==================== design 1
Figure 1. Cell area per tile (design 1).
The die is cut into 14 by 9 equal tiles; white is low, dark blue is high, 0 to 100% covered.
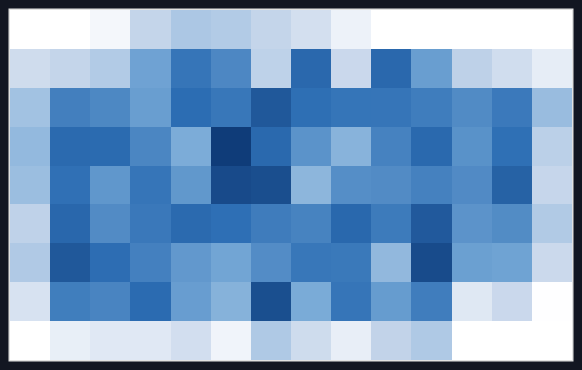

## src/rtl/sevenseg_scanner_if.sv

```systemverilog
// Display-register side of the seven-segment scanner. The master drives the
// display value and controls; the slave (the scanner) drives the board pins.
interface sevenseg_scanner_if #(
  parameter int NUM_DIGITS = 8
);
  logic [4*NUM_DIGITS-1:0] value;
  logic                    load;
  logic [NUM_DIGITS-1:0]   dp;
  logic [NUM_DIGITS-1:0]   digit_en;
  logic                    lz_suppress;
  logic                    blank;
  logic [NUM_DIGITS-1:0]   an;
  logic [6:0]              seg;
  logic                    dp_out;
  logic                    frame_done;
  logic                    update_pending;

  modport master (
    output value, load, dp, digit_en, lz_suppress, blank,
    input  an, seg, dp_out, frame_done, update_pending
  );

  modport slave (
    input  value, load, dp, digit_en, lz_suppress, blank,
    output an, seg, dp_out, frame_done, update_pending
  );
endinterface

```

## src/rtl/sevenseg_scanner.sv

```systemverilog
// Multiplexed N-digit seven-segment scanner with a double-buffered value,
// leading-zero blanking, per-digit enables, decimal points and a frame strobe.
module sevenseg_scanner #(
  parameter int NUM_DIGITS     = 8,
  parameter int DIV            = 50000,
  parameter bit SEG_ACTIVE_LOW = 1'b1,
  parameter bit AN_ACTIVE_LOW  = 1'b1
) (
  input logic               clk,
  input logic               rst_n,
  sevenseg_scanner_if.slave bus
);
  localparam int CW = (DIV > 1) ? $clog2(DIV) : 1;
  localparam int IW = (NUM_DIGITS > 1) ? $clog2(NUM_DIGITS) : 1;
  localparam logic [NUM_DIGITS-1:0] AN_OFF  = {NUM_DIGITS{AN_ACTIVE_LOW}};
  localparam logic [6:0]            SEG_OFF = {7{SEG_ACTIVE_LOW}};

  logic [CW-1:0]           cnt_q, cnt_d;
  logic [IW-1:0]           idx_q, idx_d;
  logic [4*NUM_DIGITS-1:0] pend_q, pend_d;
  logic [4*NUM_DIGITS-1:0] disp_q, disp_d;
  logic                    upd_q, upd_d;
  logic                    fd_q, fd_d;
  logic [NUM_DIGITS-1:0]   an_q, an_d;
  logic [6:0]              seg_q, seg_d;
  logic                    dpo_q, dpo_d;

  logic                  tick, wrap, suppressed, lit, run;
  logic [3:0]            nib;
  logic [NUM_DIGITS-1:0] upper_zero;
  logic [NUM_DIGITS-1:0] onehot;

  function automatic logic [6:0] glyph(input logic [3:0] n);
    case (n)
      4'h0: glyph = 7'h7E;
      4'h1: glyph = 7'h30;
      4'h2: glyph = 7'h6D;
      4'h3: glyph = 7'h79;
      4'h4: glyph = 7'h33;
      4'h5: glyph = 7'h5B;
      4'h6: glyph = 7'h5F;
      4'h7: glyph = 7'h70;
      4'h8: glyph = 7'h7F;
      4'h9: glyph = 7'h7B;
      4'hA: glyph = 7'h77;
      4'hB: glyph = 7'h1F;
      4'hC: glyph = 7'h4E;
      4'hD: glyph = 7'h3D;
      4'hE: glyph = 7'h4F;
      default: glyph = 7'h47;
    endcase
  endfunction

  always_comb begin
    tick  = (cnt_q == CW'(DIV - 1));
    wrap  = tick && (idx_q == IW'(NUM_DIGITS - 1));
    cnt_d = tick ? '0 : cnt_q + 1'b1;
    idx_d = wrap ? '0 : (tick ? idx_q + 1'b1 : idx_q);

    // disp only changes at a frame boundary so a frame never mixes values.
    pend_d = pend_q;
    disp_d = disp_q;
    upd_d  = upd_q;
    fd_d   = wrap;
    if (bus.load && wrap) begin
      pend_d = bus.value;
      disp_d = bus.value;
      upd_d  = 1'b0;
    end else begin
      if (wrap && upd_q) begin
        disp_d = pend_q;
        upd_d  = 1'b0;
      end
      if (bus.load) begin
        pend_d = bus.value;
        upd_d  = 1'b1;
      end
    end

    // upper_zero[i]: nibbles i..NUM_DIGITS-1 of disp are all zero.
    run = 1'b1;
    for (int i = NUM_DIGITS - 1; i >= 0; i--) begin
      run           = run && (disp_q[4*i +: 4] == 4'd0);
      upper_zero[i] = run;
    end

    nib        = disp_q[4*idx_q +: 4];
    suppressed = bus.lz_suppress && (idx_q != '0) && upper_zero[idx_q];
    lit        = !bus.blank && bus.digit_en[idx_q] && !suppressed;
    onehot     = NUM_DIGITS'(1) << idx_q;

    an_d  = lit ? (onehot ^ AN_OFF) : AN_OFF;
    seg_d = lit ? (glyph(nib) ^ SEG_OFF) : SEG_OFF;
    dpo_d = (lit && bus.dp[idx_q]) ^ SEG_ACTIVE_LOW;
  end

  always_ff @(posedge clk or negedge rst_n) begin
    if (!rst_n) begin
      cnt_q  <= '0;
      idx_q  <= '0;
      pend_q <= '0;
      disp_q <= '0;
      upd_q  <= 1'b0;
      fd_q   <= 1'b0;
      an_q   <= AN_OFF;
      seg_q  <= SEG_OFF;
      dpo_q  <= SEG_ACTIVE_LOW;
    end else begin
      cnt_q  <= cnt_d;
      idx_q  <= idx_d;
      pend_q <= pend_d;
      disp_q <= disp_d;
      upd_q  <= upd_d;
      fd_q   <= fd_d;
      an_q   <= an_d;
      seg_q  <= seg_d;
      dpo_q  <= dpo_d;
    end
  end

  assign bus.an             = an_q;
  assign bus.seg            = seg_q;
  assign bus.dp_out         = dpo_q;
  assign bus.frame_done     = fd_q;
  assign bus.update_pending = upd_q;
endmodule

```

## src/flat_wrapper.sv

```systemverilog
// flat-port wrapper written by rule: the top's interface ports become plain ports
module sevenseg_scanner_flat 
#(
  parameter int NUM_DIGITS     = 8,
  parameter int DIV            = 50000,
  parameter bit SEG_ACTIVE_LOW = 1'b1,
  parameter bit AN_ACTIVE_LOW  = 1'b1
)
  (clk, rst_n, bus_value, bus_load, bus_dp, bus_digit_en, bus_lz_suppress, bus_blank, bus_an, bus_seg, bus_dp_out, bus_frame_done, bus_update_pending);
  sevenseg_scanner_if #(.NUM_DIGITS(NUM_DIGITS)) bus_i ();
  input logic clk;
  input logic rst_n;
  input wire logic [$bits(bus_i.value)-1:0] bus_value;
  input wire logic [$bits(bus_i.load)-1:0] bus_load;
  input wire logic [$bits(bus_i.dp)-1:0] bus_dp;
  input wire logic [$bits(bus_i.digit_en)-1:0] bus_digit_en;
  input wire logic [$bits(bus_i.lz_suppress)-1:0] bus_lz_suppress;
  input wire logic [$bits(bus_i.blank)-1:0] bus_blank;
  output wire logic [$bits(bus_i.an)-1:0] bus_an;
  output wire logic [$bits(bus_i.seg)-1:0] bus_seg;
  output wire logic [$bits(bus_i.dp_out)-1:0] bus_dp_out;
  output wire logic [$bits(bus_i.frame_done)-1:0] bus_frame_done;
  output wire logic [$bits(bus_i.update_pending)-1:0] bus_update_pending;
  assign bus_i.value = bus_value;
  assign bus_i.load = bus_load;
  assign bus_i.dp = bus_dp;
  assign bus_i.digit_en = bus_digit_en;
  assign bus_i.lz_suppress = bus_lz_suppress;
  assign bus_i.blank = bus_blank;
  assign bus_an = bus_i.an;
  assign bus_seg = bus_i.seg;
  assign bus_dp_out = bus_i.dp_out;
  assign bus_frame_done = bus_i.frame_done;
  assign bus_update_pending = bus_i.update_pending;
  sevenseg_scanner #(.NUM_DIGITS(NUM_DIGITS), .DIV(DIV), .SEG_ACTIVE_LOW(SEG_ACTIVE_LOW), .AN_ACTIVE_LOW(AN_ACTIVE_LOW)) u_core (.clk(clk), .rst_n(rst_n), .bus(bus_i));
endmodule
```

## config.mk

```make
export PLATFORM = sky130hd
export DESIGN_NAME = sevenseg_scanner_flat
export DESIGN_NICKNAME = d
export VERILOG_FILES = /design/src/rtl/sevenseg_scanner_if.sv /design/src/rtl/sevenseg_scanner.sv /design/src/flat_wrapper.sv
export SDC_FILE = /design/constraint.sdc
export NUM_CORES = 1
export LEC_CHECK = 0
export ABC_AREA = 1
export CAP_MARGIN = 20
export CORE_ASPECT_RATIO = 0.6
export CORE_MARGIN = 4
export CORE_UTILIZATION = 48
export CTS_BUF_LIST = sky130_fd_sc_hd__clkbuf_8
export CTS_CLUSTER_DIAMETER = 60
export DETAILED_ROUTE_END_ITERATION = 10
export PLACE_DENSITY = 0.74
export SYNTH_ARGS = -nofsm -noshare
export SYNTH_HDL_FRONTEND = slang
export SYNTH_SLANG_ARGS = --single-unit
```

## constraint.sdc

```tcl
create_clock -name clk -period 3.6 [get_ports clk]
set_clock_uncertainty 0.05 [all_clocks]
set_input_delay 0.9 -clock clk [delete_from_list [all_inputs] [get_ports clk]]
set_output_delay 0.9 -clock clk [all_outputs]
set_load 0.03 [all_outputs]
```

==================== design 2
File: src/rtl/usb_pkg.sv
// Shared USB constants: token PIDs, frame timing and the 5-bit token CRC.
package usb_pkg;

    localparam logic [7:0] PID_SOF   = 8'hA5;
    localparam logic [7:0] PID_OUT   = 8'hE1;
    localparam logic [7:0] PID_IN    = 8'h69;
    localparam logic [7:0] PID_SETUP = 8'h2D;

    localparam int FULL_SPEED_FRAME_CYCLES = 48000;

    typedef enum logic [2:0] {
        ST_IDLE,
        ST_WAIT_BUS,
        ST_PID,
        ST_B1,
        ST_B2
    } sof_state_e;

    // x^5+x^2+1, seeded with ones, field consumed LSB first, residue inverted.
    function automatic logic [4:0] crc5(input logic [10:0] field);
        logic [4:0] c;
        c = 5'h1F;
        for (int i = 0; i < 11; i++) begin
            if (field[i] ^ c[4]) c = {c[3:0], 1'b0} ^ 5'h05;
            else                 c = {c[3:0], 1'b0};
        end
        return ~c;
    endfunction

endpackage

File: src/rtl/usb_sof_gen_if.sv
// Byte valid/ready stream carrying token bytes toward the host transmitter.
interface usb_sof_gen_if;
    logic [7:0] tx_data;
    logic       tx_valid;
    logic       tx_last;
    logic       tx_ready;

    modport master (output tx_data, tx_valid, tx_last, input tx_ready);
    modport slave  (input tx_data, tx_valid, tx_last, output tx_ready);
endinterface

File: src/rtl/usb_sof_gen.sv
// Host-side SOF generator: frame timer, 11-bit frame counter and a token FSM
// that emits PID, frame[7:0], {crc5, frame[10:8]} on a byte stream.
module usb_sof_gen
    import usb_pkg::*;
#(
    parameter int         FRAME_CYCLES = FULL_SPEED_FRAME_CYCLES,
    parameter logic [7:0] SOF_PID      = PID_SOF
) (
    input  logic                 clk,
    input  logic                 reset_n,
    input  logic                 enable,
    input  logic                 tx_busy,
    usb_sof_gen_if.master        tx,
    output logic                 frame_tick,
    output logic [10:0]          frame_index,
    output logic                 sof_sent,
    output logic                 sof_missed
);

    localparam int              TW        = $clog2(FRAME_CYCLES);
    localparam logic [TW-1:0]   TIMER_MAX = TW'(FRAME_CYCLES - 1);

    sof_state_e    state_q, state_d;
    logic [TW-1:0] timer_q, timer_d;
    logic          pending_q, pending_d;
    logic          frame_tick_q, frame_tick_d;
    logic [10:0]   frame_index_q, frame_index_d;
    logic [10:0]   sof_frame_q, sof_frame_d;
    logic [7:0]    tx_data_q, tx_data_d;
    logic          tx_valid_q, tx_valid_d;
    logic          tx_last_q, tx_last_d;
    logic          sof_sent_q, sof_sent_d;
    logic          sof_missed_q, sof_missed_d;
    logic          accept;
    logic          start;

    assign accept = tx_valid_q && tx.tx_ready;

    always_comb begin
        timer_d       = timer_q;
        frame_tick_d  = 1'b0;
        frame_index_d = frame_index_q;
        state_d       = state_q;
        pending_d     = pending_q;
        sof_frame_d   = sof_frame_q;
        sof_sent_d    = 1'b0;
        sof_missed_d  = 1'b0;
        tx_data_d     = 8'h00;
        tx_valid_d    = 1'b0;
        tx_last_d     = 1'b0;

        if (!enable) begin
            timer_d = '0;
        end else if (timer_q == TIMER_MAX) begin
            timer_d      = '0;
            frame_tick_d = 1'b1;
        end else begin
            timer_d = timer_q + 1'b1;
        end

        if (frame_tick_q) frame_index_d = frame_index_q + 11'd1;

        case (state_q)
            ST_IDLE:     if (pending_q) state_d = tx_busy ? ST_WAIT_BUS : ST_PID;
            ST_WAIT_BUS: if (!pending_q) state_d = ST_IDLE;
                         else if (!tx_busy) state_d = ST_PID;
            ST_PID:      if (accept) state_d = ST_B1;
            ST_B1:       if (accept) state_d = ST_B2;
            ST_B2: begin
                if (accept) begin
                    state_d    = ST_IDLE;
                    sof_sent_d = 1'b1;
                end
            end
            default:     state_d = ST_IDLE;
        endcase

        start = (state_q == ST_IDLE || state_q == ST_WAIT_BUS) && state_d == ST_PID;
        if (start) begin
            sof_frame_d = frame_index_q;
            pending_d   = 1'b0;
        end
        // A tick that lands on an unstarted SOF supersedes it; the newer frame wins.
        if (frame_tick_q) begin
            pending_d    = 1'b1;
            sof_missed_d = pending_q && !start;
        end
        if (!enable) pending_d = 1'b0;

        // Outputs follow the next state so a byte is held until accepted.
        tx_valid_d = (state_d == ST_PID) || (state_d == ST_B1) || (state_d == ST_B2);
        tx_last_d  = (state_d == ST_B2);
        case (state_d)
            ST_PID:  tx_data_d = SOF_PID;
            ST_B1:   tx_data_d = sof_frame_q[7:0];
            ST_B2:   tx_data_d = {crc5(sof_frame_q), sof_frame_q[10:8]};
            default: tx_data_d = 8'h00;
        endcase
    end

    always_ff @(posedge clk or negedge reset_n) begin
        if (!reset_n) begin
            state_q       <= ST_IDLE;
            timer_q       <= '0;
            pending_q     <= 1'b0;
            frame_tick_q  <= 1'b0;
            frame_index_q <= 11'd0;
            sof_frame_q   <= 11'd0;
            tx_data_q     <= 8'h00;
            tx_valid_q    <= 1'b0;
            tx_last_q     <= 1'b0;
            sof_sent_q    <= 1'b0;
            sof_missed_q  <= 1'b0;
        end else begin
            state_q       <= state_d;
            timer_q       <= timer_d;
            pending_q     <= pending_d;
            frame_tick_q  <= frame_tick_d;
            frame_index_q <= frame_index_d;
            sof_frame_q   <= sof_frame_d;
            tx_data_q     <= tx_data_d;
            tx_valid_q    <= tx_valid_d;
            tx_last_q     <= tx_last_d;
            sof_sent_q    <= sof_sent_d;
            sof_missed_q  <= sof_missed_d;
        end
    end

    assign tx.tx_data  = tx_data_q;
    assign tx.tx_valid = tx_valid_q;
    assign tx.tx_last  = tx_last_q;
    assign frame_tick  = frame_tick_q;
    assign frame_index = frame_index_q;
    assign sof_sent    = sof_sent_q;
    assign sof_missed  = sof_missed_q;

endmodule
File: src/flat_wrapper.sv
// flat-port wrapper written by rule: the top's interface ports become plain ports
module usb_sof_gen_flat import usb_pkg::*;
#(
    parameter int         FRAME_CYCLES = FULL_SPEED_FRAME_CYCLES,
    parameter logic [7:0] SOF_PID      = PID_SOF
)
  (clk, reset_n, enable, tx_busy, frame_tick, frame_index, sof_sent, sof_missed, tx_tx_data, tx_tx_valid, tx_tx_last, tx_tx_ready);
  usb_sof_gen_if tx_i ();
  input  logic clk;
  input  logic reset_n;
  input  logic enable;
  input  logic tx_busy;
  output logic frame_tick;
  output logic [10:0] frame_index;
  output logic sof_sent;
  output logic sof_missed;
  output wire logic [$bits(tx_i.tx_data)-1:0] tx_tx_data;
  output wire logic [$bits(tx_i.tx_valid)-1:0] tx_tx_valid;
  output wire logic [$bits(tx_i.tx_last)-1:0] tx_tx_last;
  input wire logic [$bits(tx_i.tx_ready)-1:0] tx_tx_ready;
  assign tx_tx_data = tx_i.tx_data;
  assign tx_tx_valid = tx_i.tx_valid;
  assign tx_tx_last = tx_i.tx_last;
  assign tx_i.tx_ready = tx_tx_ready;
  usb_sof_gen #(.FRAME_CYCLES(FRAME_CYCLES), .SOF_PID(SOF_PID)) u_core (.clk(clk), .reset_n(reset_n), .enable(enable), .tx_busy(tx_busy), .tx(tx_i), .frame_tick(frame_tick), .frame_index(frame_index), .sof_sent(sof_sent), .sof_missed(sof_missed));
endmodule
File: config.mk
export PLATFORM = sky130hd
export DESIGN_NAME = usb_sof_gen_flat
export DESIGN_NICKNAME = d
export VERILOG_FILES = /design/src/rtl/usb_pkg.sv /design/src/rtl/usb_sof_gen_if.sv /design/src/rtl/usb_sof_gen.sv /design/src/flat_wrapper.sv
export SDC_FILE = /design/constraint.sdc
export NUM_CORES = 1
export LEC_CHECK = 0
export CORE_ASPECT_RATIO = 0.75
export CORE_MARGIN = 4
export CORE_UTILIZATION = 55
export CTS_CLUSTER_SIZE = 16
export DETAILED_ROUTE_END_ITERATION = 12
export PLACE_DENSITY = 0.78
export SYNTH_ARGS = -nofsm -noshare
export SYNTH_HDL_FRONTEND = slang
export SYNTH_SLANG_ARGS = --single-unit
File: constraint.sdc
create_clock -name clk -period 2.3 [get_ports clk]
set_clock_uncertainty 0.15 [all_clocks]
set_input_delay 0.46 -clock clk [delete_from_list [all_inputs] [get_ports clk]]
set_output_delay 0.46 -clock clk [all_outputs]
set_load 0.01 [all_outputs]

==> screenshots <==
Signal wires on met2.
image #1
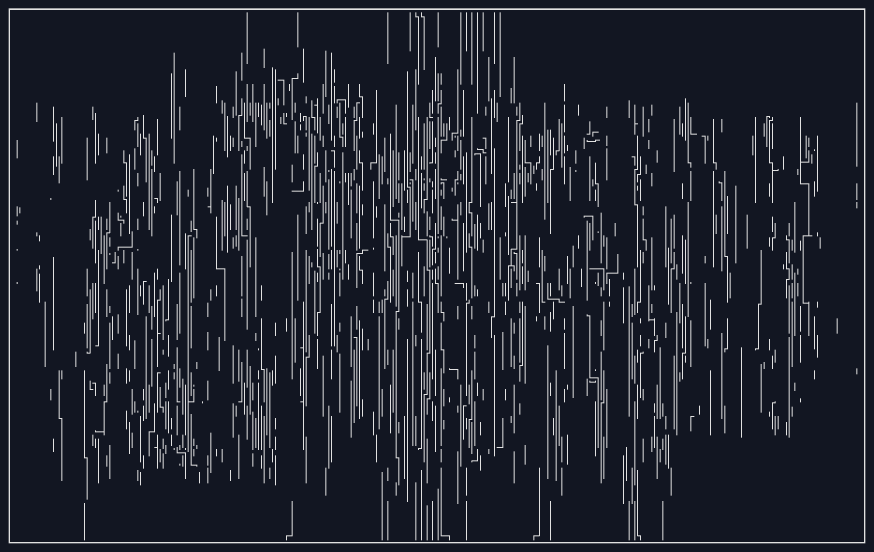
image #2
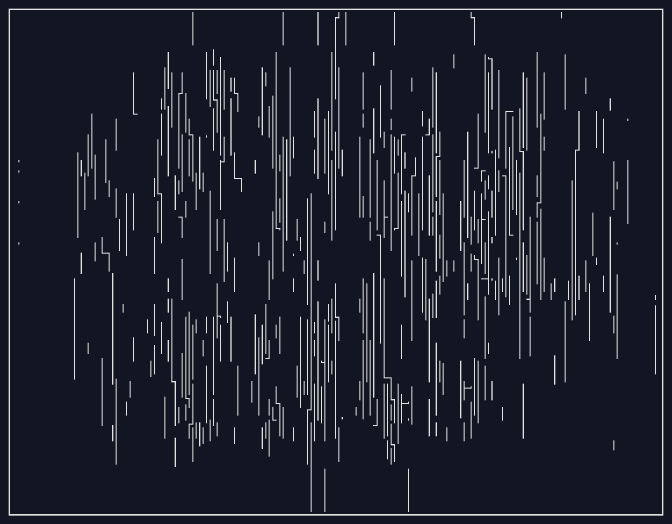
For design 1, see image #1.
For design 2, see image #2.

Key to image #2:
- share of all routed wire: 45%
- nets with wire on the layer: 221

Figure 2. Routing congestion (design 2).
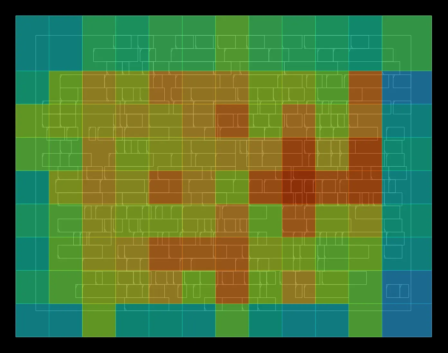
M3 GR Usage: 5.69%
GRT met2 Usage: 27.8%

==> flow_summary_export.csv, design 2 <==
group,metric,value,unit
status,outcome,"finished clean",
power,p_comb,0.000113,W
synthesis,ys_sh_aoi,6.15,%
synthesis,synthMuxAreaShare,5.36,%
clock_tree,clk_latency,0.31,ns
worst_setup_path,crit_path_end_kind,"output port",
place,dpl.hpwl,3.49,mm
power,powerDensity,587,nW/µm²
floorplanning,die_w,86.2,µm
clock_tree,post_cts_buffers,0,
power,p_int,0.00139,W
synthesis,ys_top_cells_by_count,"dfrtp_1 (55), xnor2_1 (28), nor2_1 (22)",
drt,final_antenna_net_count,0,
synthesis,synth-xor-area-share,15.3,%
sta,tightest_slew,0.673,ns
cells_and_area,utilization,67.9,%
power,p_seq_share,57.0,%
worst_setup_path,cp.depth,1,
drt,wl_met2,2.15,mm
place,postPlaceCellArea,2900,µm²
worst_setup_path,crit_end,"frame_index[2]",
cells_and_area,layout_top_cell,"dfrtp_1",
clock_tree,ctsRootBufferMaster,"clkbuf_8",
worst_setup_path,crit_start,"u_core.frame_index[2]",
cells_and_area,drive_gt1_share,13.8,%
synthesis,synth_top_area_share,54.6,%
synthesis,yosysMostFrequentCell,"dfrtp_1",
worst_setup_path,slowest_delay,0.59,ns
cells_and_area,fill_cells,338,
synthesis,ys_async_sr_fraction,100,%
worst_setup_path,reg2reg_from,"u_core.timer_q[0]",
sta,whs,0.111,ns
power,p_clk_share,36.6,%
worst_setup_path,cp-start-kind,"flop",
synthesis,synthDistinctLibCells,39,
drt,drt_iter0_drc,77,
synthesis,top_area_cell,"dfrtp_1",
clock_tree,cts_resized,0,
worst_setup_path,critical_path_arrival,1.38,ns
place,globalplace.congestion,0.824,
synthesis,ys.flops,55,
floorplanning,fp_util,56.8,%
synthesis,synthCells,214,
sta,setup_ws,0.307,ns
drt,via_count,1669,
worst_setup_path,critPathMaxFanout,7,
sta,slew_headroom,55.1,%
worst_setup_path,rr_worst_depth,6,
cells_and_area,final_cell_area,3010,µm²
clock_tree,cts_buffers,5,
synthesis,yosys-top-cells-area,"dfrtp_1 (55%), xnor2_1 (9.7%), mux2_2 (5.4%), xor2_1 (3.8%), nor2_1 (3.3%)",
global_routing,grt-busiest-layer,"met1",
power,p_total,0.00177,W
sta,drv_slew,0,
-- design 2: worst reg2reg max path, cell delays in order, from the launching register on --
cell and delay (ns):
dfrtp_1 0.42, ha_1 0.29, nand2_1 0.13, or2_4 0.26
o31ai_4 0.26, buf_4 0.21, nor2_1 0.07
-- design 2: layout make-up --
type,instances,area share (%)
Sequential cell,55,45.7
Multi-Input combinational cell,149,36.4
Timing Repair Buffer,35,10.9
Clock buffer,6,2.74
Tap cell,57,2.37
Clock inverter,2,1.16
Inverter,6,0.748
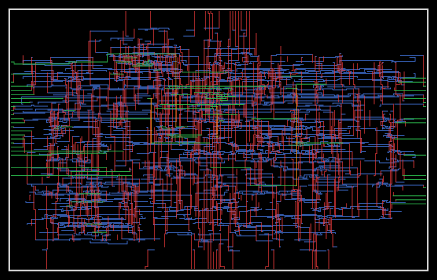
Figure 3: design 1, metal layers overlaid.
- blue: metal 1 (wire length 5750 µm)
- green: metal 3 (wire length 814 µm)
- red: metal 2 (wire length 5010 µm)
- orange: metal 4 (wire length 82.3 µm)
gr usage total: 20.5%
WL per Instance: 13.8 µm
total wire length: 11.7 mm
Vias: 4207

About Figure 1:
- tiles over 75% full: 17%
- mean over tiles: 48%
- fullest tile: 95%
CORE AREA: 10000 µm²
post-layout util: 60.3%

==> flow_summary_export.csv, design 1 <==
group,metric,value,unit
global_routing,antenna_found_initial,0,
power,p_total,0.00219,W
sta,slew_headroom,55.2,%
synthesis,ys_sh_aoi,6.02,%
synthesis,synth-edff-count,0,
worst_setup_path,crit_path_end_kind,"flop",
worst_setup_path,cp.depth,7,
floorplanning,io_pins,71,
clock_tree,cts_buffers,9,
synthesis,top_area_cell,"dfrtp_1",
worst_setup_path,reg2reg_slack,0.98,ns
worst_setup_path,critical_path_arrival,2.82,ns
cells_and_area,comb_area,2050,µm²
worst_setup_path,crit_buf_inv,3,
clock_tree,cts_tree,"built",
status,outcome,"finished clean",
synthesis,ys_top_logic_family,"simple AND/OR/NAND/NOR gates",
cells_and_area,nClkBuffers,9,
floorplanning,tap_cells,135,
synthesis,yosys-top-cells-area,"dfrtp_1 (42%), nand2_1 (18%), dfstp_2 (8.4%), nand3_1 (5.5%), inv_1 (5.4%)",
floorplanning,placementRows,28,
cells_and_area,fill_cells,899,
sta,min_period,2.63,ns
global_routing,grt_overflow_total,0,
drt,dr.pass1.iters,5,
synthesis,synth_top_area_share,42.5,%
clock_tree,cts_resized,0,
cells_and_area,num-nets-final,770,
sta,whs,0.419,ns
cells_and_area,bufAreaShareNonClock,12.4,%
sta,setup_viol,0,
clock_tree,path_clk_slew,0.09,ns
power,p_leak,3.01,nW
worst_setup_path,critPathTopFamily,"buffers and inverters",
synthesis,ys_async_sr_fraction,100,%
hold_path,min_path_type,"flop to flop",
sta,setup_ws,0.966,ns
worst_setup_path,crit_end,"u_core.disp_q[24]",
cells_and_area,logic_gates,439,
synthesis,synthDistinctLibCells,31,
global_routing,grt_start_max_net_pins,50,
sta,fmax,380,MHz
synthesis,adder_share,3.25,%
place,dpl.hpwl,8.59,mm
[design 1: where the power goes]
part	switching (W)	total, W	internal (W)	leakage [nW]
clock network	0.000390	0.000849	0.000459	0.121
logic	0.0000865	0.000162	0.0000754	1.76
registers	0.00000863	0.00118	0.00117	1.12
total	0.000485	0.00219	0.00170	3.01
[design 1: layout by cell type (no fill, tap or decap), types with 9 or more instances in the layout]
cell             synthesis  routed
o21ai_0                 36      36
nor2_1                  49      49
clkbuf_8                 0       9
dfrtp_1                 85      85
nand3_1                 55      55
ha_1                    13      13
dfstp_2                 16      16
nand2_1                238     238
inv_1                   72      73
clkdlybuf4s50_1          0      69

==================== design 3
Figure 4. Metal layers overlaid (design 3).
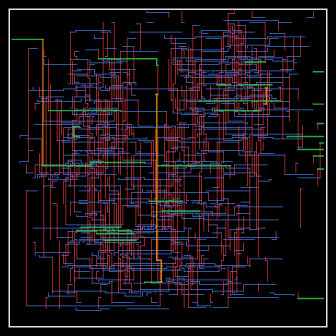

==> src/rtl/sec_tick_counter.sv <==
// Seconds stage of the clock datapath: 1 Hz prescaler, 0..59 seconds counter,
// wrap carry to the minutes stage, manual set-mode adjust and a 1 Hz blink.
module sec_tick_counter #(
    parameter int CLK_HZ = 50_000_000,
    parameter int PW     = $clog2(CLK_HZ)
) (
    input  logic       clk,
    input  logic       rst_n,
    input  logic       ctrl_set,
    input  logic       inc,
    input  logic       dec,
    input  logic       clr,
    output logic [5:0] sec_count,
    output logic       tick,
    output logic       carry_out,
    output logic       blink
);

    localparam logic [PW-1:0] TERM = PW'(CLK_HZ - 1);
    localparam logic [PW-1:0] HALF = PW'(CLK_HZ / 2);

    logic [PW-1:0] cnt_q, cnt_d;
    logic [5:0]    sec_q, sec_d;
    logic          tick_q, tick_d;
    logic          carry_q, carry_d;
    logic          blink_q, blink_d;

    // Out-of-range values (60..63) fold back into 0..59 on the next step.
    function automatic logic [5:0] sec_inc(input logic [5:0] s);
        return (s >= 6'd59) ? 6'd0 : s + 6'd1;
    endfunction

    function automatic logic [5:0] sec_dec(input logic [5:0] s);
        return (s == 6'd0 || s > 6'd59) ? 6'd59 : s - 6'd1;
    endfunction

    always_comb begin
        cnt_d   = cnt_q;
        sec_d   = sec_q;
        tick_d  = 1'b0;
        carry_d = 1'b0;
        if (clr) begin
            cnt_d = '0;
            sec_d = '0;
        end else if (ctrl_set) begin
            // Holding the prescaler at 0 resynchronises the second to set release.
            cnt_d = '0;
            if (inc) begin
                sec_d = sec_inc(sec_q);
            end else if (dec) begin
                sec_d = sec_dec(sec_q);
            end
        end else if (cnt_q == TERM) begin
            cnt_d   = '0;
            tick_d  = 1'b1;
            carry_d = (sec_q == 6'd59);
            sec_d   = sec_inc(sec_q);
        end else begin
            cnt_d = cnt_q + PW'(1);
        end
        blink_d = (cnt_d < HALF);
    end

    always_ff @(posedge clk or negedge rst_n) begin
        if (!rst_n) begin
            cnt_q   <= '0;
            sec_q   <= '0;
            tick_q  <= 1'b0;
            carry_q <= 1'b0;
            blink_q <= 1'b1;
        end else begin
            cnt_q   <= cnt_d;
            sec_q   <= sec_d;
            tick_q  <= tick_d;
            carry_q <= carry_d;
            blink_q <= blink_d;
        end
    end

    assign sec_count = sec_q;
    assign tick      = tick_q;
    assign carry_out = carry_q;
    assign blink     = blink_q;

endmodule
==> config.mk <==
export PLATFORM = sky130hd
export DESIGN_NAME = sec_tick_counter
export DESIGN_NICKNAME = d
export VERILOG_FILES = /design/src/rtl/sec_tick_counter.sv
export SDC_FILE = /design/constraint.sdc
export NUM_CORES = 1
export LEC_CHECK = 0
export CAP_MARGIN = 20
export CORE_UTILIZATION = 55
export DETAILED_ROUTE_END_ITERATION = 12
export PLACE_DENSITY = 0.75
export RECOVER_POWER = 25
export SETUP_SLACK_MARGIN = 0.4
export SLEW_MARGIN = 15
export SYNTH_ARGS = -nofsm -noshare
export SYNTH_HDL_FRONTEND = slang
export SYNTH_SLANG_ARGS = --single-unit
==> constraint.sdc <==
create_clock -name clk -period 3.7 [get_ports clk]
set_input_delay 1.11 -clock clk [delete_from_list [all_inputs] [get_ports clk]]
set_output_delay 1.11 -clock clk [all_outputs]
set_load 0.05 [all_outputs]
==================== design 4
<file path="src/rtl/ram_access_ctrl_pkg.sv">
// Shared types and default geometry for the 16x8 RAM bank, its access
// controller and the display logic that reads from it.
package ram_access_ctrl_pkg;

    localparam int RAM_AW = 4;
    localparam int RAM_DW = 8;

    typedef enum logic [1:0] {
        ST_IDLE  = 2'd0,
        ST_ISSUE = 2'd1,
        ST_WAIT  = 2'd2,
        ST_ACK   = 2'd3
    } state_e;

endpackage

</file>
<file path="src/rtl/rr_arb2.sv">
// Two-way round-robin pick: on a tie the requester not served last wins.
module rr_arb2 (
    input  logic [1:0] req,
    input  logic       last,
    output logic [1:0] pick
);

    always_comb begin
        pick = req;
        if (req == 2'b11) begin
            pick = last ? 2'b01 : 2'b10;
        end
    end

endmodule

</file>
<file path="src/rtl/ram_access_ctrl.sv">
// Arbitrated, fixed-latency access sequencer for one synchronous RAM bank
// shared by the switch-entry writer and the display scanner.
module ram_access_ctrl
    import ram_access_ctrl_pkg::*;
#(
    parameter int AW     = RAM_AW,
    parameter int DW     = RAM_DW,
    parameter int RD_LAT = 1
) (
    input  logic          clk,
    input  logic          rst,
    input  logic          req0,
    input  logic          req1,
    input  logic          wr0,
    input  logic          wr1,
    input  logic [AW-1:0] addr0,
    input  logic [AW-1:0] addr1,
    input  logic [DW-1:0] wdata0,
    input  logic [DW-1:0] wdata1,
    output logic          ack0,
    output logic          ack1,
    output logic [DW-1:0] rdata,
    output logic [1:0]    grant,
    output logic          busy,
    output logic          ram_we,
    output logic [AW-1:0] ram_waddr,
    output logic [AW-1:0] ram_raddr,
    output logic [DW-1:0] ram_wdata,
    input  logic [DW-1:0] ram_rdata
);

    localparam logic [1:0] WAIT_INIT = 2'(RD_LAT - 1);

    state_e        state_q, state_d;
    logic [1:0]    cnt_q, cnt_d;
    logic          last_q, last_d;
    logic          wr_q, wr_d;
    logic [AW-1:0] addr_q, addr_d;
    logic [DW-1:0] wdata_q, wdata_d;
    logic [DW-1:0] rdata_q, rdata_d;
    logic [1:0]    grant_q, grant_d;
    logic          ack0_q, ack0_d;
    logic          ack1_q, ack1_d;
    logic          busy_q, busy_d;
    logic          we_q, we_d;
    logic [1:0]    pick;

    rr_arb2 u_arb (
        .req  ({req1, req0}),
        .last (last_q),
        .pick (pick)
    );

    always_comb begin
        state_d = state_q;
        cnt_d   = cnt_q;
        last_d  = last_q;
        wr_d    = wr_q;
        addr_d  = addr_q;
        wdata_d = wdata_q;
        rdata_d = rdata_q;
        grant_d = grant_q;
        ack0_d  = ack0_q;
        ack1_d  = ack1_q;
        busy_d  = busy_q;
        we_d    = we_q;
        unique case (state_q)
            ST_IDLE: begin
                if (pick != 2'b00) begin
                    state_d = ST_ISSUE;
                    grant_d = pick;
                    busy_d  = 1'b1;
                    wr_d    = pick[1] ? wr1 : wr0;
                    addr_d  = pick[1] ? addr1 : addr0;
                    wdata_d = pick[1] ? wdata1 : wdata0;
                    // Enable is registered here so it is high exactly in ISSUE
                    we_d    = pick[1] ? wr1 : wr0;
                end
            end
            ST_ISSUE: begin
                state_d = ST_WAIT;
                we_d    = 1'b0;
                cnt_d   = WAIT_INIT;
            end
            ST_WAIT: begin
                if (cnt_q == 2'd0) begin
                    state_d = ST_ACK;
                    if (!wr_q) begin
                        rdata_d = ram_rdata;
                    end
                    ack0_d = grant_q[0];
                    ack1_d = grant_q[1];
                end else begin
                    cnt_d = cnt_q - 2'd1;
                end
            end
            ST_ACK: begin
                state_d = ST_IDLE;
                last_d  = grant_q[1];
                ack0_d  = 1'b0;
                ack1_d  = 1'b0;
                grant_d = 2'b00;
                busy_d  = 1'b0;
            end
            default: begin
                state_d = ST_IDLE;
            end
        endcase
    end

    always_ff @(posedge clk or posedge rst) begin
        if (rst) begin
            state_q <= ST_IDLE;
            cnt_q   <= 2'd0;
            last_q  <= 1'b1;
            wr_q    <= 1'b0;
            addr_q  <= '0;
            wdata_q <= '0;
            rdata_q <= '0;
            grant_q <= 2'b00;
            ack0_q  <= 1'b0;
            ack1_q  <= 1'b0;
            busy_q  <= 1'b0;
            we_q    <= 1'b0;
        end else begin
            state_q <= state_d;
            cnt_q   <= cnt_d;
            last_q  <= last_d;
            wr_q    <= wr_d;
            addr_q  <= addr_d;
            wdata_q <= wdata_d;
            rdata_q <= rdata_d;
            grant_q <= grant_d;
            ack0_q  <= ack0_d;
            ack1_q  <= ack1_d;
            busy_q  <= busy_d;
            we_q    <= we_d;
        end
    end

    assign ack0      = ack0_q;
    assign ack1      = ack1_q;
    assign rdata     = rdata_q;
    assign grant     = grant_q;
    assign busy      = busy_q;
    assign ram_we    = we_q;
    assign ram_waddr = addr_q;
    assign ram_raddr = addr_q;
    assign ram_wdata = wdata_q;

endmodule

</file>
<file path="config.mk">
export PLATFORM = sky130hd
export DESIGN_NAME = ram_access_ctrl
export DESIGN_NICKNAME = d
export VERILOG_FILES = /design/src/rtl/ram_access_ctrl_pkg.sv /design/src/rtl/rr_arb2.sv /design/src/rtl/ram_access_ctrl.sv
export SDC_FILE = /design/constraint.sdc
export NUM_CORES = 1
export LEC_CHECK = 0
export CORE_AREA = 3 3 68 70
export CTS_CLUSTER_SIZE = 20
export DETAILED_ROUTE_END_ITERATION = 10
export DIE_AREA = 0 0 71 73
export MAX_ROUTING_LAYER = met4
export PLACE_DENSITY = 0.73
export SLEW_MARGIN = 15
export SYNTH_ARGS = -nofsm -noshare
export SYNTH_HDL_FRONTEND = slang
export SYNTH_HIERARCHICAL = 1
export SYNTH_SLANG_ARGS = --single-unit
</file>
<file path="constraint.sdc">
create_clock -name clk -period 3.4 [get_ports clk]
set_input_delay 0.85 -clock clk [delete_from_list [all_inputs] [get_ports clk]]
set_output_delay 0.85 -clock clk [all_outputs]
set_load 0.005 [all_outputs]
</file>
==================== design 5
--- src/rtl/mouse_ctrl_pkg.sv ---
// Shared register map, control/status bit positions and fill FSM state type
// for the mouse sprite controller.
package mouse_ctrl_pkg;

  localparam logic [1:0] OFF_PIXEL = 2'd0;
  localparam logic [1:0] OFF_X     = 2'd1;
  localparam logic [1:0] OFF_Y     = 2'd2;
  localparam logic [1:0] OFF_CTRL  = 2'd3;

  localparam int CTRL_EN_BIT   = 0;
  localparam int CTRL_FILL_BIT = 1;
  localparam int STAT_BUSY_BIT = 0;
  localparam int STAT_PEND_BIT = 1;

  localparam int PIX_ADDR_LSB = 16;
  localparam int FILL_VAL_LSB = 8;
  localparam int COORD_W      = 11;

  typedef enum logic {
    ST_IDLE = 1'b0,
    ST_FILL = 1'b1
  } fill_state_e;

endpackage

--- src/rtl/mouse_fill_engine.sv ---
// Sprite RAM fill engine: walks addresses 0..FILL_MAX writing one value,
// pausing (counter held) in any cycle the host owns the write port.
module mouse_fill_engine
  import mouse_ctrl_pkg::*;
#(
  parameter int ADDR     = 14,
  parameter int PIX_W    = 1,
  parameter int FILL_MAX = 2**ADDR-1
) (
  input  logic             clk,
  input  logic             reset,
  input  logic             start_i,
  input  logic [PIX_W-1:0] value_i,
  input  logic             stall_i,
  output logic             busy_o,
  output logic             req_o,
  output logic [ADDR-1:0]  req_addr_o,
  output logic [PIX_W-1:0] req_data_o
);

  fill_state_e      state_q, state_d;
  logic [ADDR-1:0]  cnt_q, cnt_d;
  logic [PIX_W-1:0] val_q, val_d;

  // NOTE: every always_comb output gets a default first so no path leaves it unassigned (no latch).
  always_comb begin
    state_d = state_q;
    cnt_d   = cnt_q;
    val_d   = val_q;
    req_o   = 1'b0;
    case (state_q)
      ST_IDLE: begin
        if (start_i) begin
          val_d   = value_i;
          cnt_d   = '0;
          state_d = ST_FILL;
        end
      end
      ST_FILL: begin
        if (!stall_i) begin
          req_o = 1'b1;
          cnt_d = cnt_q + ADDR'(1);
          if (cnt_q == ADDR'(FILL_MAX)) state_d = ST_IDLE;
        end
      end
    endcase
  end

  // NOTE: state registers use non-blocking assignments so all flops update together at the edge.
  always_ff @(posedge clk) begin
    if (reset) begin
      state_q <= ST_IDLE;
      cnt_q   <= '0;
      val_q   <= '0;
    end else begin
      state_q <= state_d;
      cnt_q   <= cnt_d;
      val_q   <= val_d;
    end
  end

  assign busy_o     = (state_q == ST_FILL);
  assign req_addr_o = cnt_q;
  assign req_data_o = val_q;

endmodule

--- src/rtl/mouse_ctrl.sv ---
// Mouse sprite controller: shadowed origin/enable committed at frame start,
// registered sprite RAM write port; fill engine present only with MOUSE_CTRL_FILL_EN.
module mouse_ctrl
  import mouse_ctrl_pkg::*;
#(
  parameter int ADDR     = 14,
  parameter int PIX_W    = 1,
  parameter int FILL_MAX = 2**ADDR-1
) (
  input  logic               clk,
  input  logic               reset,
  input  logic               cs,
  input  logic               write,
  input  logic [1:0]         addr,
  input  logic [31:0]        wr_data,
  output logic [31:0]        rd_data,
  input  logic               frame_start,
  output logic [COORD_W-1:0] x0,
  output logic [COORD_W-1:0] y0,
  output logic               spr_en,
  output logic               spr_we,
  output logic [ADDR-1:0]    spr_addr,
  output logic [PIX_W-1:0]   spr_din
);

  logic [COORD_W-1:0] sx_q, sx_d, sy_q, sy_d, x0_q, x0_d, y0_q, y0_d;
  logic               sen_q, sen_d, en_q, en_d, pend_q, pend_d;
  logic               we_q, we_d;
  logic [ADDR-1:0]    waddr_q, waddr_d;
  logic [PIX_W-1:0]   wdin_q, wdin_d;

  logic               bus_we, pix_we;
  logic               fill_busy, fill_req;
  logic [ADDR-1:0]    fill_addr;
  logic [PIX_W-1:0]   fill_data;
  logic               unused_wr;

  assign bus_we    = cs & write;
  assign pix_we    = bus_we && (addr == OFF_PIXEL);
  assign unused_wr = ^wr_data;

`ifdef MOUSE_CTRL_FILL_EN
  logic fill_start;
  assign fill_start = bus_we && (addr == OFF_CTRL) && wr_data[CTRL_FILL_BIT];

  mouse_fill_engine #(
    .ADDR    (ADDR),
    .PIX_W   (PIX_W),
    .FILL_MAX(FILL_MAX)
  ) u_fill (
    .clk       (clk),
    .reset     (reset),
    .start_i   (fill_start),
    .value_i   (wr_data[FILL_VAL_LSB +: PIX_W]),
    .stall_i   (pix_we),
    .busy_o    (fill_busy),
    .req_o     (fill_req),
    .req_addr_o(fill_addr),
    .req_data_o(fill_data)
  );
`else
  localparam int unused_fill_max = FILL_MAX;
  assign fill_busy = 1'b0;
  assign fill_req  = 1'b0;
  assign fill_addr = '0;
  assign fill_data = '0;
`endif

  // Commit reads the pre-write shadow; a same-cycle shadow write re-arms pending.
  always_comb begin
    sx_d   = sx_q;
    sy_d   = sy_q;
    sen_d  = sen_q;
    x0_d   = x0_q;
    y0_d   = y0_q;
    en_d   = en_q;
    pend_d = pend_q;
    if (frame_start && pend_q) begin
      x0_d   = sx_q;
      y0_d   = sy_q;
      en_d   = sen_q;
      pend_d = 1'b0;
    end
    if (bus_we) begin
      case (addr)
        OFF_X:    begin sx_d  = wr_data[COORD_W-1:0]; pend_d = 1'b1; end
        OFF_Y:    begin sy_d  = wr_data[COORD_W-1:0]; pend_d = 1'b1; end
        OFF_CTRL: begin sen_d = wr_data[CTRL_EN_BIT]; pend_d = 1'b1; end
        default:  ;
      endcase
    end
  end

  always_comb begin
    we_d    = pix_we | fill_req;
    waddr_d = waddr_q;
    wdin_d  = wdin_q;
    if (pix_we) begin
      waddr_d = wr_data[PIX_ADDR_LSB +: ADDR];
      wdin_d  = wr_data[PIX_W-1:0];
    end else if (fill_req) begin
      waddr_d = fill_addr;
      wdin_d  = fill_data;
    end
  end

  // NOTE: reset is synchronous here, so it is simply the highest-priority branch inside the clocked block.
  always_ff @(posedge clk) begin
    if (reset) begin
      sx_q    <= '0;
      sy_q    <= '0;
      sen_q   <= 1'b0;
      x0_q    <= '0;
      y0_q    <= '0;
      en_q    <= 1'b0;
      pend_q  <= 1'b0;
      we_q    <= 1'b0;
      waddr_q <= '0;
      wdin_q  <= '0;
    end else begin
      sx_q    <= sx_d;
      sy_q    <= sy_d;
      sen_q   <= sen_d;
      x0_q    <= x0_d;
      y0_q    <= y0_d;
      en_q    <= en_d;
      pend_q  <= pend_d;
      we_q    <= we_d;
      waddr_q <= waddr_d;
      wdin_q  <= wdin_d;
    end
  end

  always_comb begin
    rd_data = '0;
    case (addr)
      OFF_PIXEL: begin
        rd_data[STAT_BUSY_BIT] = fill_busy;
        rd_data[STAT_PEND_BIT] = pend_q;
      end
      OFF_X:    rd_data[COORD_W-1:0] = x0_q;
      OFF_Y:    rd_data[COORD_W-1:0] = y0_q;
      OFF_CTRL: rd_data[0]           = en_q;
      default:  ;
    endcase
  end

  assign x0       = x0_q;
  assign y0       = y0_q;
  assign spr_en   = en_q;
  assign spr_we   = we_q;
  assign spr_addr = waddr_q;
  assign spr_din  = wdin_q;

endmodule

--- config.mk ---
export PLATFORM = sky130hd
export DESIGN_NAME = mouse_ctrl
export DESIGN_NICKNAME = d
export VERILOG_FILES = /design/src/rtl/mouse_ctrl_pkg.sv /design/src/rtl/mouse_fill_engine.sv /design/src/rtl/mouse_ctrl.sv
export SDC_FILE = /design/constraint.sdc
export NUM_CORES = 1
export LEC_CHECK = 0
export ABC_CLOCK_PERIOD_IN_PS = 1350
export CAP_MARGIN = 20
export CORE_MARGIN = 5
export CORE_UTILIZATION = 42
export CTS_BUF_LIST = sky130_fd_sc_hd__clkbuf_4 sky130_fd_sc_hd__clkbuf_8
export CTS_CLUSTER_SIZE = 25
export DETAILED_ROUTE_END_ITERATION = 12
export GPL_TIMING_DRIVEN = 0
export MAX_ROUTING_LAYER = met4
export PLACE_DENSITY = 0.78
export SYNTH_ARGS = -nofsm -noshare
export SYNTH_HDL_FRONTEND = slang
export SYNTH_SLANG_ARGS = --single-unit
--- constraint.sdc ---
create_clock -name clk -period 1.35 [get_ports clk]
set_input_delay 0.2025 -clock clk [delete_from_list [all_inputs] [get_ports clk]]
set_output_delay 0.2025 -clock clk [all_outputs]
set_load 0.01 [all_outputs]
==================== design 6
--- src/rtl/sp_issue.sv ---
// Issue/writeback sequencer for one SP lane: reads per-thread operands,
// issues them under ena/ack and writes the SP result back, thread by thread.
module sp_issue #(
  parameter int TIMEOUT = 64
) (
  input  logic        clk,
  input  logic        Resetn,
  input  logic        req_valid,
  output logic        req_ready,
  input  logic [5:0]  req_opcode,
  input  logic [2:0]  req_modifier,
  input  logic        req_Si,
  input  logic [2:0]  req_Sp,
  input  logic [2:0]  req_Dp,
  input  logic [8:0]  req_addr_d,
  input  logic [7:0]  req_thread_cnt,
  output logic        rf_rd_en,
  output logic [7:0]  rf_rd_thread,
  input  logic [31:0] rf_rs_a,
  input  logic [31:0] rf_rs_b,
  input  logic [31:0] rf_rs_c,
  output logic        ena,
  output logic [31:0] rs_a,
  output logic [31:0] rs_b,
  output logic [31:0] rs_c,
  output logic [8:0]  addr_d,
  output logic [2:0]  Sp,
  output logic [2:0]  Dp,
  output logic [2:0]  modifier,
  output logic        Si,
  output logic [5:0]  opcode,
  output logic [7:0]  thread_cnt,
  input  logic        ack,
  input  logic [31:0] out,
  input  logic [8:0]  des_addr,
  input  logic [2:0]  des_pre,
  output logic        wb_valid,
  output logic [7:0]  wb_thread,
  output logic [8:0]  wb_addr,
  output logic [31:0] wb_data,
  output logic [2:0]  wb_pre,
  output logic        done,
  output logic        err
);

  localparam int WW = $clog2(TIMEOUT + 1);
  localparam logic [WW-1:0] TO_V = WW'(TIMEOUT);

  typedef enum logic [2:0] {
    S_IDLE, S_READ, S_CAPT, S_ISSUE, S_WB, S_DONE
  } state_t;

  state_t      state_q, state_d;
  logic [5:0]  op_q, op_d;
  logic [2:0]  mod_q, mod_d;
  logic        si_q, si_d;
  logic [2:0]  sp_q, sp_d;
  logic [2:0]  dp_q, dp_d;
  logic [8:0]  ad_q, ad_d;
  logic [7:0]  cnt_q, cnt_d;
  logic [7:0]  tidx_q, tidx_d;
  logic [31:0] a_q, a_d;
  logic [31:0] b_q, b_d;
  logic [31:0] c_q, c_d;
  logic [WW-1:0] wait_q, wait_d;
  logic [31:0] res_q, res_d;
  logic [8:0]  des_q, des_d;
  logic [2:0]  pre_q, pre_d;
  logic        err_q, err_d;

  logic [WW-1:0] wait_inc;
  logic [7:0]    last;

  assign wait_inc = wait_q + WW'(1);
  assign last     = cnt_q - 8'd1;

  always_comb begin
    state_d = state_q;
    op_d    = op_q;
    mod_d   = mod_q;
    si_d    = si_q;
    sp_d    = sp_q;
    dp_d    = dp_q;
    ad_d    = ad_q;
    cnt_d   = cnt_q;
    tidx_d  = tidx_q;
    a_d     = a_q;
    b_d     = b_q;
    c_d     = c_q;
    wait_d  = wait_q;
    res_d   = res_q;
    des_d   = des_q;
    pre_d   = pre_q;
    err_d   = err_q;
    unique case (state_q)
      S_IDLE: begin
        if (req_valid) begin
          op_d   = req_opcode;
          mod_d  = req_modifier;
          si_d   = req_Si;
          sp_d   = req_Sp;
          dp_d   = req_Dp;
          ad_d   = req_addr_d;
          cnt_d  = req_thread_cnt;
          tidx_d = 8'd0;
          state_d = (req_thread_cnt == 8'd0) ? S_DONE : S_READ;
        end
      end
      S_READ: state_d = S_CAPT;
      S_CAPT: begin
        a_d     = rf_rs_a;
        b_d     = rf_rs_b;
        c_d     = rf_rs_c;
        wait_d  = '0;
        state_d = S_ISSUE;
      end
      S_ISSUE: begin
        // ack takes priority over a timeout in the same cycle
        if (ack) begin
          res_d   = out;
          des_d   = des_addr;
          pre_d   = des_pre;
          state_d = S_WB;
        end else if (wait_inc == TO_V) begin
          err_d   = 1'b1;
          state_d = S_DONE;
        end else begin
          wait_d = wait_inc;
        end
      end
      S_WB: begin
        if (tidx_q == last) begin
          state_d = S_DONE;
        end else begin
          tidx_d  = tidx_q + 8'd1;
          state_d = S_READ;
        end
      end
      S_DONE: begin
        err_d   = 1'b0;
        state_d = S_IDLE;
      end
      default: state_d = S_IDLE;
    endcase
  end

  always_ff @(posedge clk) begin
    if (!Resetn) begin
      state_q <= S_IDLE;
      op_q    <= '0;
      mod_q   <= '0;
      si_q    <= 1'b0;
      sp_q    <= '0;
      dp_q    <= '0;
      ad_q    <= '0;
      cnt_q   <= '0;
      tidx_q  <= '0;
      a_q     <= '0;
      b_q     <= '0;
      c_q     <= '0;
      wait_q  <= '0;
      res_q   <= '0;
      des_q   <= '0;
      pre_q   <= '0;
      err_q   <= 1'b0;
    end else begin
      state_q <= state_d;
      op_q    <= op_d;
      mod_q   <= mod_d;
      si_q    <= si_d;
      sp_q    <= sp_d;
      dp_q    <= dp_d;
      ad_q    <= ad_d;
      cnt_q   <= cnt_d;
      tidx_q  <= tidx_d;
      a_q     <= a_d;
      b_q     <= b_d;
      c_q     <= c_d;
      wait_q  <= wait_d;
      res_q   <= res_d;
      des_q   <= des_d;
      pre_q   <= pre_d;
      err_q   <= err_d;
    end
  end

  assign req_ready    = (state_q == S_IDLE);
  assign rf_rd_en     = (state_q == S_READ);
  assign rf_rd_thread = tidx_q;
  assign ena          = (state_q == S_ISSUE);
  assign rs_a         = a_q;
  assign rs_b         = b_q;
  assign rs_c         = c_q;
  assign addr_d       = ad_q;
  assign Sp           = sp_q;
  assign Dp           = dp_q;
  assign modifier     = mod_q;
  assign Si           = si_q;
  assign opcode       = op_q;
  assign thread_cnt   = tidx_q;
  assign wb_valid     = (state_q == S_WB);
  assign wb_thread    = tidx_q;
  assign wb_addr      = des_q;
  assign wb_data      = res_q;
  assign wb_pre       = pre_q;
  assign done         = (state_q == S_DONE);
  assign err          = (state_q == S_DONE) && err_q;

endmodule

--- config.mk ---
export PLATFORM = sky130hd
export DESIGN_NAME = sp_issue
export DESIGN_NICKNAME = d
export VERILOG_FILES = /design/src/rtl/sp_issue.sv
export SDC_FILE = /design/constraint.sdc
export NUM_CORES = 1
export LEC_CHECK = 0
export CAP_MARGIN = 10
export CORE_AREA = 2 2 143 145
export DETAILED_ROUTE_END_ITERATION = 12
export DIE_AREA = 0 0 145 147
export GPL_ROUTABILITY_DRIVEN = 0
export PLACE_DENSITY = 0.76
export SYNTH_ARGS = -nofsm -noshare
export SYNTH_HDL_FRONTEND = slang
export SYNTH_SLANG_ARGS = --single-unit
--- constraint.sdc ---
create_clock -name clk -period 3.1 [get_ports clk]
set_input_delay 0.62 -clock clk [delete_from_list [all_inputs] [get_ports clk]]
set_output_delay 0.62 -clock clk [all_outputs]
set_load 0.05 [all_outputs]

==> notes/layouts.md <==
Pictures saved along the way, in no particular order.

Cell area per tile.
Plate I
The die is cut into 7 by 7 equal tiles; white is low, dark blue is high, 0 to 100% covered.
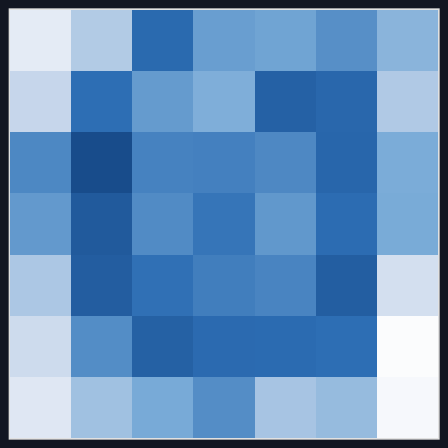
Plate II
The die is cut into 10 by 10 equal tiles; white is low, dark blue is high, 0 to 100% covered.
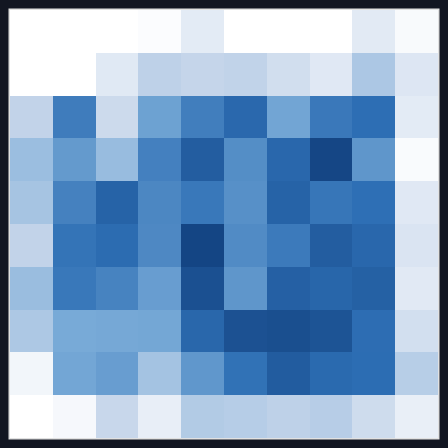
Plate III
The die is cut into 14 by 15 equal tiles; white is low, dark blue is high, 0 to 100% covered.
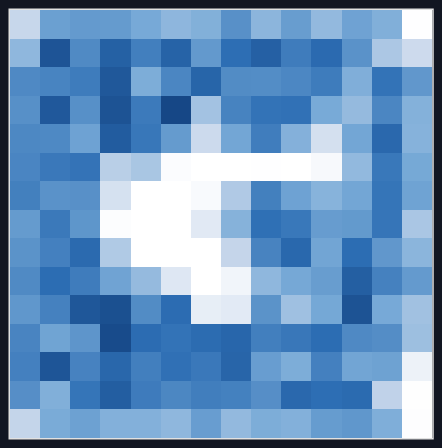
Plate IV
The die is cut into 7 by 7 equal tiles; white is low, dark blue is high, 0 to 100% covered.
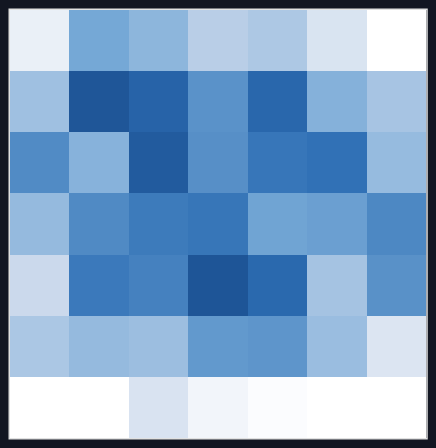
| from | picture |
|---|---|
| design 6 | Plate III |
| design 4 | Plate IV |
| design 3 | Plate I |
| design 5 | Plate II |

Figure 5. Metal layers overlaid (design 6).
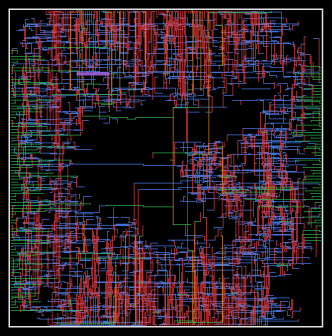
- orange: metal 4 (wire length 841 µm)
- red: metal 2 (wire length 11000 µm)
- purple: metal 5 (wire length 13.8 µm)
- green: metal 3 (wire length 1920 µm)
- blue: metal 1 (wire length 9100 µm)
WL per Instance: 14.8 µm
Vias: 7347

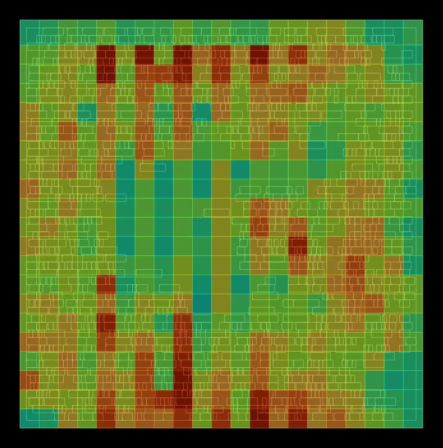
Figure 6: design 6, routing congestion.
post-layout util: 58.7%
gr usage total: 20.8%

==> flow_summary_export.csv, design 6 <==
group,metric,value,unit
synthesis,ys_async_sr_fraction,0,%
sta,slew_headroom,25.2,%
worst_setup_path,critPathMaxFanout,13,
place,port_buffers,371,
place,dpl.hpwl,16.1,mm
cells_and_area,finalNonFillerCells,1538,
global_routing,grt_overflow_total,0,
drt,final_antenna_net_count,0,
synthesis,synth-main-ff-cell,"dfxtp_1",
global_routing,grt_pass1_vias,6889,
global_routing,antenna_found_initial,1,
sta,rsz0062_at_grt,"no",
cells_and_area,syn_to_final_growth,59.6,%
global_routing,grt_pass1_wl,35.8,mm
synthesis,ys_sh_aoi,16.0,%
clock_tree,hold_buffers,0,
status,outcome,"finished clean",
clock_tree,post_cts_buffers,0,
cells_and_area,largestClassByArea,"flip-flops and latches",
power,p_int,0.00414,W
power,power.switching,0.00181,W
cells_and_area,final_cell_area,11600,µm²
sta,tightest_slew,1.12,ns
drt,finalWirelength,22.8,mm
synthesis,ys_top_logic_family,"simple AND/OR/NAND/NOR gates",
sta,setup_viol,0,
sta,drv_slew,0,
place,dp.cells,1507,
sta,finalSetupTns,0,ns
power,p_comb,0.00121,W
[design 6: flip-flops by register name, summed over array words and instances, names as in the netlist]
name	cells
modifier	3
rf_rd_thread	8
state_q	3
Si	1
rs_b	32
cnt_q	8
rs_a	32
opcode	6
Dp	3
wb_data	32
wb_pre	3
err_q	1
wb_addr	9
addr_d	9
rs_c	32
Sp	3
wait_q	7
[design 6: worst paths after layout]
check,cells past startpoint,from,to,slack [ns]
setup reg to reg,7,wait_q[0],wait_q[5],0.52
setup / recovery,2,state_q[2],req_ready,0.23
hold / removal,2,rs_a[23],rs_a[23],0.45
hold reg to reg,2,rs_a[23],rs_a[23],0.45
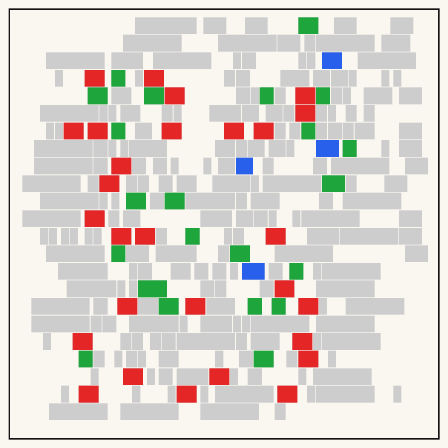
Figure 7: design 3, logic cells by family.
- green: and/or cells (cells 22)
- blue: non-inverting ao/oa cells (cells 4)
- red: xor and xnor cells (cells 28)
most common logic cell in the routed design: nor2_1
fin cells: 308
combinational share of cell area: 52.2%

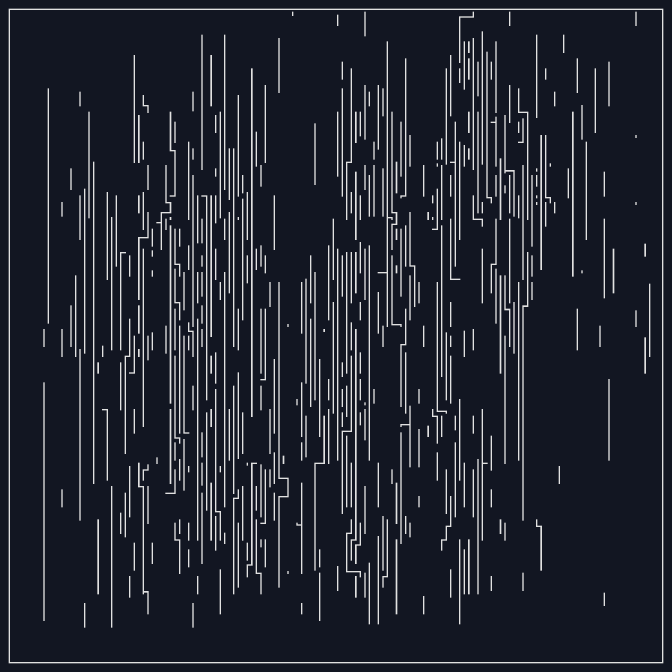
Figure 8: design 3, signal wires on met2.
- main direction: vertical
- share of all routed wire: 48%
- nets with wire on the layer: 235
- wire length on this layer: 2280 µm
GRT met2 Usage: 40.8%
Vias: 1924

## Picture notes: Figure 4
- orange: metal 4 (wire length 70.3 µm)
- red: metal 2 (wire length 2280 µm)
- green: metal 3 (wire length 198 µm)
- blue: metal 1 (wire length 2250 µm)
gr usage total: 25.7%
total wire length: 4.80 mm
WL per Instance: 15.6 µm

==> flow_summary_export.csv, design 3 <==
group,metric,value,unit
worst_setup_path,rr_worst_depth,7,
worst_setup_path,cp-start-kind,"flop",
synthesis,yosys-top-cells-area,"dfrtp_1 (37%), xnor2_1 (6.2%), nor2_1 (5.8%), xor2_1 (4.6%), nand4_1 (3.3%)",
place,postPlaceCellArea,2420,µm²
worst_setup_path,r2r_end,"sec_count[5]",
sta,min_period,2.90,ns
worst_setup_path,path_class,"flop to flop",
worst_setup_path,critPathMaxFanout,27,
power,p_clk,0.000285,W
worst_setup_path,slowest_delay,0.62,ns
power,pg_seq,0.000422,W
clock_tree,hold_buffers,0,
global_routing,gr-usage-met3,4.66,%
drt,wl_met1,2.25,mm
floorplanning,core,4000,µm²
cells_and_area,flops,35,
global_routing,grt_pass1_vias,1761,
worst_setup_path,critical_path_arrival,3.11,ns
clock_tree,cts.htree.levels,2,
synthesis,top_area_cell,"dfrtp_1",
sta,drv_slew,36,
floorplanning,io_pins,15,
run,maxCapViolations,1,
worst_setup_path,crit_path_end_kind,"flop",
run,tool_warnings,28,
clock_tree,ctsRootBufferMaster,"clkbuf_8",
synthesis,synthDistinctLibCells,54,
place,port_buffers,14,
worst_setup_path,cpMaxStageDelayCell,"o21ai_4",
status,violations,"max-capacitance violations, max-slew violations",
synthesis,ys_cells,246,
sta,setup_ws,0.802,ns
worst_setup_path,crit_start,"cnt_q[0]",
clock_tree,cts_sinks,35,
worst_setup_path,reg2reg_from,"cnt_q[0]",
cells_and_area,seq_area_share,34.9,%
worst_setup_path,reg2reg_slack,0.80,ns
sta,finalSetupTns,0,ns
global_routing,grt_pass1_wl,8.42,mm
synthesis,synth_seq_share,38.5,%
global_routing,antenna_found_initial,0,
status,outcome,"complete, but fails checks",
floorplanning,chip_area,4400,µm²
worst_setup_path,critPathTopFamily,"AND-OR/OR-AND gates",
clock_tree,cts_resized,0,
==> design 3: layout by cell type, fill, tap and decap left out, types with 5 or more instances in the layout <==
cell type        instances
nor2_1                  35
nand3_1                 12
o21ai_0                  5
nor4_1                   5
a21oi_1                  8
and4_1                   7
clkdlybuf4s50_1         13
nand4_1                 12
nor3_1                   7
clkbuf_8                 6
xnor2_1                 16
and3_1                   5
inv_1                    9
dfrtp_1                 34
nand2_1                 13
xor2_1                  12
==> design 3: registers in the layout (all words and copies together), names as in the netlist <==
| name | cells |
|---|---|
| cnt_q | 26 |
| sec_count | 6 |
| blink | 1 |
| carry_out | 1 |
| tick | 1 |
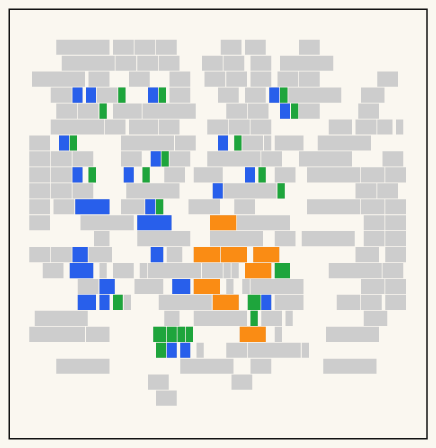
Figure 9: design 4, logic cells by family.
- blue: aoi and oai cells (cells 25)
- green: nand cells (cells 22)
- orange: fa/ha/maj cells (cells 8; where center)
combinational share of cell area: 29.8%
most common logic cell in the routed design: clkdlybuf4s50_1

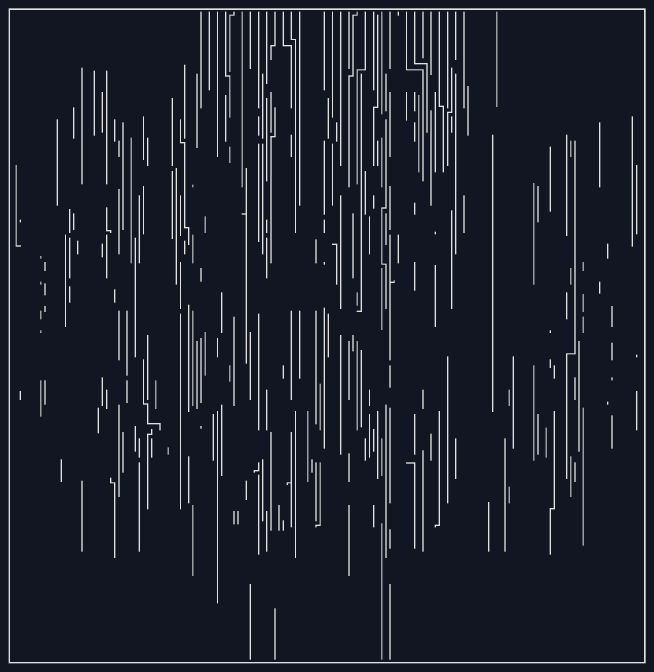
Figure 10: design 4, signal wires on met2.
- share of all routed wire: 52%
- wire length on this layer: 1890 µm
Vias: 1212
GRT met2 Usage: 25.5%
total wire length: 3.64 mm

==> flow_summary_export.csv, design 4 <==
group,metric,value,unit
worst_setup_path,reg2reg_from,"last_q",
global_routing,grt_start_max_net_pins,33,
power,p_int,0.00129,W
drt,wl_met3,214,µm
floorplanning,tap_cells,50,
synthesis,ys_async_sr_fraction,100,%
cells_and_area,final_cell_area,2380,µm²
cells_and_area,bufAreaShareNonClock,28.8,%
drt,final_antenna_net_count,0,
worst_setup_path,cp.required,3.57,ns
power,powerDensity,803,nW/µm²
status,outcome,"finished clean",
cells_and_area,finalNonFillerCells,257,
sta,fin_worst_skew,0.00535,ns
worst_setup_path,path_cells,"clkdlybuf4s50_1 > a21boi_1 > nor2_4 > a21oi_2 > mux2_4",
power,power_frac_comb,49.8,%
global_routing,grt-busiest-layer,"met2",
synthesis,synth-edff-count,0,
sta,fmax,443,MHz
synthesis,synth_seq_share,50.1,%
worst_setup_path,critPathTopFamily,"AND-OR/OR-AND gates",
clock_tree,clockBufferDepth,2,
synthesis,ys.flops,32,
==> design 4: state kept, by name (all words and copies together), names as in the netlist <==
register / flops
last_q: 1
ram_we: 1
ack1: 1
state_q: 2
rdata: 8
ram_wdata: 8
grant: 2
cnt_q: 2
ram_raddr: 4
busy: 1
wr_q: 1
ack0: 1
==> design 4: cells by family (layout without fill, tap and decap cells) <==
family	after synthesis	count (layout)	synth area share [%]
adder cells (fa/ha/maj)	8	8	6.26
AND/OR/NAND/NOR	28	28	8.29
AND-OR/OR-AND	26	26	10.9
flip-flops	32	32	50.1
multiplexers	28	28	18.6
buffers and inverters	16	85	5.86
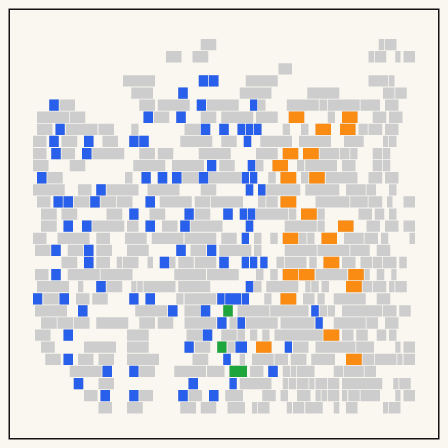
Figure 11: design 5, logic cells by family.
- orange: non-inverting ao/oa cells (cells 23)
- blue: nand cells (cells 92)
- green: and/or cells (cells 3)
fin cells: 541
combinational share of cell area: 38.8%

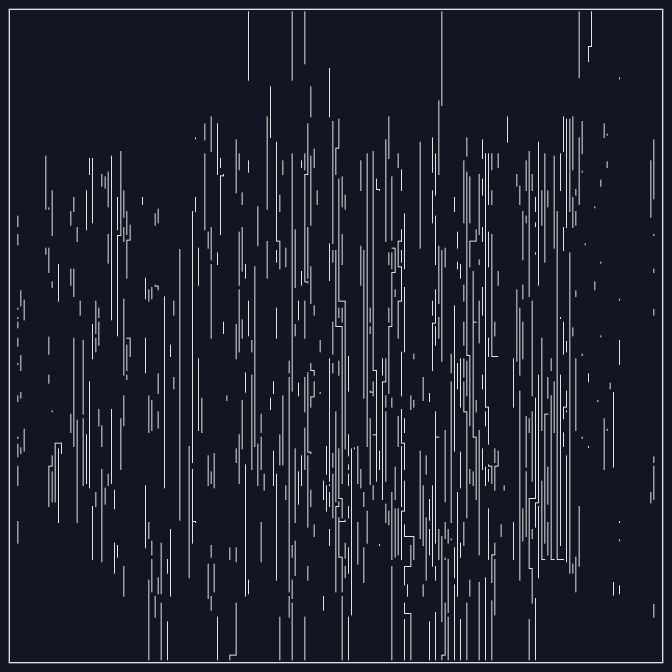
Figure 12: design 5, signal wires on met2.
- main direction: vertical
- wire length on this layer: 3490 µm
- share of all routed wire: 45%
- nets with wire on the layer: 389
total wire length: 7.81 mm
GRT met2 Usage: 26.8%
Vias: 2538

==> flow_summary_export.csv, design 5 <==
group,metric,value,unit
synthesis,ys.flops,63,
worst_setup_path,reg2reg_slack,0.17,ns
cells_and_area,layout_top_cell,"nand2b_1",
synthesis,synth_chip_area,3120,µm²
cells_and_area,clock_area_share,4.55,%
global_routing,gr-usage-met3,4.69,%
run,maxCapViolations,0,
worst_setup_path,path_cells,"a222oi_1 > nor2_1 > buf_2",
worst_setup_path,critPathMaxFanout,7,
worst_setup_path,critPathTopFamily,"flip-flops",
global_routing,use_met1,22.3,%
sta,setup_viol,2,
hold_path,min-delay-start,"reset",
global_routing,grt_pass1_vias,2454,
synthesis,yosysMostFrequentCell,"nand2b_1",
place,port_buffers,77,
synthesis,ys_sh_aoi,14.0,%
status,violations,"negative setup slack",
sta,fmax,709,MHz
cells_and_area,largest_reg_flops,14,
cells_and_area,bufAreaShareNonClock,24.2,%
worst_setup_path,reg2reg_from,"pend_q",
status,outcome,"complete, but fails checks",
worst_setup_path,crit_end,"rd_data[1]",
cells_and_area,regArea,1270,µm²
floorplanning,chip_area,9250,µm²
cells_and_area,largestClassByArea,"multi-input combinational cells",
cells_and_area,seq_area_share,29.2,%
synthesis,yosys-top-cells-area,"dfxtp_1 (40%), nand2b_1 (13%), mux2i_1 (12%), a21bo_2 (7.4%), buf_4 (5.1%)",
worst_setup_path,rr_worst_depth,4,
sta,setup_ws,-0.0598,ns
drt,dr.pass1.iters,4,
floorplanning,core,7250,µm²
worst_setup_path,path_class,"flop to output port",
design 5: per-layer routing:
layer | part of all wire, % | vias up
li1 | - | 1279
met1 | 47 | 1162
met2 | 45 | 89
met3 | 7.7 | 8
met4 | 0.90 | 0
met5 | 0 | -
design 5: power groups by stage:
stage / logic, W / registers [W] / clock network [W]
floorplan: 0.000278 / 0.00195 / 0
global placement: 0.000439 / 0.00194 / 0
detailed placement: 0.000446 / 0.00195 / 0
CTS: 0.000467 / 0.00191 / 0.00167
global route: 0.000523 / 0.00191 / 0.00177
finish: 0.000482 / 0.00190 / 0.00165

==================== design 7
$ cat config.mk
export PLATFORM = sky130hd
export DESIGN_NAME = fetch_unit
export DESIGN_NICKNAME = d
export VERILOG_FILES = /design/src/rtl/fetch_unit.sv
export SDC_FILE = /design/constraint.sdc
export NUM_CORES = 1
export LEC_CHECK = 0
export CAP_MARGIN = 20
export CORE_UTILIZATION = 48
export DETAILED_ROUTE_END_ITERATION = 10
export PLACE_DENSITY = 0.79
export SKIP_LAST_GASP = 1
export SLEW_MARGIN = 20
export SYNTH_ARGS = -nofsm -noshare
export SYNTH_HDL_FRONTEND = slang
export SYNTH_SLANG_ARGS = --single-unit
$ cat constraint.sdc
create_clock -name clk -period 2.59 [get_ports clk]
set_input_delay 0.6475 -clock clk [delete_from_list [all_inputs] [get_ports clk]]
set_output_delay 0.6475 -clock clk [all_outputs]
set_load 0.05 [all_outputs]
$ cat src/rtl/fetch_unit.sv
// Instruction fetch stage: owns the PC, keeps at most one imem request outstanding,
// and hands fetched words to decode. Applies branch redirects and drops stale responses.
module fetch_unit #(
  parameter logic [31:0] RESET_PC = 32'h0000_0000
) (
  input  logic        clk,
  input  logic        rst,
  input  logic        branch_valid,
  input  logic        taken,
  input  logic [31:0] target,
  output logic        imem_req,
  output logic [31:0] imem_addr,
  input  logic        imem_ready,
  input  logic        imem_rvalid,
  input  logic [31:0] imem_rdata,
  output logic        if_valid,
  input  logic        if_ready,
  output logic [31:0] if_pc,
  output logic [31:0] if_instr,
  output logic        fault
);

  // Handshakes: a transfer happens on a rising edge where valid&ready are both 1;
  // the producer holds valid and its payload stable until that edge.
  localparam logic [2:0] S_IDLE  = 3'd0;
  localparam logic [2:0] S_REQ   = 3'd1;
  localparam logic [2:0] S_WAIT  = 3'd2;
  localparam logic [2:0] S_HOLD  = 3'd3;
  localparam logic [2:0] S_DROP  = 3'd4;
  localparam logic [2:0] S_FAULT = 3'd5;

  localparam logic [31:0] NOP = 32'h0000_0013;

  logic [2:0]  state;
  logic [31:0] pc;
  logic        drop_pend;
  logic        fault_req;
  logic        redirect;
  logic        bad_target;

  assign redirect   = branch_valid & taken & (target[1:0] == 2'b00);
  assign bad_target = branch_valid & taken & (target[1:0] != 2'b00);

  // A request raised before a fault must still complete its handshake.
  assign imem_req = (state == S_REQ) | ((state == S_FAULT) & fault_req);

  always_ff @(posedge clk) begin
    if (rst) begin
      state     <= S_IDLE;
      pc        <= RESET_PC;
      imem_addr <= RESET_PC;
      if_valid  <= 1'b0;
      if_pc     <= 32'h0000_0000;
      if_instr  <= NOP;
      fault     <= 1'b0;
      drop_pend <= 1'b0;
      fault_req <= 1'b0;
    end else if (bad_target && state != S_FAULT) begin
      fault     <= 1'b1;
      if_valid  <= 1'b0;
      state     <= S_FAULT;
      drop_pend <= 1'b0;
      fault_req <= (state == S_REQ) && !imem_ready;
    end else begin
      if (redirect && state != S_FAULT) pc <= target;
      case (state)
        S_IDLE: begin
          imem_addr <= redirect ? target : pc;
          state     <= S_REQ;
        end
        S_REQ: begin
          // imem_addr must not move while the request is pending; remember the redirect instead.
          if (imem_ready) begin
            state     <= (redirect || drop_pend) ? S_DROP : S_WAIT;
            drop_pend <= 1'b0;
          end else if (redirect) begin
            drop_pend <= 1'b1;
          end
        end
        S_WAIT: begin
          if (imem_rvalid) begin
            if (redirect) begin
              imem_addr <= target;
              state     <= S_REQ;
            end else begin
              if_instr <= imem_rdata;
              if_pc    <= imem_addr;
              if_valid <= 1'b1;
              pc       <= imem_addr + 32'd4;
              state    <= S_HOLD;
            end
          end else if (redirect) begin
            state <= S_DROP;
          end
        end
        S_HOLD: begin
          if (redirect) begin
            if_valid  <= 1'b0;
            imem_addr <= target;
            state     <= S_REQ;
          end else if (if_ready) begin
            if_valid  <= 1'b0;
            imem_addr <= pc;
            state     <= S_REQ;
          end
        end
        S_DROP: begin
          if (imem_rvalid) begin
            imem_addr <= redirect ? target : pc;
            state     <= S_REQ;
          end
        end
        S_FAULT: begin
          if (imem_ready) fault_req <= 1'b0;
        end
        default: state <= S_IDLE;
      endcase
    end
  end

endmodule

==================== design 8
$ cat config.mk
export PLATFORM = sky130hd
export DESIGN_NAME = pic_fetch_unit
export DESIGN_NICKNAME = d
export VERILOG_FILES = /design/src/rtl/pic_pkg.sv /design/src/rtl/return_stack.sv /design/src/rtl/pic_fetch_unit.sv
export SDC_FILE = /design/constraint.sdc
export NUM_CORES = 1
export LEC_CHECK = 0
export CAP_MARGIN = 20
export CORE_ASPECT_RATIO = 1.75
export CORE_MARGIN = 8
export CORE_UTILIZATION = 45
export CTS_CLUSTER_SIZE = 30
export DETAILED_ROUTE_END_ITERATION = 8
export GPL_TIMING_DRIVEN = 1
export MAX_ROUTING_LAYER = met4
export PLACE_DENSITY = 0.66
export SLEW_MARGIN = 20
export SYNTH_ARGS = -nofsm -noshare
export SYNTH_HDL_FRONTEND = slang
export SYNTH_HIERARCHICAL = 1
export SYNTH_SLANG_ARGS = --single-unit
$ cat constraint.sdc
create_clock -name clk -period 4.8 [get_ports clk]
set_clock_uncertainty 0.05 [all_clocks]
set_input_delay 0.96 -clock clk [delete_from_list [all_inputs] [get_ports clk]]
set_output_delay 0.96 -clock clk [all_outputs]
set_load 0.02 [all_outputs]
$ cat src/rtl/pic_pkg.sv
// Shared types and constants for the PIC16F887 core model.
//   PC_W / pc_t       : program counter and ROM address width (13 bits)
//   INSTR_W / instr_t : instruction word width (14 bits)
//   RESET_VECTOR      : first fetch address after reset
//   INT_VECTOR        : interrupt redirect address
package pic_pkg;
  localparam int PC_W    = 13;
  localparam int INSTR_W = 14;

  typedef logic [PC_W-1:0]    pc_t;
  typedef logic [INSTR_W-1:0] instr_t;

  localparam pc_t RESET_VECTOR = 13'h0000;
  localparam pc_t INT_VECTOR   = 13'h0004;
endpackage

$ cat src/rtl/return_stack.sv
// Circular hardware return stack (PIC style: no real limit, it just wraps).
// Ports:
//   clk, reset      : clock, asynchronous active-high reset
//   push, push_data : write push_data at sp, advance sp
//   pop             : retreat sp; caller reads top in the same cycle
//   top             : entry at sp-1 (the value a pop returns)
//   overflow        : one-cycle pulse after a push made while full
//   underflow       : one-cycle pulse after a pop made while empty
// push and pop are mutually exclusive; push wins if both are asserted.
module return_stack
  import pic_pkg::*;
#(
  parameter int STACK_DEPTH = 8
) (
  input  logic clk,
  input  logic reset,
  input  logic push,
  input  pc_t  push_data,
  input  logic pop,
  output pc_t  top,
  output logic overflow,
  output logic underflow
);
  localparam int SP_W    = $clog2(STACK_DEPTH);
  localparam int DEPTH_W = SP_W + 1;

  pc_t               stack [STACK_DEPTH];
  logic [SP_W-1:0]   sp;
  logic [SP_W-1:0]   sp_m1;
  logic [DEPTH_W-1:0] depth;

  assign sp_m1 = sp - SP_W'(1);
  // Wraps even when empty: an underflowing pop returns the stale circular entry.
  assign top   = stack[sp_m1];

  always_ff @(posedge clk or posedge reset) begin
    if (reset) begin
      for (int i = 0; i < STACK_DEPTH; i++) stack[i] <= '0;
      sp        <= '0;
      depth     <= '0;
      overflow  <= 1'b0;
      underflow <= 1'b0;
    end else begin
      overflow  <= 1'b0;
      underflow <= 1'b0;
      if (push) begin
        stack[sp] <= push_data;
        sp        <= sp + SP_W'(1);
        // When full the oldest entry is silently overwritten.
        if (depth == DEPTH_W'(STACK_DEPTH)) overflow <= 1'b1;
        else                                 depth    <= depth + DEPTH_W'(1);
      end else if (pop) begin
        sp <= sp_m1;
        if (depth == '0) underflow <= 1'b1;
        else             depth     <= depth - DEPTH_W'(1);
      end
    end
  end
endmodule

$ cat src/rtl/pic_fetch_unit.sv
// Instruction fetch / sequencing stage for the PIC16F887 model.
// Drives a synchronous program ROM (data returns one cycle after the
// address) and presents one instruction per clock to execute. Redirects
// flush the sequential fetch in flight, giving one bubble (PIC 2-cycle
// branch timing). Owns the circular return stack.
// Ports:
//   clk, reset         : clock, asynchronous active-high reset
//   imem_addr          : ROM read address (combinational)
//   imem_data          : ROM data for last cycle's imem_addr
//   instr, instr_pc    : current instruction and its address
//   instr_valid        : instr is valid for execute
//   stall              : execute not consuming; instr holds
//   branch_en, call_en : jump / call to branch_target
//   ret_en             : pop return address
//   irq_take           : interrupt; pushes instr_pc, jumps to INT_VECTOR
//   stk_overflow/underflow : one-cycle return stack error pulses
module pic_fetch_unit
  import pic_pkg::*;
#(
  parameter int STACK_DEPTH = 8
) (
  input  logic   clk,
  input  logic   reset,
  output pc_t    imem_addr,
  input  instr_t imem_data,
  output instr_t instr,
  output pc_t    instr_pc,
  output logic   instr_valid,
  input  logic   stall,
  input  logic   branch_en,
  input  logic   call_en,
  input  logic   ret_en,
  input  logic   irq_take,
  input  pc_t    branch_target,
  output logic   stk_overflow,
  output logic   stk_underflow
);
  pc_t  pc_q;
  pc_t  fetch_pc_q;
  logic fetch_valid_q;

  logic consume;
  logic redirect;
  logic push;
  logic pop;
  pc_t  push_data;
  pc_t  stk_top;
  pc_t  target;

  assign instr       = imem_data;
  assign instr_pc    = fetch_pc_q;
  assign instr_valid = fetch_valid_q;

  // On stall the ROM re-reads the current address so instr holds.
  assign imem_addr = stall ? fetch_pc_q : pc_q;
  assign consume   = fetch_valid_q & ~stall;

  // Redirect priority: irq > ret > call > branch; only a consumed instruction redirects.
  always_comb begin
    redirect  = 1'b0;
    push      = 1'b0;
    pop       = 1'b0;
    push_data = fetch_pc_q;
    target    = branch_target;
    if (consume) begin
      redirect = 1'b1;
      if (irq_take) begin
        push      = 1'b1;
        push_data = fetch_pc_q;
        target    = INT_VECTOR;
      end else if (ret_en) begin
        pop    = 1'b1;
        target = stk_top;
      end else if (call_en) begin
        push      = 1'b1;
        push_data = fetch_pc_q + pc_t'(1);
        target    = branch_target;
      end else if (!branch_en) begin
        redirect = 1'b0;
      end
    end
  end

  // Fetch stage boundary: pc_q is the address in flight to the ROM,
  // fetch_pc_q/fetch_valid_q describe the word the ROM is returning now.
  always_ff @(posedge clk or posedge reset) begin
    if (reset) begin
      pc_q          <= RESET_VECTOR;
      fetch_pc_q    <= RESET_VECTOR;
      fetch_valid_q <= 1'b0;
    end else if (redirect) begin
      pc_q          <= target;
      fetch_valid_q <= 1'b0;
    end else if (!stall) begin
      fetch_pc_q    <= pc_q;
      fetch_valid_q <= 1'b1;
      pc_q          <= pc_q + pc_t'(1);
    end
  end

  return_stack #(
    .STACK_DEPTH(STACK_DEPTH)
  ) u_stack (
    .clk       (clk),
    .reset     (reset),
    .push      (push),
    .push_data (push_data),
    .pop       (pop),
    .top       (stk_top),
    .overflow  (stk_overflow),
    .underflow (stk_underflow)
  );
endmodule
Figure 13. Signal wires on met2 (design 8).
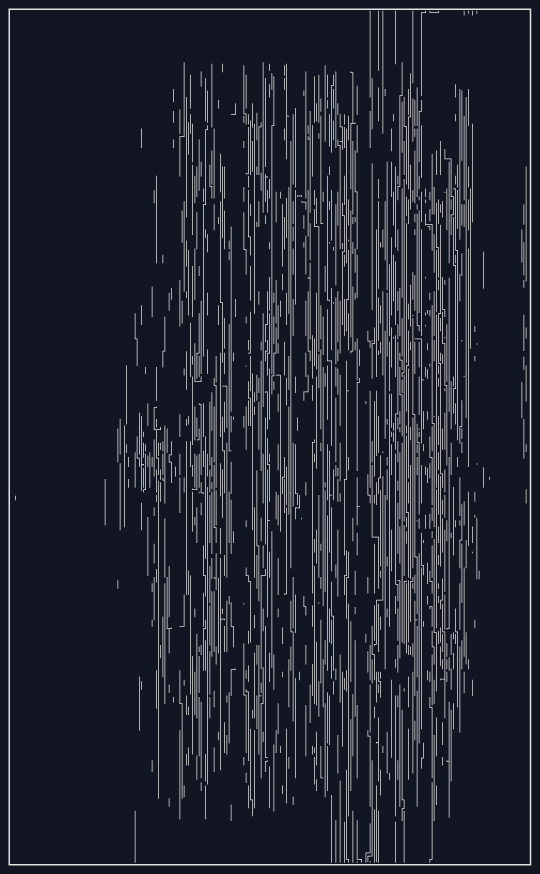
- longest straight run: 91.8 µm
- nets with wire on the layer: 571
Vias: 4618
total wire length: 17.2 mm
GRT met2 Usage: 32.6%

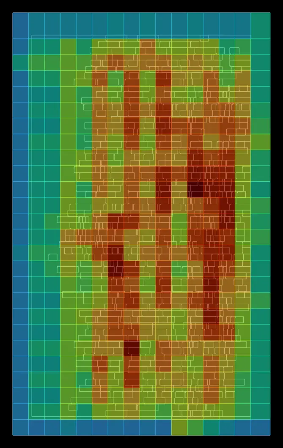
Figure 14: design 8, routing congestion.
WL per Instance: 22.0 µm
met1 Use GR: 18.6%
post-layout util: 53.1%
gr busiest metal: met2

==> flow_summary_export.csv, design 8 <==
group,metric,value,unit
status,outcome,"finished clean",
worst_setup_path,crit_path_end_kind,"output port",
power,netSwitchingFraction,35.1,%
clock_tree,hold_buffers,0,
hold_path,hold_end,"u_stack/stack[9]",
cells_and_area,num-nets-final,623,
worst_setup_path,path_cells,"clkdlybuf4s50_1 > buf_4 > mux2_2 > clkdlybuf4s50_1",
synthesis,yosysMostFrequentCell,"dfrtp_1",
place,dp.cells,752,
synthesis,synth_chip_area,7240,µm²
cells_and_area,finalNonFillerCells,784,
clock_tree,clk_latency,0.42,ns
worst_setup_path,crit_buf_inv,3,
power,power.switching,0.00207,W
floorplanning,io_pins,77,
synthesis,netlist_area,7240,µm²
sta,whs,0.451,ns
worst_setup_path,crit_start,"stall",
worst_setup_path,crit_path_frequent_cell,"clkdlybuf4s50_1",
worst_setup_path,reg2reg_slack,1.85,ns
drt,drt_iter0_drc,207,
floorplanning,fp_util,45.9,%
worst_setup_path,critPathTopFamily,"buffers and inverters",
place,port_buffers,48,
run,maxCapViolations,0,
floorplanning,die_w,112,µm
floorplanning,placementRows,61,
synthesis,syn_area_per_cell,13.3,µm²
sta,hold_viol,0,
drt,dr.pass1.iters,4,
global_routing,antenna_found_initial,0,
power,p_clk_share,22.0,%
-- design 8: power by group through the flow --
stage               clock network [W]  logic, W  registers (W)
floorplan                           0   0.00180        0.00204
global placement                    0   0.00245        0.00207
detailed placement                  0   0.00249        0.00212
CTS                           0.00133   0.00252        0.00210
global route                  0.00138   0.00268        0.00217
finish                        0.00130   0.00249        0.00210
-- design 8: cell type report --
class,instances,area share (%)
Clock buffer,20,5.32
Timing Repair Buffer,63,7.22
Sequential cell,140,41.8
Inverter,12,0.566
Multi-Input combinational cell,348,40.7
Clock inverter,12,1.65
Tap cell,189,2.82
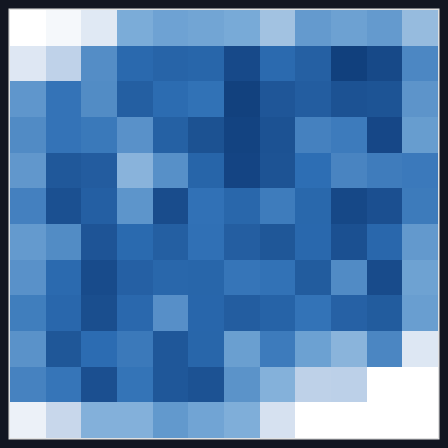
Figure 15: design 7, cell area per tile.
The die is cut into 12 by 12 equal tiles; white is low, dark blue is high, 0 to 100% covered.
- nearly empty tiles: 4.9%
- mean over tiles: 65%
- fullest tile: 94%
- emptiest ninth of the die: south-east
- tiles over 75% full: 43%
post-layout util: 71.5%
Initial Util: 50.1%

==> flow_summary_export.csv, design 7 <==
group,metric,value,unit
clock_tree,ctsRootBufferMaster,"clkbuf_16",
sta,hold_viol,0,
global_routing,grt_util_all_layers,28.2,%
power,ir_drop,0.516,mV
synthesis,synth_chip_area,6140,µm²
sta,fmax,399,MHz
clock_tree,clk_latency,0.42,ns
worst_setup_path,crit_path_end_kind,"output port",
drt,maxUsedRoutingLayer,"met4",
cells_and_area,logic_gates,527,
clock_tree,path_clk_slew,0.06,ns
cells_and_area,comb_area,3150,µm²
global_routing,grt_pass1_wl,28.9,mm
global_routing,grt_overflow_total,0,
synthesis,synth-xor-area-share,3.42,%
power,p_leak,3.19,nW
synthesis,synth-main-ff-cell,"dfxtp_1",
synthesis,ys.flops,135,
drt,wl_met1,7.54,mm
synthesis,simple_gate_area_share,20.3,%
sta,finalSetupTns,0,ns
worst_setup_path,rr_worst_depth,6,
status,outcome,"finished clean",
cells_and_area,diodes,0,
global_routing,antenna_found_initial,0,
cells_and_area,mostFrequentLayoutCells,"clkdlybuf4s50_1 (167), nand2_1 (152), dfxtp_1 (135), a21oi_1 (82), nor2_1 (62)",
sta,fin_worst_skew,0.00576,ns
synthesis,synthDistinctLibCells,58,
drt,via_count,6113,
power,p_seq_share,37.2,%
worst_setup_path,r2r_end,"if_instr[6]",
place,dp.cells,1056,
synthesis,syn_nets,796,
power,p_clk_share,32.1,%
power,power_leader,"registers",
synthesis,synthCells,724,
cells_and_area,largestClassByArea,"multi-input combinational cells",
sta,setup_ws,0.0852,ns
synthesis,top_area_cell,"dfxtp_1",
hold_path,min_path_type,"flop to flop",
clock_tree,hold_buffers,0,
floorplanning,die_h,115,µm
power,powerDensity,758,nW/µm²
synthesis,ys_top_cells_by_count,"nand2_1 (152), dfxtp_1 (135), a21oi_1 (82)",
cells_and_area,drive_gt1_share,12.6,%
cells_and_area,layout_top_cell,"clkdlybuf4s50_1",
clock_tree,cts_resized,0,
worst_setup_path,cp-start-kind,"flop",
worst_setup_path,path_cells,"clkdlybuf4s50_1",
cells_and_area,clock_area_share,5.87,%
place,port_buffers,169,
worst_setup_path,reg2reg_from,"state[1]",
cells_and_area,flops,135,
hold_path,hold_end,"if_instr[28]",
hold_path,min-delay-start,"if_instr[28]",
worst_setup_path,critPathMaxFanout,8,
global_routing,grt_pass1_vias,5852,
design 7: how the worst max path moves through the flow:
stage / to / cells after the start / slack, ns
3_5_place_dp: imem_addr[23] / 8 / -0.14
5_1_grt: imem_addr[22] / 1 / 0.05
3_3_place_gp: imem_addr[20] / 8 / -0.04
4_1_cts: imem_addr[22] / 1 / 0.08
2_1_floorplan: imem_req / 4 / 0.39
6_report: imem_addr[22] / 1 / 0.09
design 7: routing by layer:
layer / up-vias / GRT usage, %
met5: - / 0
met4: 0 / 12.2
met3: 42 / 7.17
met2: 260 / 46.7
met1: 2899 / 34.9
li1: 2912 / -

==================== design 9
Figure 16. Logic cells by family (design 9).
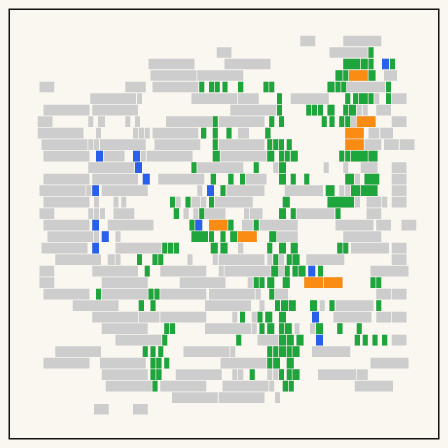

### config.mk
export PLATFORM = sky130hd
export DESIGN_NAME = sync_fifo_flex
export DESIGN_NICKNAME = d
export VERILOG_FILES = /design/src/rtl/sync_fifo_flex.sv
export SDC_FILE = /design/constraint.sdc
export NUM_CORES = 1
export LEC_CHECK = 0
export ABC_AREA = 1
export CAP_MARGIN = 10
export CORE_MARGIN = 5
export CORE_UTILIZATION = 45
export DETAILED_ROUTE_END_ITERATION = 12
export RECOVER_POWER = 25
export SYNTH_ARGS = -nofsm -noshare
export SYNTH_HDL_FRONTEND = slang
export SYNTH_SLANG_ARGS = --single-unit
### constraint.sdc
create_clock -name clk -period 5.1 [get_ports clk]
set_clock_uncertainty 0.1 [all_clocks]
set_input_delay 1.02 -clock clk [delete_from_list [all_inputs] [get_ports clk]]
set_output_delay 1.02 -clock clk [all_outputs]
set_load 0.02 [all_outputs]
### src/rtl/sync_fifo_flex.sv
`default_nettype none
// ============================================================================
// Module      : sync_fifo_flex
// Description : Single-clock FIFO with arbitrary depth, an occupancy count,
//               programmable almost-full/almost-empty thresholds, selectable
//               standard or first-word-fall-through read mode, and one-cycle
//               overflow/underflow error pulses.
//
// Ports
//   clk          in   1      clock, all state changes on the rising edge
//   rst          in   1      asynchronous reset, active low
//   write        in   1      push request
//   read         in   1      pop request
//   data_in      in   WIDTH  push data
//   data_out     out  WIDTH  read data (registered, or head word in FWFT)
//   full         out  1      count == DEPTH
//   empty        out  1      count == 0
//   almost_full  out  1      count >= AFULL_THRESH
//   almost_empty out  1      count <= AEMPTY_THRESH
//   count        out  CW     occupancy 0..DEPTH, CW = $clog2(DEPTH+1)
//   overflow     out  1      pulse: a write was rejected last cycle
//   underflow    out  1      pulse: a read was rejected last cycle
//
// Revision    : 1.0 - initial release
// ============================================================================
module sync_fifo_flex #(
    parameter int DEPTH         = 8,
    parameter int WIDTH         = 8,
    parameter int FWFT          = 0,
    parameter int AFULL_THRESH  = DEPTH - 1,
    parameter int AEMPTY_THRESH = 1
) (
    input  logic                       clk,
    input  logic                       rst,
    input  logic                       write,
    input  logic                       read,
    input  logic [WIDTH-1:0]           data_in,
    output logic [WIDTH-1:0]           data_out,
    output logic                       full,
    output logic                       empty,
    output logic                       almost_full,
    output logic                       almost_empty,
    output logic [$clog2(DEPTH+1)-1:0] count,
    output logic                       overflow,
    output logic                       underflow
);

    localparam int c_PTR_W = $clog2(DEPTH);
    localparam int c_CNT_W = $clog2(DEPTH + 1);

    localparam logic [c_PTR_W-1:0] c_PTR_LAST = c_PTR_W'(DEPTH - 1);
    localparam logic [c_PTR_W-1:0] c_PTR_ONE  = c_PTR_W'(1);
    localparam logic [c_CNT_W-1:0] c_CNT_ONE  = c_CNT_W'(1);
    localparam logic [c_CNT_W-1:0] c_CNT_FULL = c_CNT_W'(DEPTH);
    localparam logic [c_CNT_W-1:0] c_AFULL    = c_CNT_W'(AFULL_THRESH);
    localparam logic [c_CNT_W-1:0] c_AEMPTY   = c_CNT_W'(AEMPTY_THRESH);

    logic [WIDTH-1:0]   r_mem [DEPTH];
    logic [c_PTR_W-1:0] r_wr_ptr;
    logic [c_PTR_W-1:0] r_rd_ptr;
    logic [c_CNT_W-1:0] r_count;
    logic               r_overflow;
    logic               r_underflow;

    logic               w_full;
    logic               w_empty;
    logic               w_rd_ok;
    logic               w_wr_ok;
    logic [c_PTR_W-1:0] w_wr_ptr_nxt;
    logic [c_PTR_W-1:0] w_rd_ptr_nxt;

    // Flags come straight from the count register so they never depend on
    // the current cycle's requests.
    assign w_full  = (r_count == c_CNT_FULL);
    assign w_empty = (r_count == '0);

    // A full FIFO still takes a write when a read frees a slot on the same
    // edge; an empty FIFO never satisfies a read, even with a concurrent write.
    assign w_rd_ok = read & ~w_empty;
    assign w_wr_ok = write & (~w_full | w_rd_ok);

    // Explicit wrap so a non-power-of-two depth has no hole at the end.
    assign w_wr_ptr_nxt = (r_wr_ptr == c_PTR_LAST) ? '0 : r_wr_ptr + c_PTR_ONE;
    assign w_rd_ptr_nxt = (r_rd_ptr == c_PTR_LAST) ? '0 : r_rd_ptr + c_PTR_ONE;

    // Storage is not reset.
    always_ff @(posedge clk) begin
        if (w_wr_ok) begin
            r_mem[r_wr_ptr] <= data_in;
        end
    end

    always_ff @(posedge clk or negedge rst) begin
        if (!rst) begin
            r_wr_ptr    <= '0;
            r_rd_ptr    <= '0;
            r_count     <= '0;
            r_overflow  <= 1'b0;
            r_underflow <= 1'b0;
        end else begin
            if (w_wr_ok) begin
                r_wr_ptr <= w_wr_ptr_nxt;
            end
            if (w_rd_ok) begin
                r_rd_ptr <= w_rd_ptr_nxt;
            end
            case ({w_wr_ok, w_rd_ok})
                2'b10:   r_count <= r_count + c_CNT_ONE;
                2'b01:   r_count <= r_count - c_CNT_ONE;
                default: r_count <= r_count;
            endcase
            r_overflow  <= write & ~w_wr_ok;
            r_underflow <= read & ~w_rd_ok;
        end
    end

    generate
        if (FWFT != 0) begin : g_fwft
            // Head word is shown combinationally; a word written this cycle
            // only appears after the edge that stores it.
            assign data_out = w_empty ? '0 : r_mem[r_rd_ptr];
        end else begin : g_std
            logic [WIDTH-1:0] r_dout;

            always_ff @(posedge clk or negedge rst) begin
                if (!rst) begin
                    r_dout <= '0;
                end else if (w_rd_ok) begin
                    r_dout <= r_mem[r_rd_ptr];
                end
            end

            assign data_out = r_dout;
        end
    endgenerate

    assign full         = w_full;
    assign empty        = w_empty;
    assign almost_full  = (r_count >= c_AFULL);
    assign almost_empty = (r_count <= c_AEMPTY);
    assign count        = r_count;
    assign overflow     = r_overflow;
    assign underflow    = r_underflow;

endmodule
`default_nettype wire

==================== design 10
File: src/rtl/alu_share_arbiter.sv
// Round-robin arbiter that time-shares one combinational ALU between two requesters.
// Define ALU_SHARE_FIXED_PRIO_EN to give requester 0 fixed priority instead of round-robin.
module alu_share_arbiter #(
  parameter int DATA_W  = 32,
  parameter int MUL_LAT = 2
) (
  input  logic              clk,
  input  logic              rst_n,
  input  logic              req0_valid,
  output logic              req0_ready,
  input  logic [2:0]        req0_op,
  input  logic [DATA_W-1:0] req0_a,
  input  logic [DATA_W-1:0] req0_b,
  input  logic              req1_valid,
  output logic              req1_ready,
  input  logic [2:0]        req1_op,
  input  logic [DATA_W-1:0] req1_a,
  input  logic [DATA_W-1:0] req1_b,
  output logic              rsp0_valid,
  input  logic              rsp0_ready,
  output logic [DATA_W-1:0] rsp0_data,
  output logic              rsp0_zero,
  output logic              rsp0_err,
  output logic              rsp1_valid,
  input  logic              rsp1_ready,
  output logic [DATA_W-1:0] rsp1_data,
  output logic              rsp1_zero,
  output logic              rsp1_err,
  output logic [DATA_W-1:0] alu_a,
  output logic [DATA_W-1:0] alu_b,
  output logic [2:0]        alu_ctrl,
  input  logic [DATA_W-1:0] alu_out,
  input  logic              alu_zero,
  output logic              busy
);

  localparam int CNT_W = $clog2(MUL_LAT + 1) + 1;

  typedef enum logic [1:0] {
    IDLE,
    EXEC,
    RESP
  } state_t;

  state_t            state, state_nxt;
  logic              grant;
  logic              owner;
  logic [CNT_W-1:0]  cnt;
  logic [DATA_W-1:0] rsp_data_q;
  logic              rsp_zero_q;
  logic              rsp_err_q;
  logic [DATA_W-1:0] alu_a_q;
  logic [DATA_W-1:0] alu_b_q;
  logic [2:0]        alu_ctrl_q;

  logic              accept;
  logic              rsp_fire;
  logic              op_ok;
  logic [2:0]        sel_op;
  logic [DATA_W-1:0] sel_a;
  logic [DATA_W-1:0] sel_b;

`ifdef ALU_SHARE_FIXED_PRIO_EN
  always_comb begin
    grant = 1'b0;
    if (!req0_valid && req1_valid)
      grant = 1'b1;
  end
`else
  logic ptr;

  // With no contention the lone requester wins; otherwise the pointer decides.
  always_comb begin
    grant = ptr;
    if (req0_valid && !req1_valid)
      grant = 1'b0;
    else if (!req0_valid && req1_valid)
      grant = 1'b1;
  end

  always_ff @(posedge clk or negedge rst_n) begin
    if (!rst_n)
      ptr <= 1'b0;
    else if (rsp_fire)
      ptr <= ~owner;
  end
`endif

  always_comb begin
    sel_op = grant ? req1_op : req0_op;
    sel_a  = grant ? req1_a  : req0_a;
    sel_b  = grant ? req1_b  : req0_b;
    op_ok  = (sel_op != 3'b011) && (sel_op != 3'b111);
    accept = (state == IDLE) && (grant ? req1_valid : req0_valid);
    rsp_fire = (state == RESP) && (owner ? rsp1_ready : rsp0_ready);
  end

  always_comb begin
    state_nxt = state;
    case (state)
      IDLE: if (accept) state_nxt = op_ok ? EXEC : RESP;
      EXEC: if (cnt == CNT_W'(1)) state_nxt = RESP;
      RESP: if (rsp_fire) state_nxt = IDLE;
      default: state_nxt = IDLE;
    endcase
  end

  always_ff @(posedge clk or negedge rst_n) begin
    if (!rst_n)
      state <= IDLE;
    else
      state <= state_nxt;
  end

  // Unsupported opcodes never reach the ALU drive registers, so the ALU sees no new op.
  always_ff @(posedge clk or negedge rst_n) begin
    if (!rst_n) begin
      owner      <= 1'b0;
      cnt        <= '0;
      rsp_data_q <= '0;
      rsp_zero_q <= 1'b0;
      rsp_err_q  <= 1'b0;
      alu_a_q    <= '0;
      alu_b_q    <= '0;
      alu_ctrl_q <= 3'b000;
    end else begin
      case (state)
        IDLE: begin
          if (accept) begin
            owner <= grant;
            if (op_ok) begin
              alu_a_q    <= sel_a;
              alu_b_q    <= sel_b;
              alu_ctrl_q <= sel_op;
              cnt        <= (sel_op == 3'b101) ? CNT_W'(MUL_LAT) : CNT_W'(1);
            end else begin
              rsp_data_q <= '0;
              rsp_zero_q <= 1'b0;
              rsp_err_q  <= 1'b1;
            end
          end
        end
        EXEC: begin
          cnt <= cnt - CNT_W'(1);
          if (cnt == CNT_W'(1)) begin
            rsp_data_q <= alu_out;
            rsp_zero_q <= alu_zero;
            rsp_err_q  <= 1'b0;
          end
        end
        default: ;
      endcase
    end
  end

  always_comb begin
    req0_ready = (state == IDLE) && !grant;
    req1_ready = (state == IDLE) &&  grant;
    rsp0_valid = (state == RESP) && !owner;
    rsp1_valid = (state == RESP) &&  owner;
    rsp0_data  = rsp_data_q;
    rsp1_data  = rsp_data_q;
    rsp0_zero  = rsp_zero_q;
    rsp1_zero  = rsp_zero_q;
    rsp0_err   = rsp_err_q;
    rsp1_err   = rsp_err_q;
    alu_a      = alu_a_q;
    alu_b      = alu_b_q;
    alu_ctrl   = alu_ctrl_q;
    busy       = (state != IDLE);
  end

endmodule

File: config.mk
export PLATFORM = sky130hd
export DESIGN_NAME = alu_share_arbiter
export DESIGN_NICKNAME = d
export VERILOG_FILES = /design/src/rtl/alu_share_arbiter.sv
export SDC_FILE = /design/constraint.sdc
export NUM_CORES = 1
export LEC_CHECK = 0
export ABC_CLOCK_PERIOD_IN_PS = 5900
export CORE_AREA = 2 2 123 125
export CTS_CLUSTER_SIZE = 14
export DETAILED_ROUTE_END_ITERATION = 6
export DIE_AREA = 0 0 125 127
export GPL_TIMING_DRIVEN = 0
export PLACE_DENSITY = 0.84
export REMOVE_ABC_BUFFERS = 1
export SLEW_MARGIN = 40
export SYNTH_ARGS = -nofsm -noshare
export SYNTH_HDL_FRONTEND = slang
export SYNTH_SLANG_ARGS = --single-unit
File: constraint.sdc
create_clock -name clk -period 5.9 [get_ports clk]
set_input_delay 1.18 -clock clk [delete_from_list [all_inputs] [get_ports clk]]
set_output_delay 1.18 -clock clk [all_outputs]
set_load 0.01 [all_outputs]
==================== design 11
## src/rtl/if_pkg.sv

```systemverilog
// if_pkg: shared FSM states, TRAP opcode and default reset PC for the fetch stage
package if_pkg;
  typedef enum logic [1:0] {FETCH, HOLD, HALT, FAULT} if_state_e;
  localparam logic [0:5] TRAP_OPCODE = 6'h11;
  localparam logic [31:0] DEFAULT_RESET_PC = 32'h0000_0000;
endpackage

```

## src/rtl/if_next_pc.sv

```systemverilog
// if_next_pc: next-PC select (reg jump > imm26 jump > taken branch > sequential), word aligned
module if_next_pc (
  input  logic [0:31] pc,
  input  logic [0:25] imm26,
  input  logic        jump,
  input  logic        jump_use_reg,
  input  logic        branch,
  input  logic        branch_taken,
  input  logic [0:31] reg_target,
  output logic [0:31] next_pc
);
  logic [31:0] base, target;
  // word-offset immediates are sign-extended and scaled to bytes; result forced word aligned
  always_comb begin
    base = pc + 32'd4;
    target = (jump && jump_use_reg) ? reg_target
           : jump ? base + {{4{imm26[0]}}, imm26, 2'b00}
           : (branch && branch_taken) ? base + {{14{imm26[10]}}, imm26[10:25], 2'b00}
           : base;
    next_pc = target & ~32'd3;
  end
endmodule

```

## src/rtl/if_stage.sv

```systemverilog
// if_stage: instruction fetch FSM with timeout fault; IF_STAGE_HALT_DETECT_EN enables TRAP halt
module if_stage
  import if_pkg::*;
#(
  parameter logic [31:0] RESET_PC = DEFAULT_RESET_PC,
  parameter int IMEM_TIMEOUT = 8
) (
  input  logic        clk,
  input  logic        reset,
  output logic        imem_req,
  output logic [0:31] imem_addr,
  input  logic [0:31] imem_rdata,
  input  logic        imem_ready,
  output logic [0:31] instruction,
  output logic        instr_valid,
  input  logic        advance,
  input  logic        BRANCH,
  input  logic        JUMP,
  input  logic        JUMP_USE_REG,
  input  logic        branch_taken,
  input  logic [0:31] reg_target,
  output logic [0:31] pc_plus4,
  output logic        fetch_fault,
  output logic        halted
);
  localparam int CW = $clog2(IMEM_TIMEOUT + 1);
  if_state_e state_q, state_d;
  logic [0:31] pc_q, pc_d, instr_q, instr_d, next_pc;
  logic [CW-1:0] cnt_q, cnt_d;
  logic fault_q, fault_d, halted_q, halted_d;

  if_next_pc u_next_pc (
    .pc(pc_q), .imm26(instr_q[6:31]), .jump(JUMP), .jump_use_reg(JUMP_USE_REG),
    .branch(BRANCH), .branch_taken(branch_taken), .reg_target(reg_target), .next_pc(next_pc)
  );

  // fetch/hold sequencing; HALT and FAULT have no exits so only reset leaves them
  always_comb begin
    state_d = state_q;
    pc_d = pc_q;
    instr_d = instr_q;
    cnt_d = cnt_q;
    fault_d = fault_q;
    halted_d = halted_q;
    if (state_q == FETCH) begin
      if (imem_ready) begin
        instr_d = imem_rdata;
        state_d = HOLD;
        cnt_d = '0;
      end else if (cnt_q == CW'(IMEM_TIMEOUT - 1)) begin
        state_d = FAULT;
        fault_d = 1'b1;
      end else
        cnt_d = cnt_q + CW'(1);
    end else if (state_q == HOLD && advance) begin
`ifdef IF_STAGE_HALT_DETECT_EN
      if (instr_q[0:5] == TRAP_OPCODE) begin
        state_d = HALT;
        halted_d = 1'b1;
      end else
`endif
      begin
        pc_d = next_pc;
        state_d = FETCH;
      end
    end
  end

  // state registers with asynchronous reset discarding any pending fetch
  always_ff @(posedge clk or posedge reset) begin
    if (reset) begin
      state_q <= FETCH;
      pc_q <= RESET_PC;
      instr_q <= '0;
      cnt_q <= '0;
      fault_q <= 1'b0;
      halted_q <= 1'b0;
    end else begin
      state_q <= state_d;
      pc_q <= pc_d;
      instr_q <= instr_d;
      cnt_q <= cnt_d;
      fault_q <= fault_d;
      halted_q <= halted_d;
    end
  end

  assign imem_req = (state_q == FETCH) && !reset;
  assign imem_addr = pc_q;
  assign instruction = instr_q;
  assign instr_valid = state_q == HOLD;
  assign pc_plus4 = pc_q + 32'd4;
  assign fetch_fault = fault_q;
  assign halted = halted_q;
endmodule

```

## config.mk

```make
export PLATFORM = sky130hd
export DESIGN_NAME = if_stage
export DESIGN_NICKNAME = d
export VERILOG_FILES = /design/src/rtl/if_pkg.sv /design/src/rtl/if_next_pc.sv /design/src/rtl/if_stage.sv
export SDC_FILE = /design/constraint.sdc
export NUM_CORES = 1
export LEC_CHECK = 0
export CAP_MARGIN = 20
export CELL_PAD_IN_SITES_DETAIL_PLACEMENT = 0
export CELL_PAD_IN_SITES_GLOBAL_PLACEMENT = 2
export CORE_ASPECT_RATIO = 0.75
export CORE_MARGIN = 1
export CORE_UTILIZATION = 28
export CTS_CLUSTER_DIAMETER = 200
export DETAILED_ROUTE_END_ITERATION = 8
export PLACE_DENSITY = 0.91
export SLEW_MARGIN = 20
export SYNTH_ARGS = -nofsm -noshare
export SYNTH_HDL_FRONTEND = slang
export SYNTH_SLANG_ARGS = --single-unit
```

## constraint.sdc

```tcl
create_clock -name clk -period 4.4 [get_ports clk]
set_clock_uncertainty 0.05 [all_clocks]
set_input_delay 0.44 -clock clk [delete_from_list [all_inputs] [get_ports clk]]
set_output_delay 0.44 -clock clk [all_outputs]
set_load 0.005 [all_outputs]
```


==> layout pictures side by side <==
Signal wires on met2.
shot_01.png
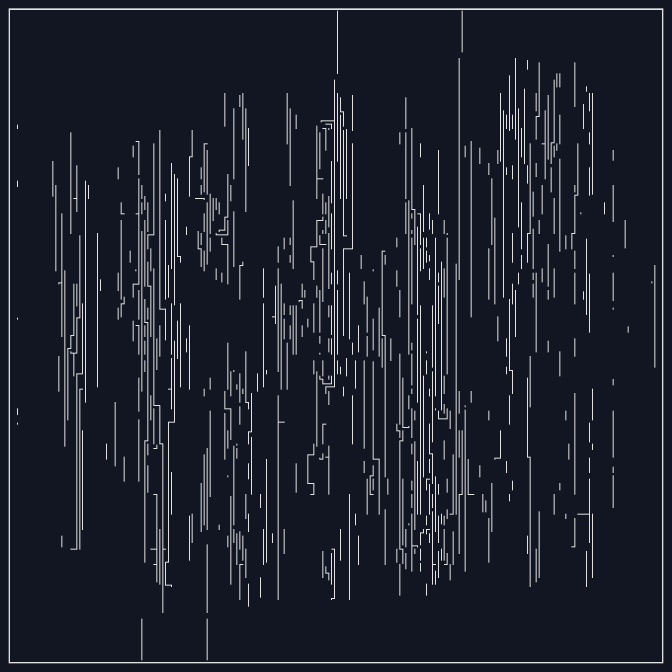
shot_02.png
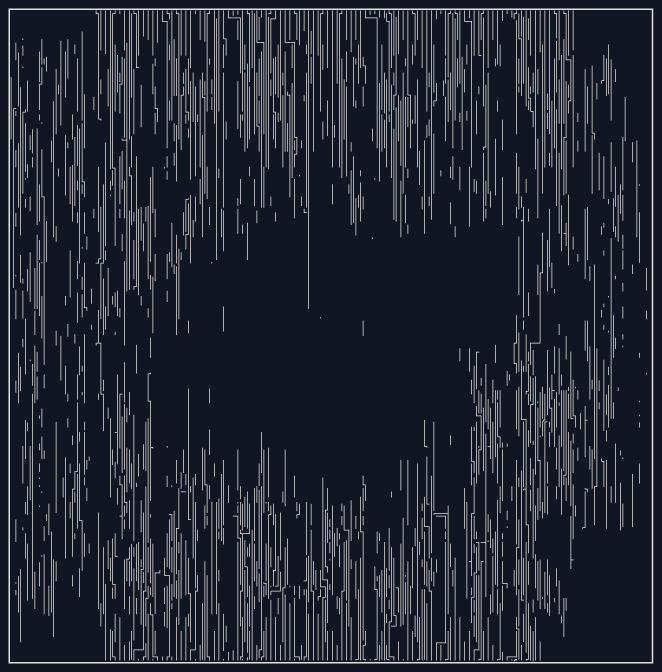
shot_03.png
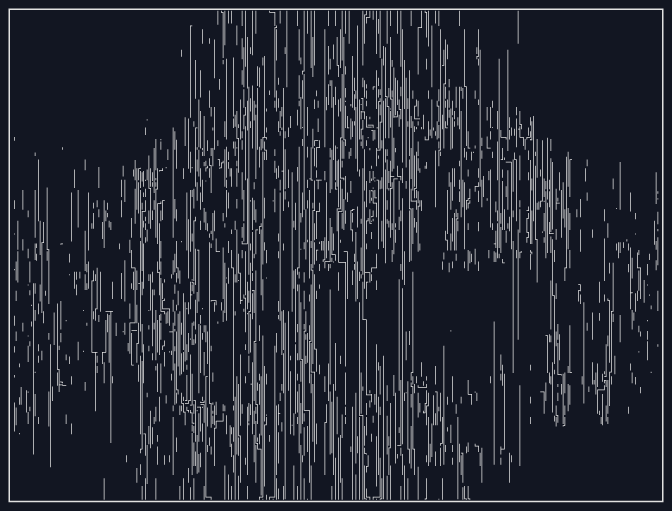
design 11 -> shot_03.png
design 9 -> shot_01.png
design 10 -> shot_02.png

Key to shot_02.png:
- share of all routed wire: 54%
- longest straight run: 58.0 µm
- wire length on this layer: 9220 µm
- nets with wire on the layer: 827

Figure 17. Routing congestion (design 9).
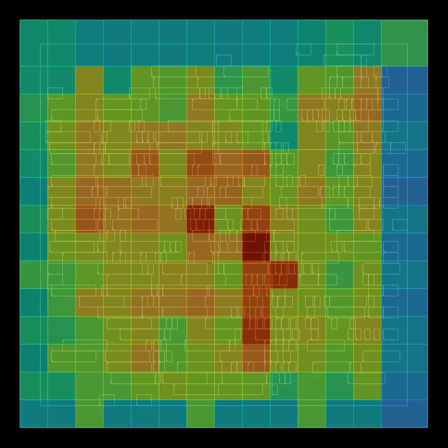
M3 GR Usage: 4.27%
post-layout util: 51.9%

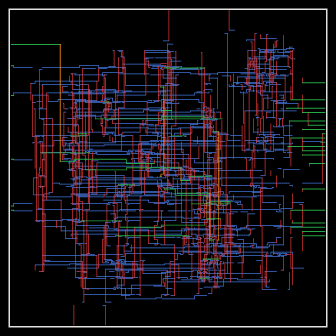
Figure 18: design 9, metal layers overlaid.
- orange: metal 4 (wire length 128 µm)
- red: metal 2 (wire length 3270 µm)
- green: metal 3 (wire length 479 µm)
- blue: metal 1 (wire length 3730 µm)
gr usage total: 16.0%
WL per Instance: 15.2 µm
total wire length: 7.60 mm
Vias: 2485

## Picture notes: Figure 16
- green: nand cells (cells 175)
- blue: aoi and oai cells (cells 14)
- orange: fa/ha/maj cells (cells 8)
fin cells: 499
combinational share of cell area: 26.1%

==> flow_summary_export.csv, design 9 <==
group,metric,value,unit
synthesis,synth_chip_area,3740,µm²
worst_setup_path,slowest_delay,0.61,ns
clock_tree,hold_buffers,0,
power,p_leak,1.79,nW
synthesis,ys_cells,362,
sta,setup_viol,0,
clock_tree,clockBufferDepth,2,
synthesis,syn_area_per_cell,10.3,µm²
worst_setup_path,path_cells,"inv_1 > ha_1 > nand2_2 > nor2_4 > clkdlybuf4s50_1",
power,power.switching,0.000955,W
global_routing,antenna_found_initial,0,
power,p_seq_share,42.7,%
synthesis,yosysMostFrequentCell,"nand2_1",
synthesis,ys_top_cells_by_count,"nand2_1 (124), edfxtp_1 (64), nand3_1 (40)",
power,p_comb,0.000941,W
place,pre_cts_ws,1.88,ns
cells_and_area,layout_top_cell,"nand2_1",
sta,whs,0.385,ns
floorplanning,die_w,101,µm
run,maxCapViolations,0,
worst_setup_path,cpMaxStageDelayCell,"clkdlybuf4s50_1",
status,outcome,"finished clean",
worst_setup_path,cp.required,3.98,ns
clock_tree,ctsRootBufferMaster,"clkbuf_8",
drt,drc,0,
hold_path,min-delay-start,"data_out[4]",
hold_path,min_path_type,"flop to flop",
clock_tree,path_clk_slew,0.08,ns
-- design 9: per-layer routing --
layer	routed length (µm)	GRT usage [%]	vias up
li1	-	-	1240
met1	3730	23.4	1156
met2	3270	22.2	77
met3	478	4.27	12
met4	128	7.46	0
met5	0	0	-
-- design 9: final cells by class --
class | instances | area, µm²
Tap cell | 105 | 131
Timing Repair Buffer | 30 | 298
Clock inverter | 7 | 42.5
Fill cell | 740 | 3930
Inverter | 31 | 116
Sequential cell | 84 | 2420
Clock buffer | 9 | 124
Multi-Input combinational cell | 233 | 1110
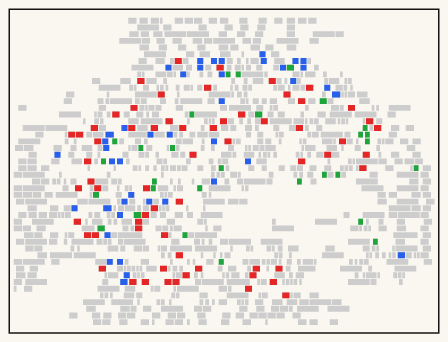
Figure 19: design 11, logic cells by family.
- blue: non-inverting ao/oa cells (cells 42)
- red: xor and xnor cells (cells 63)
- green: and/or cells (cells 29)
fin cells: 1230
most common logic cell in the routed design: clkdlybuf4s50_1
combinational share of cell area: 48.9%

==> flow_summary_export.csv, design 11 <==
group,metric,value,unit
status,outcome,"finished clean",
power,power.switching,0.000482,W
worst_setup_path,cp.required,4.57,ns
power,p_total,0.00166,W
drt,wl_met3,1.35,mm
worst_setup_path,cpMaxStageDelayCell,"dfrtp_1",
worst_setup_path,crit_path_end_kind,"flop",
synthesis,synth-edff-count,0,
synthesis,yosys-top-cells-area,"dfrtp_1 (28%), ha_1 (9.5%), mux2_2 (5.8%), xnor2_1 (5.4%), nand2_1 (4.9%)",
clock_tree,clockBufferDepth,2,
drt,maxUsedRoutingLayer,"met4",
drt,finalWirelength,22.5,mm
synthesis,synth_seq_share,27.9,%
sta,setup_viol,0,
global_routing,use_met1,29.5,%
worst_setup_path,critPathTopFamily,"AND-OR/OR-AND gates",
synthesis,ys_cells,742,
floorplanning,die_h,131,µm
drt,avgRoutedWirePerCell,18.3,µm
cells_and_area,diodes,0,
clock_tree,ctsRootBufferMaster,"clkbuf_16",
synthesis,netlist_area,6200,µm²
worst_setup_path,crit_start,"imem_addr[29]",
clock_tree,cts_resized,0,
clock_tree,cts_sinks,69,
cells_and_area,flops,69,
synthesis,synthMuxAreaShare,6.30,%
cells_and_area,seq_area_share,19.6,%
worst_setup_path,reg2reg_slack,0.33,ns
global_routing,grt_start_max_net_pins,70,
synthesis,adder_share,9.81,%
place,pre_cts_ws,0.256,ns
synthesis,syn_area_per_cell,8.35,µm²
clock_tree,post_cts_buffers,0,
global_routing,grt_pass1_vias,5994,
cells_and_area,fill_cells,2214,
worst_setup_path,critPathMaxFanout,6,
sta,whs,0.421,ns
sta,tightest_slew,0.971,ns
sta,finalSetupTns,0,ns
clock_tree,hold_buffers,0,
clock_tree,path_clk_slew,0.07,ns
synthesis,synthCells,742,
sta,drv_slew,0,
synthesis,synth-main-ff-cell,"dfrtp_1",
-- design 11: cells in the mapped netlist, types with 4 or more instances --
cell,n
dfrtp_1,69
a21oi_1,53
o211ai_1,15
nand2b_1,5
mux2_2,32
a21o_1,30
nor2_1,54
o21a_1,7
nor3_1,13
and3_1,14
clkbuf_1,31
ha_1,47
nand4_1,14
o21ai_1,8
nand2_1,81
a211oi_1,12
o221ai_1,6
xnor2_1,38
and4_1,5
xor2_1,25
nor2b_1,4
inv_1,13
o21ai_0,45
a31oi_1,16
buf_4,7
and2_1,7
a221oi_1,6
o31ai_1,4
nand3_1,26
o21bai_1,7
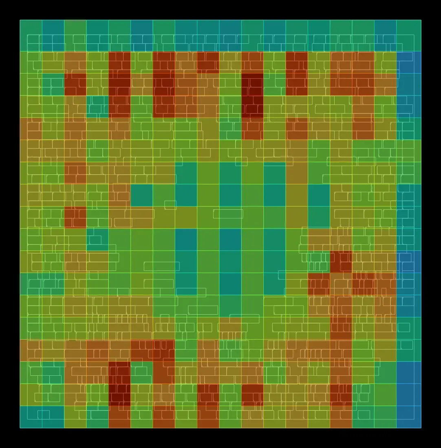
Figure 20: design 10, routing congestion.
met1 Use GR: 22.7%
gr busiest metal: met2
GRT met2 Usage: 37.9%
WL per Instance: 18.2 µm
gr usage total: 20.5%

==> flow_summary_export.csv, design 10 <==
group,metric,value,unit
power,p_total,0.00472,W
power,powerDensity,513,nW/µm²
drt,final_antenna_net_count,0,
cells_and_area,largestClassByArea,"non-clock buffers",
floorplanning,die_w,125,µm
worst_setup_path,critPathMaxFanout,15,
synthesis,synth_seq_share,46.7,%
floorplanning,io_pins,313,
sta,drv_slew,0,
sta,slew_headroom,51.7,%
worst_setup_path,r2r_end,"alu_b[29]",
place,port_buffers,312,
sta,setup_ws,1.61,ns
worst_setup_path,cp-start-kind,"input pin",
synthesis,synth-main-ff-cell,"dfrtp_1",
synthesis,synth_top_area_share,46.7,%
clock_tree,cts_resized,0,
cells_and_area,fill_cells,1089,
worst_setup_path,critPathTopFamily,"buffers and inverters",
cells_and_area,diodes,0,
status,outcome,"finished clean",
cells_and_area,regArea,2700,µm²
clock_tree,path_clk_slew,0.07,ns
clock_tree,hold_buffers,0,
synthesis,top_area_cell,"dfrtp_1",
cells_and_area,num-nets-final,920,
worst_setup_path,crit_path_end_kind,"output port",
floorplanning,fp_util,40.1,%
synthesis,synthDistinctLibCells,42,
sta,fmax,233,MHz
clock_tree,clockBufferDepth,2,
cells_and_area,layout_top_cell,"clkdlybuf4s50_1",
cells_and_area,bufAreaShareNonClock,36.1,%
floorplanning,chip_area,15900,µm²
worst_setup_path,rr_worst_depth,7,
clock_tree,cts.htree.levels,3,
design 10: power breakdown:
group / internal (W) / switching [W] / leakage [nW]
clock: 0.000323 / 0.000272 / 0.133
combinational: 0.00162 / 0.00107 / 2.45
sequential: 0.00113 / 0.000304 / 1.28
total: 0.00307 / 0.00165 / 3.86
design 10: cells by family (layout without fill, tap and decap cells):
logic type               count (synthesis)  after routing  share of synthesized area, %
adder cells (fa/ha/maj)                  2              2                         0.432
multiplexers                           134            134                          28.5
AND/OR/NAND/NOR                         67             67                          5.23
AND-OR/OR-AND                           92             92                          10.7
buffers and inverters                   71            345                          8.41
flip-flops                             108            108                          46.7


==> layout pictures side by side <==
Cell area per tile.
picture 1
The die is cut into 10 by 10 equal tiles; white is low, dark blue is high, 0 to 100% covered.
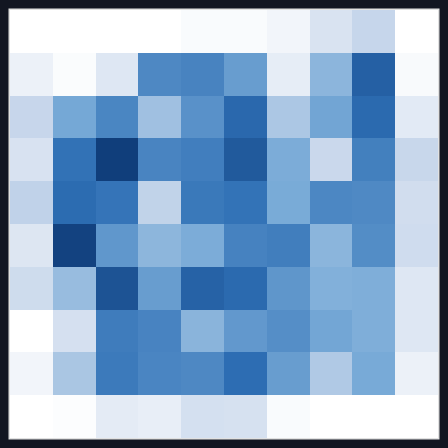
picture 2
The die is cut into 9 by 7 equal tiles; white is low, dark blue is high, 0 to 100% covered.
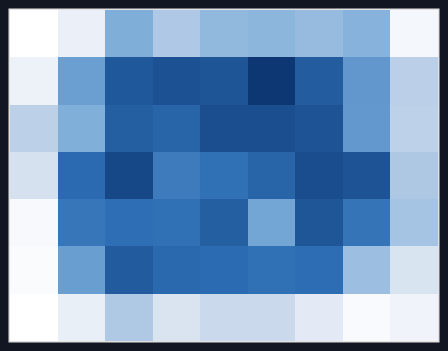
picture 3
The die is cut into 12 by 13 equal tiles; white is low, dark blue is high, 0 to 100% covered.
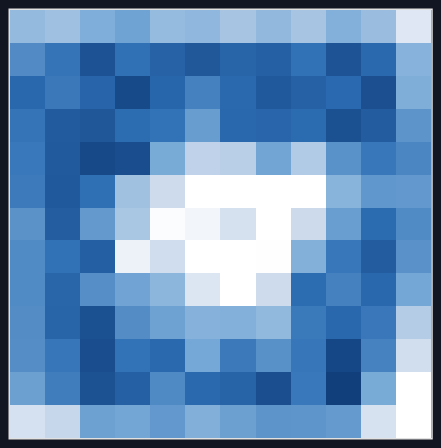
picture 4
The die is cut into 11 by 18 equal tiles; white is low, dark blue is high, 0 to 100% covered.
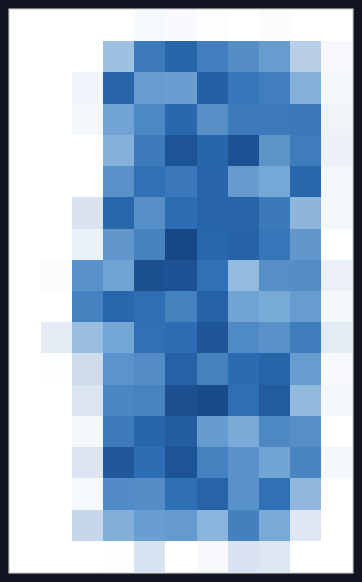
picture 5
The die is cut into 17 by 13 equal tiles; white is low, dark blue is high, 0 to 100% covered.
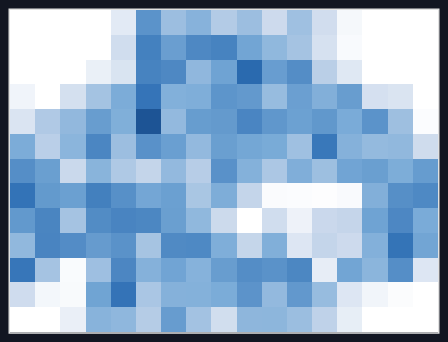
The one with the lowest utilization is picture 5.
| from | picture |
|---|---|
| design 8 | picture 4 |
| design 2 | picture 2 |
| design 9 | picture 1 |
| design 10 | picture 3 |
| design 11 | picture 5 |

Key to picture 3:
- nearly empty tiles: 7.7%
- tiles over 75% full: 30%
- mean over tiles: 56%
- fullest tile: 94%
- emptiest ninth of the die: center


==> layout pictures side by side <==
Routing congestion.
(a)
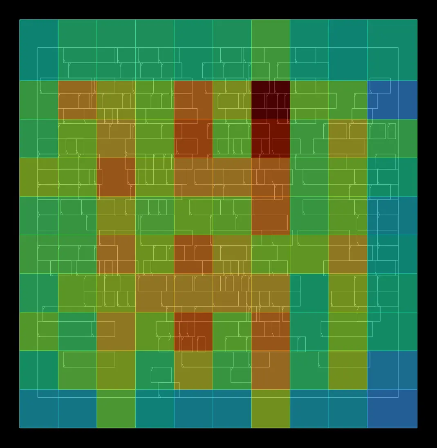
(b)
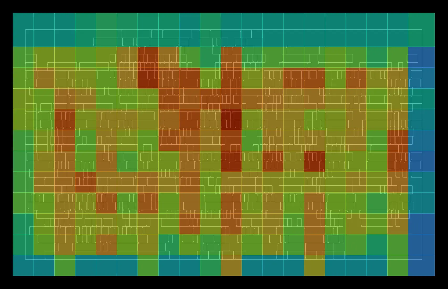
(c)
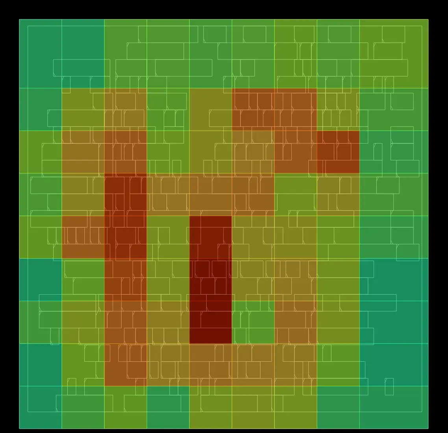
(d)
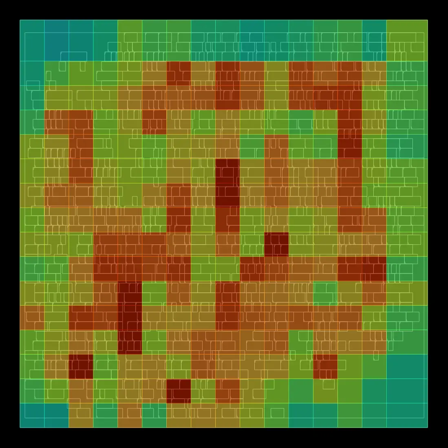
(e)
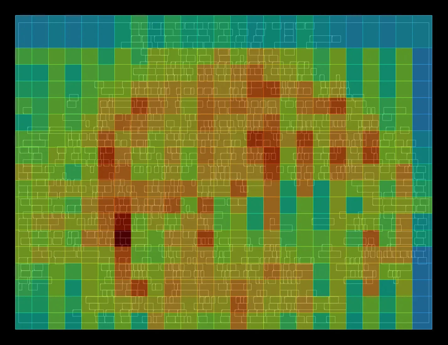
(f)
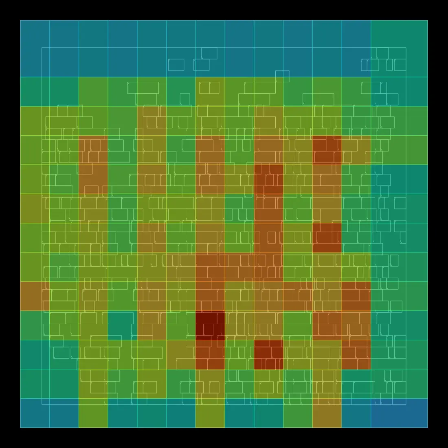
For design 5, see (f).
For design 1, see (b).
For design 4, see (a).
For design 11, see (e).
For design 3, see (c).
For design 7, see (d).
Of these, lowest utilization: (e)

Power figures rest on the tool's default switching activity, not on a simulated workload.
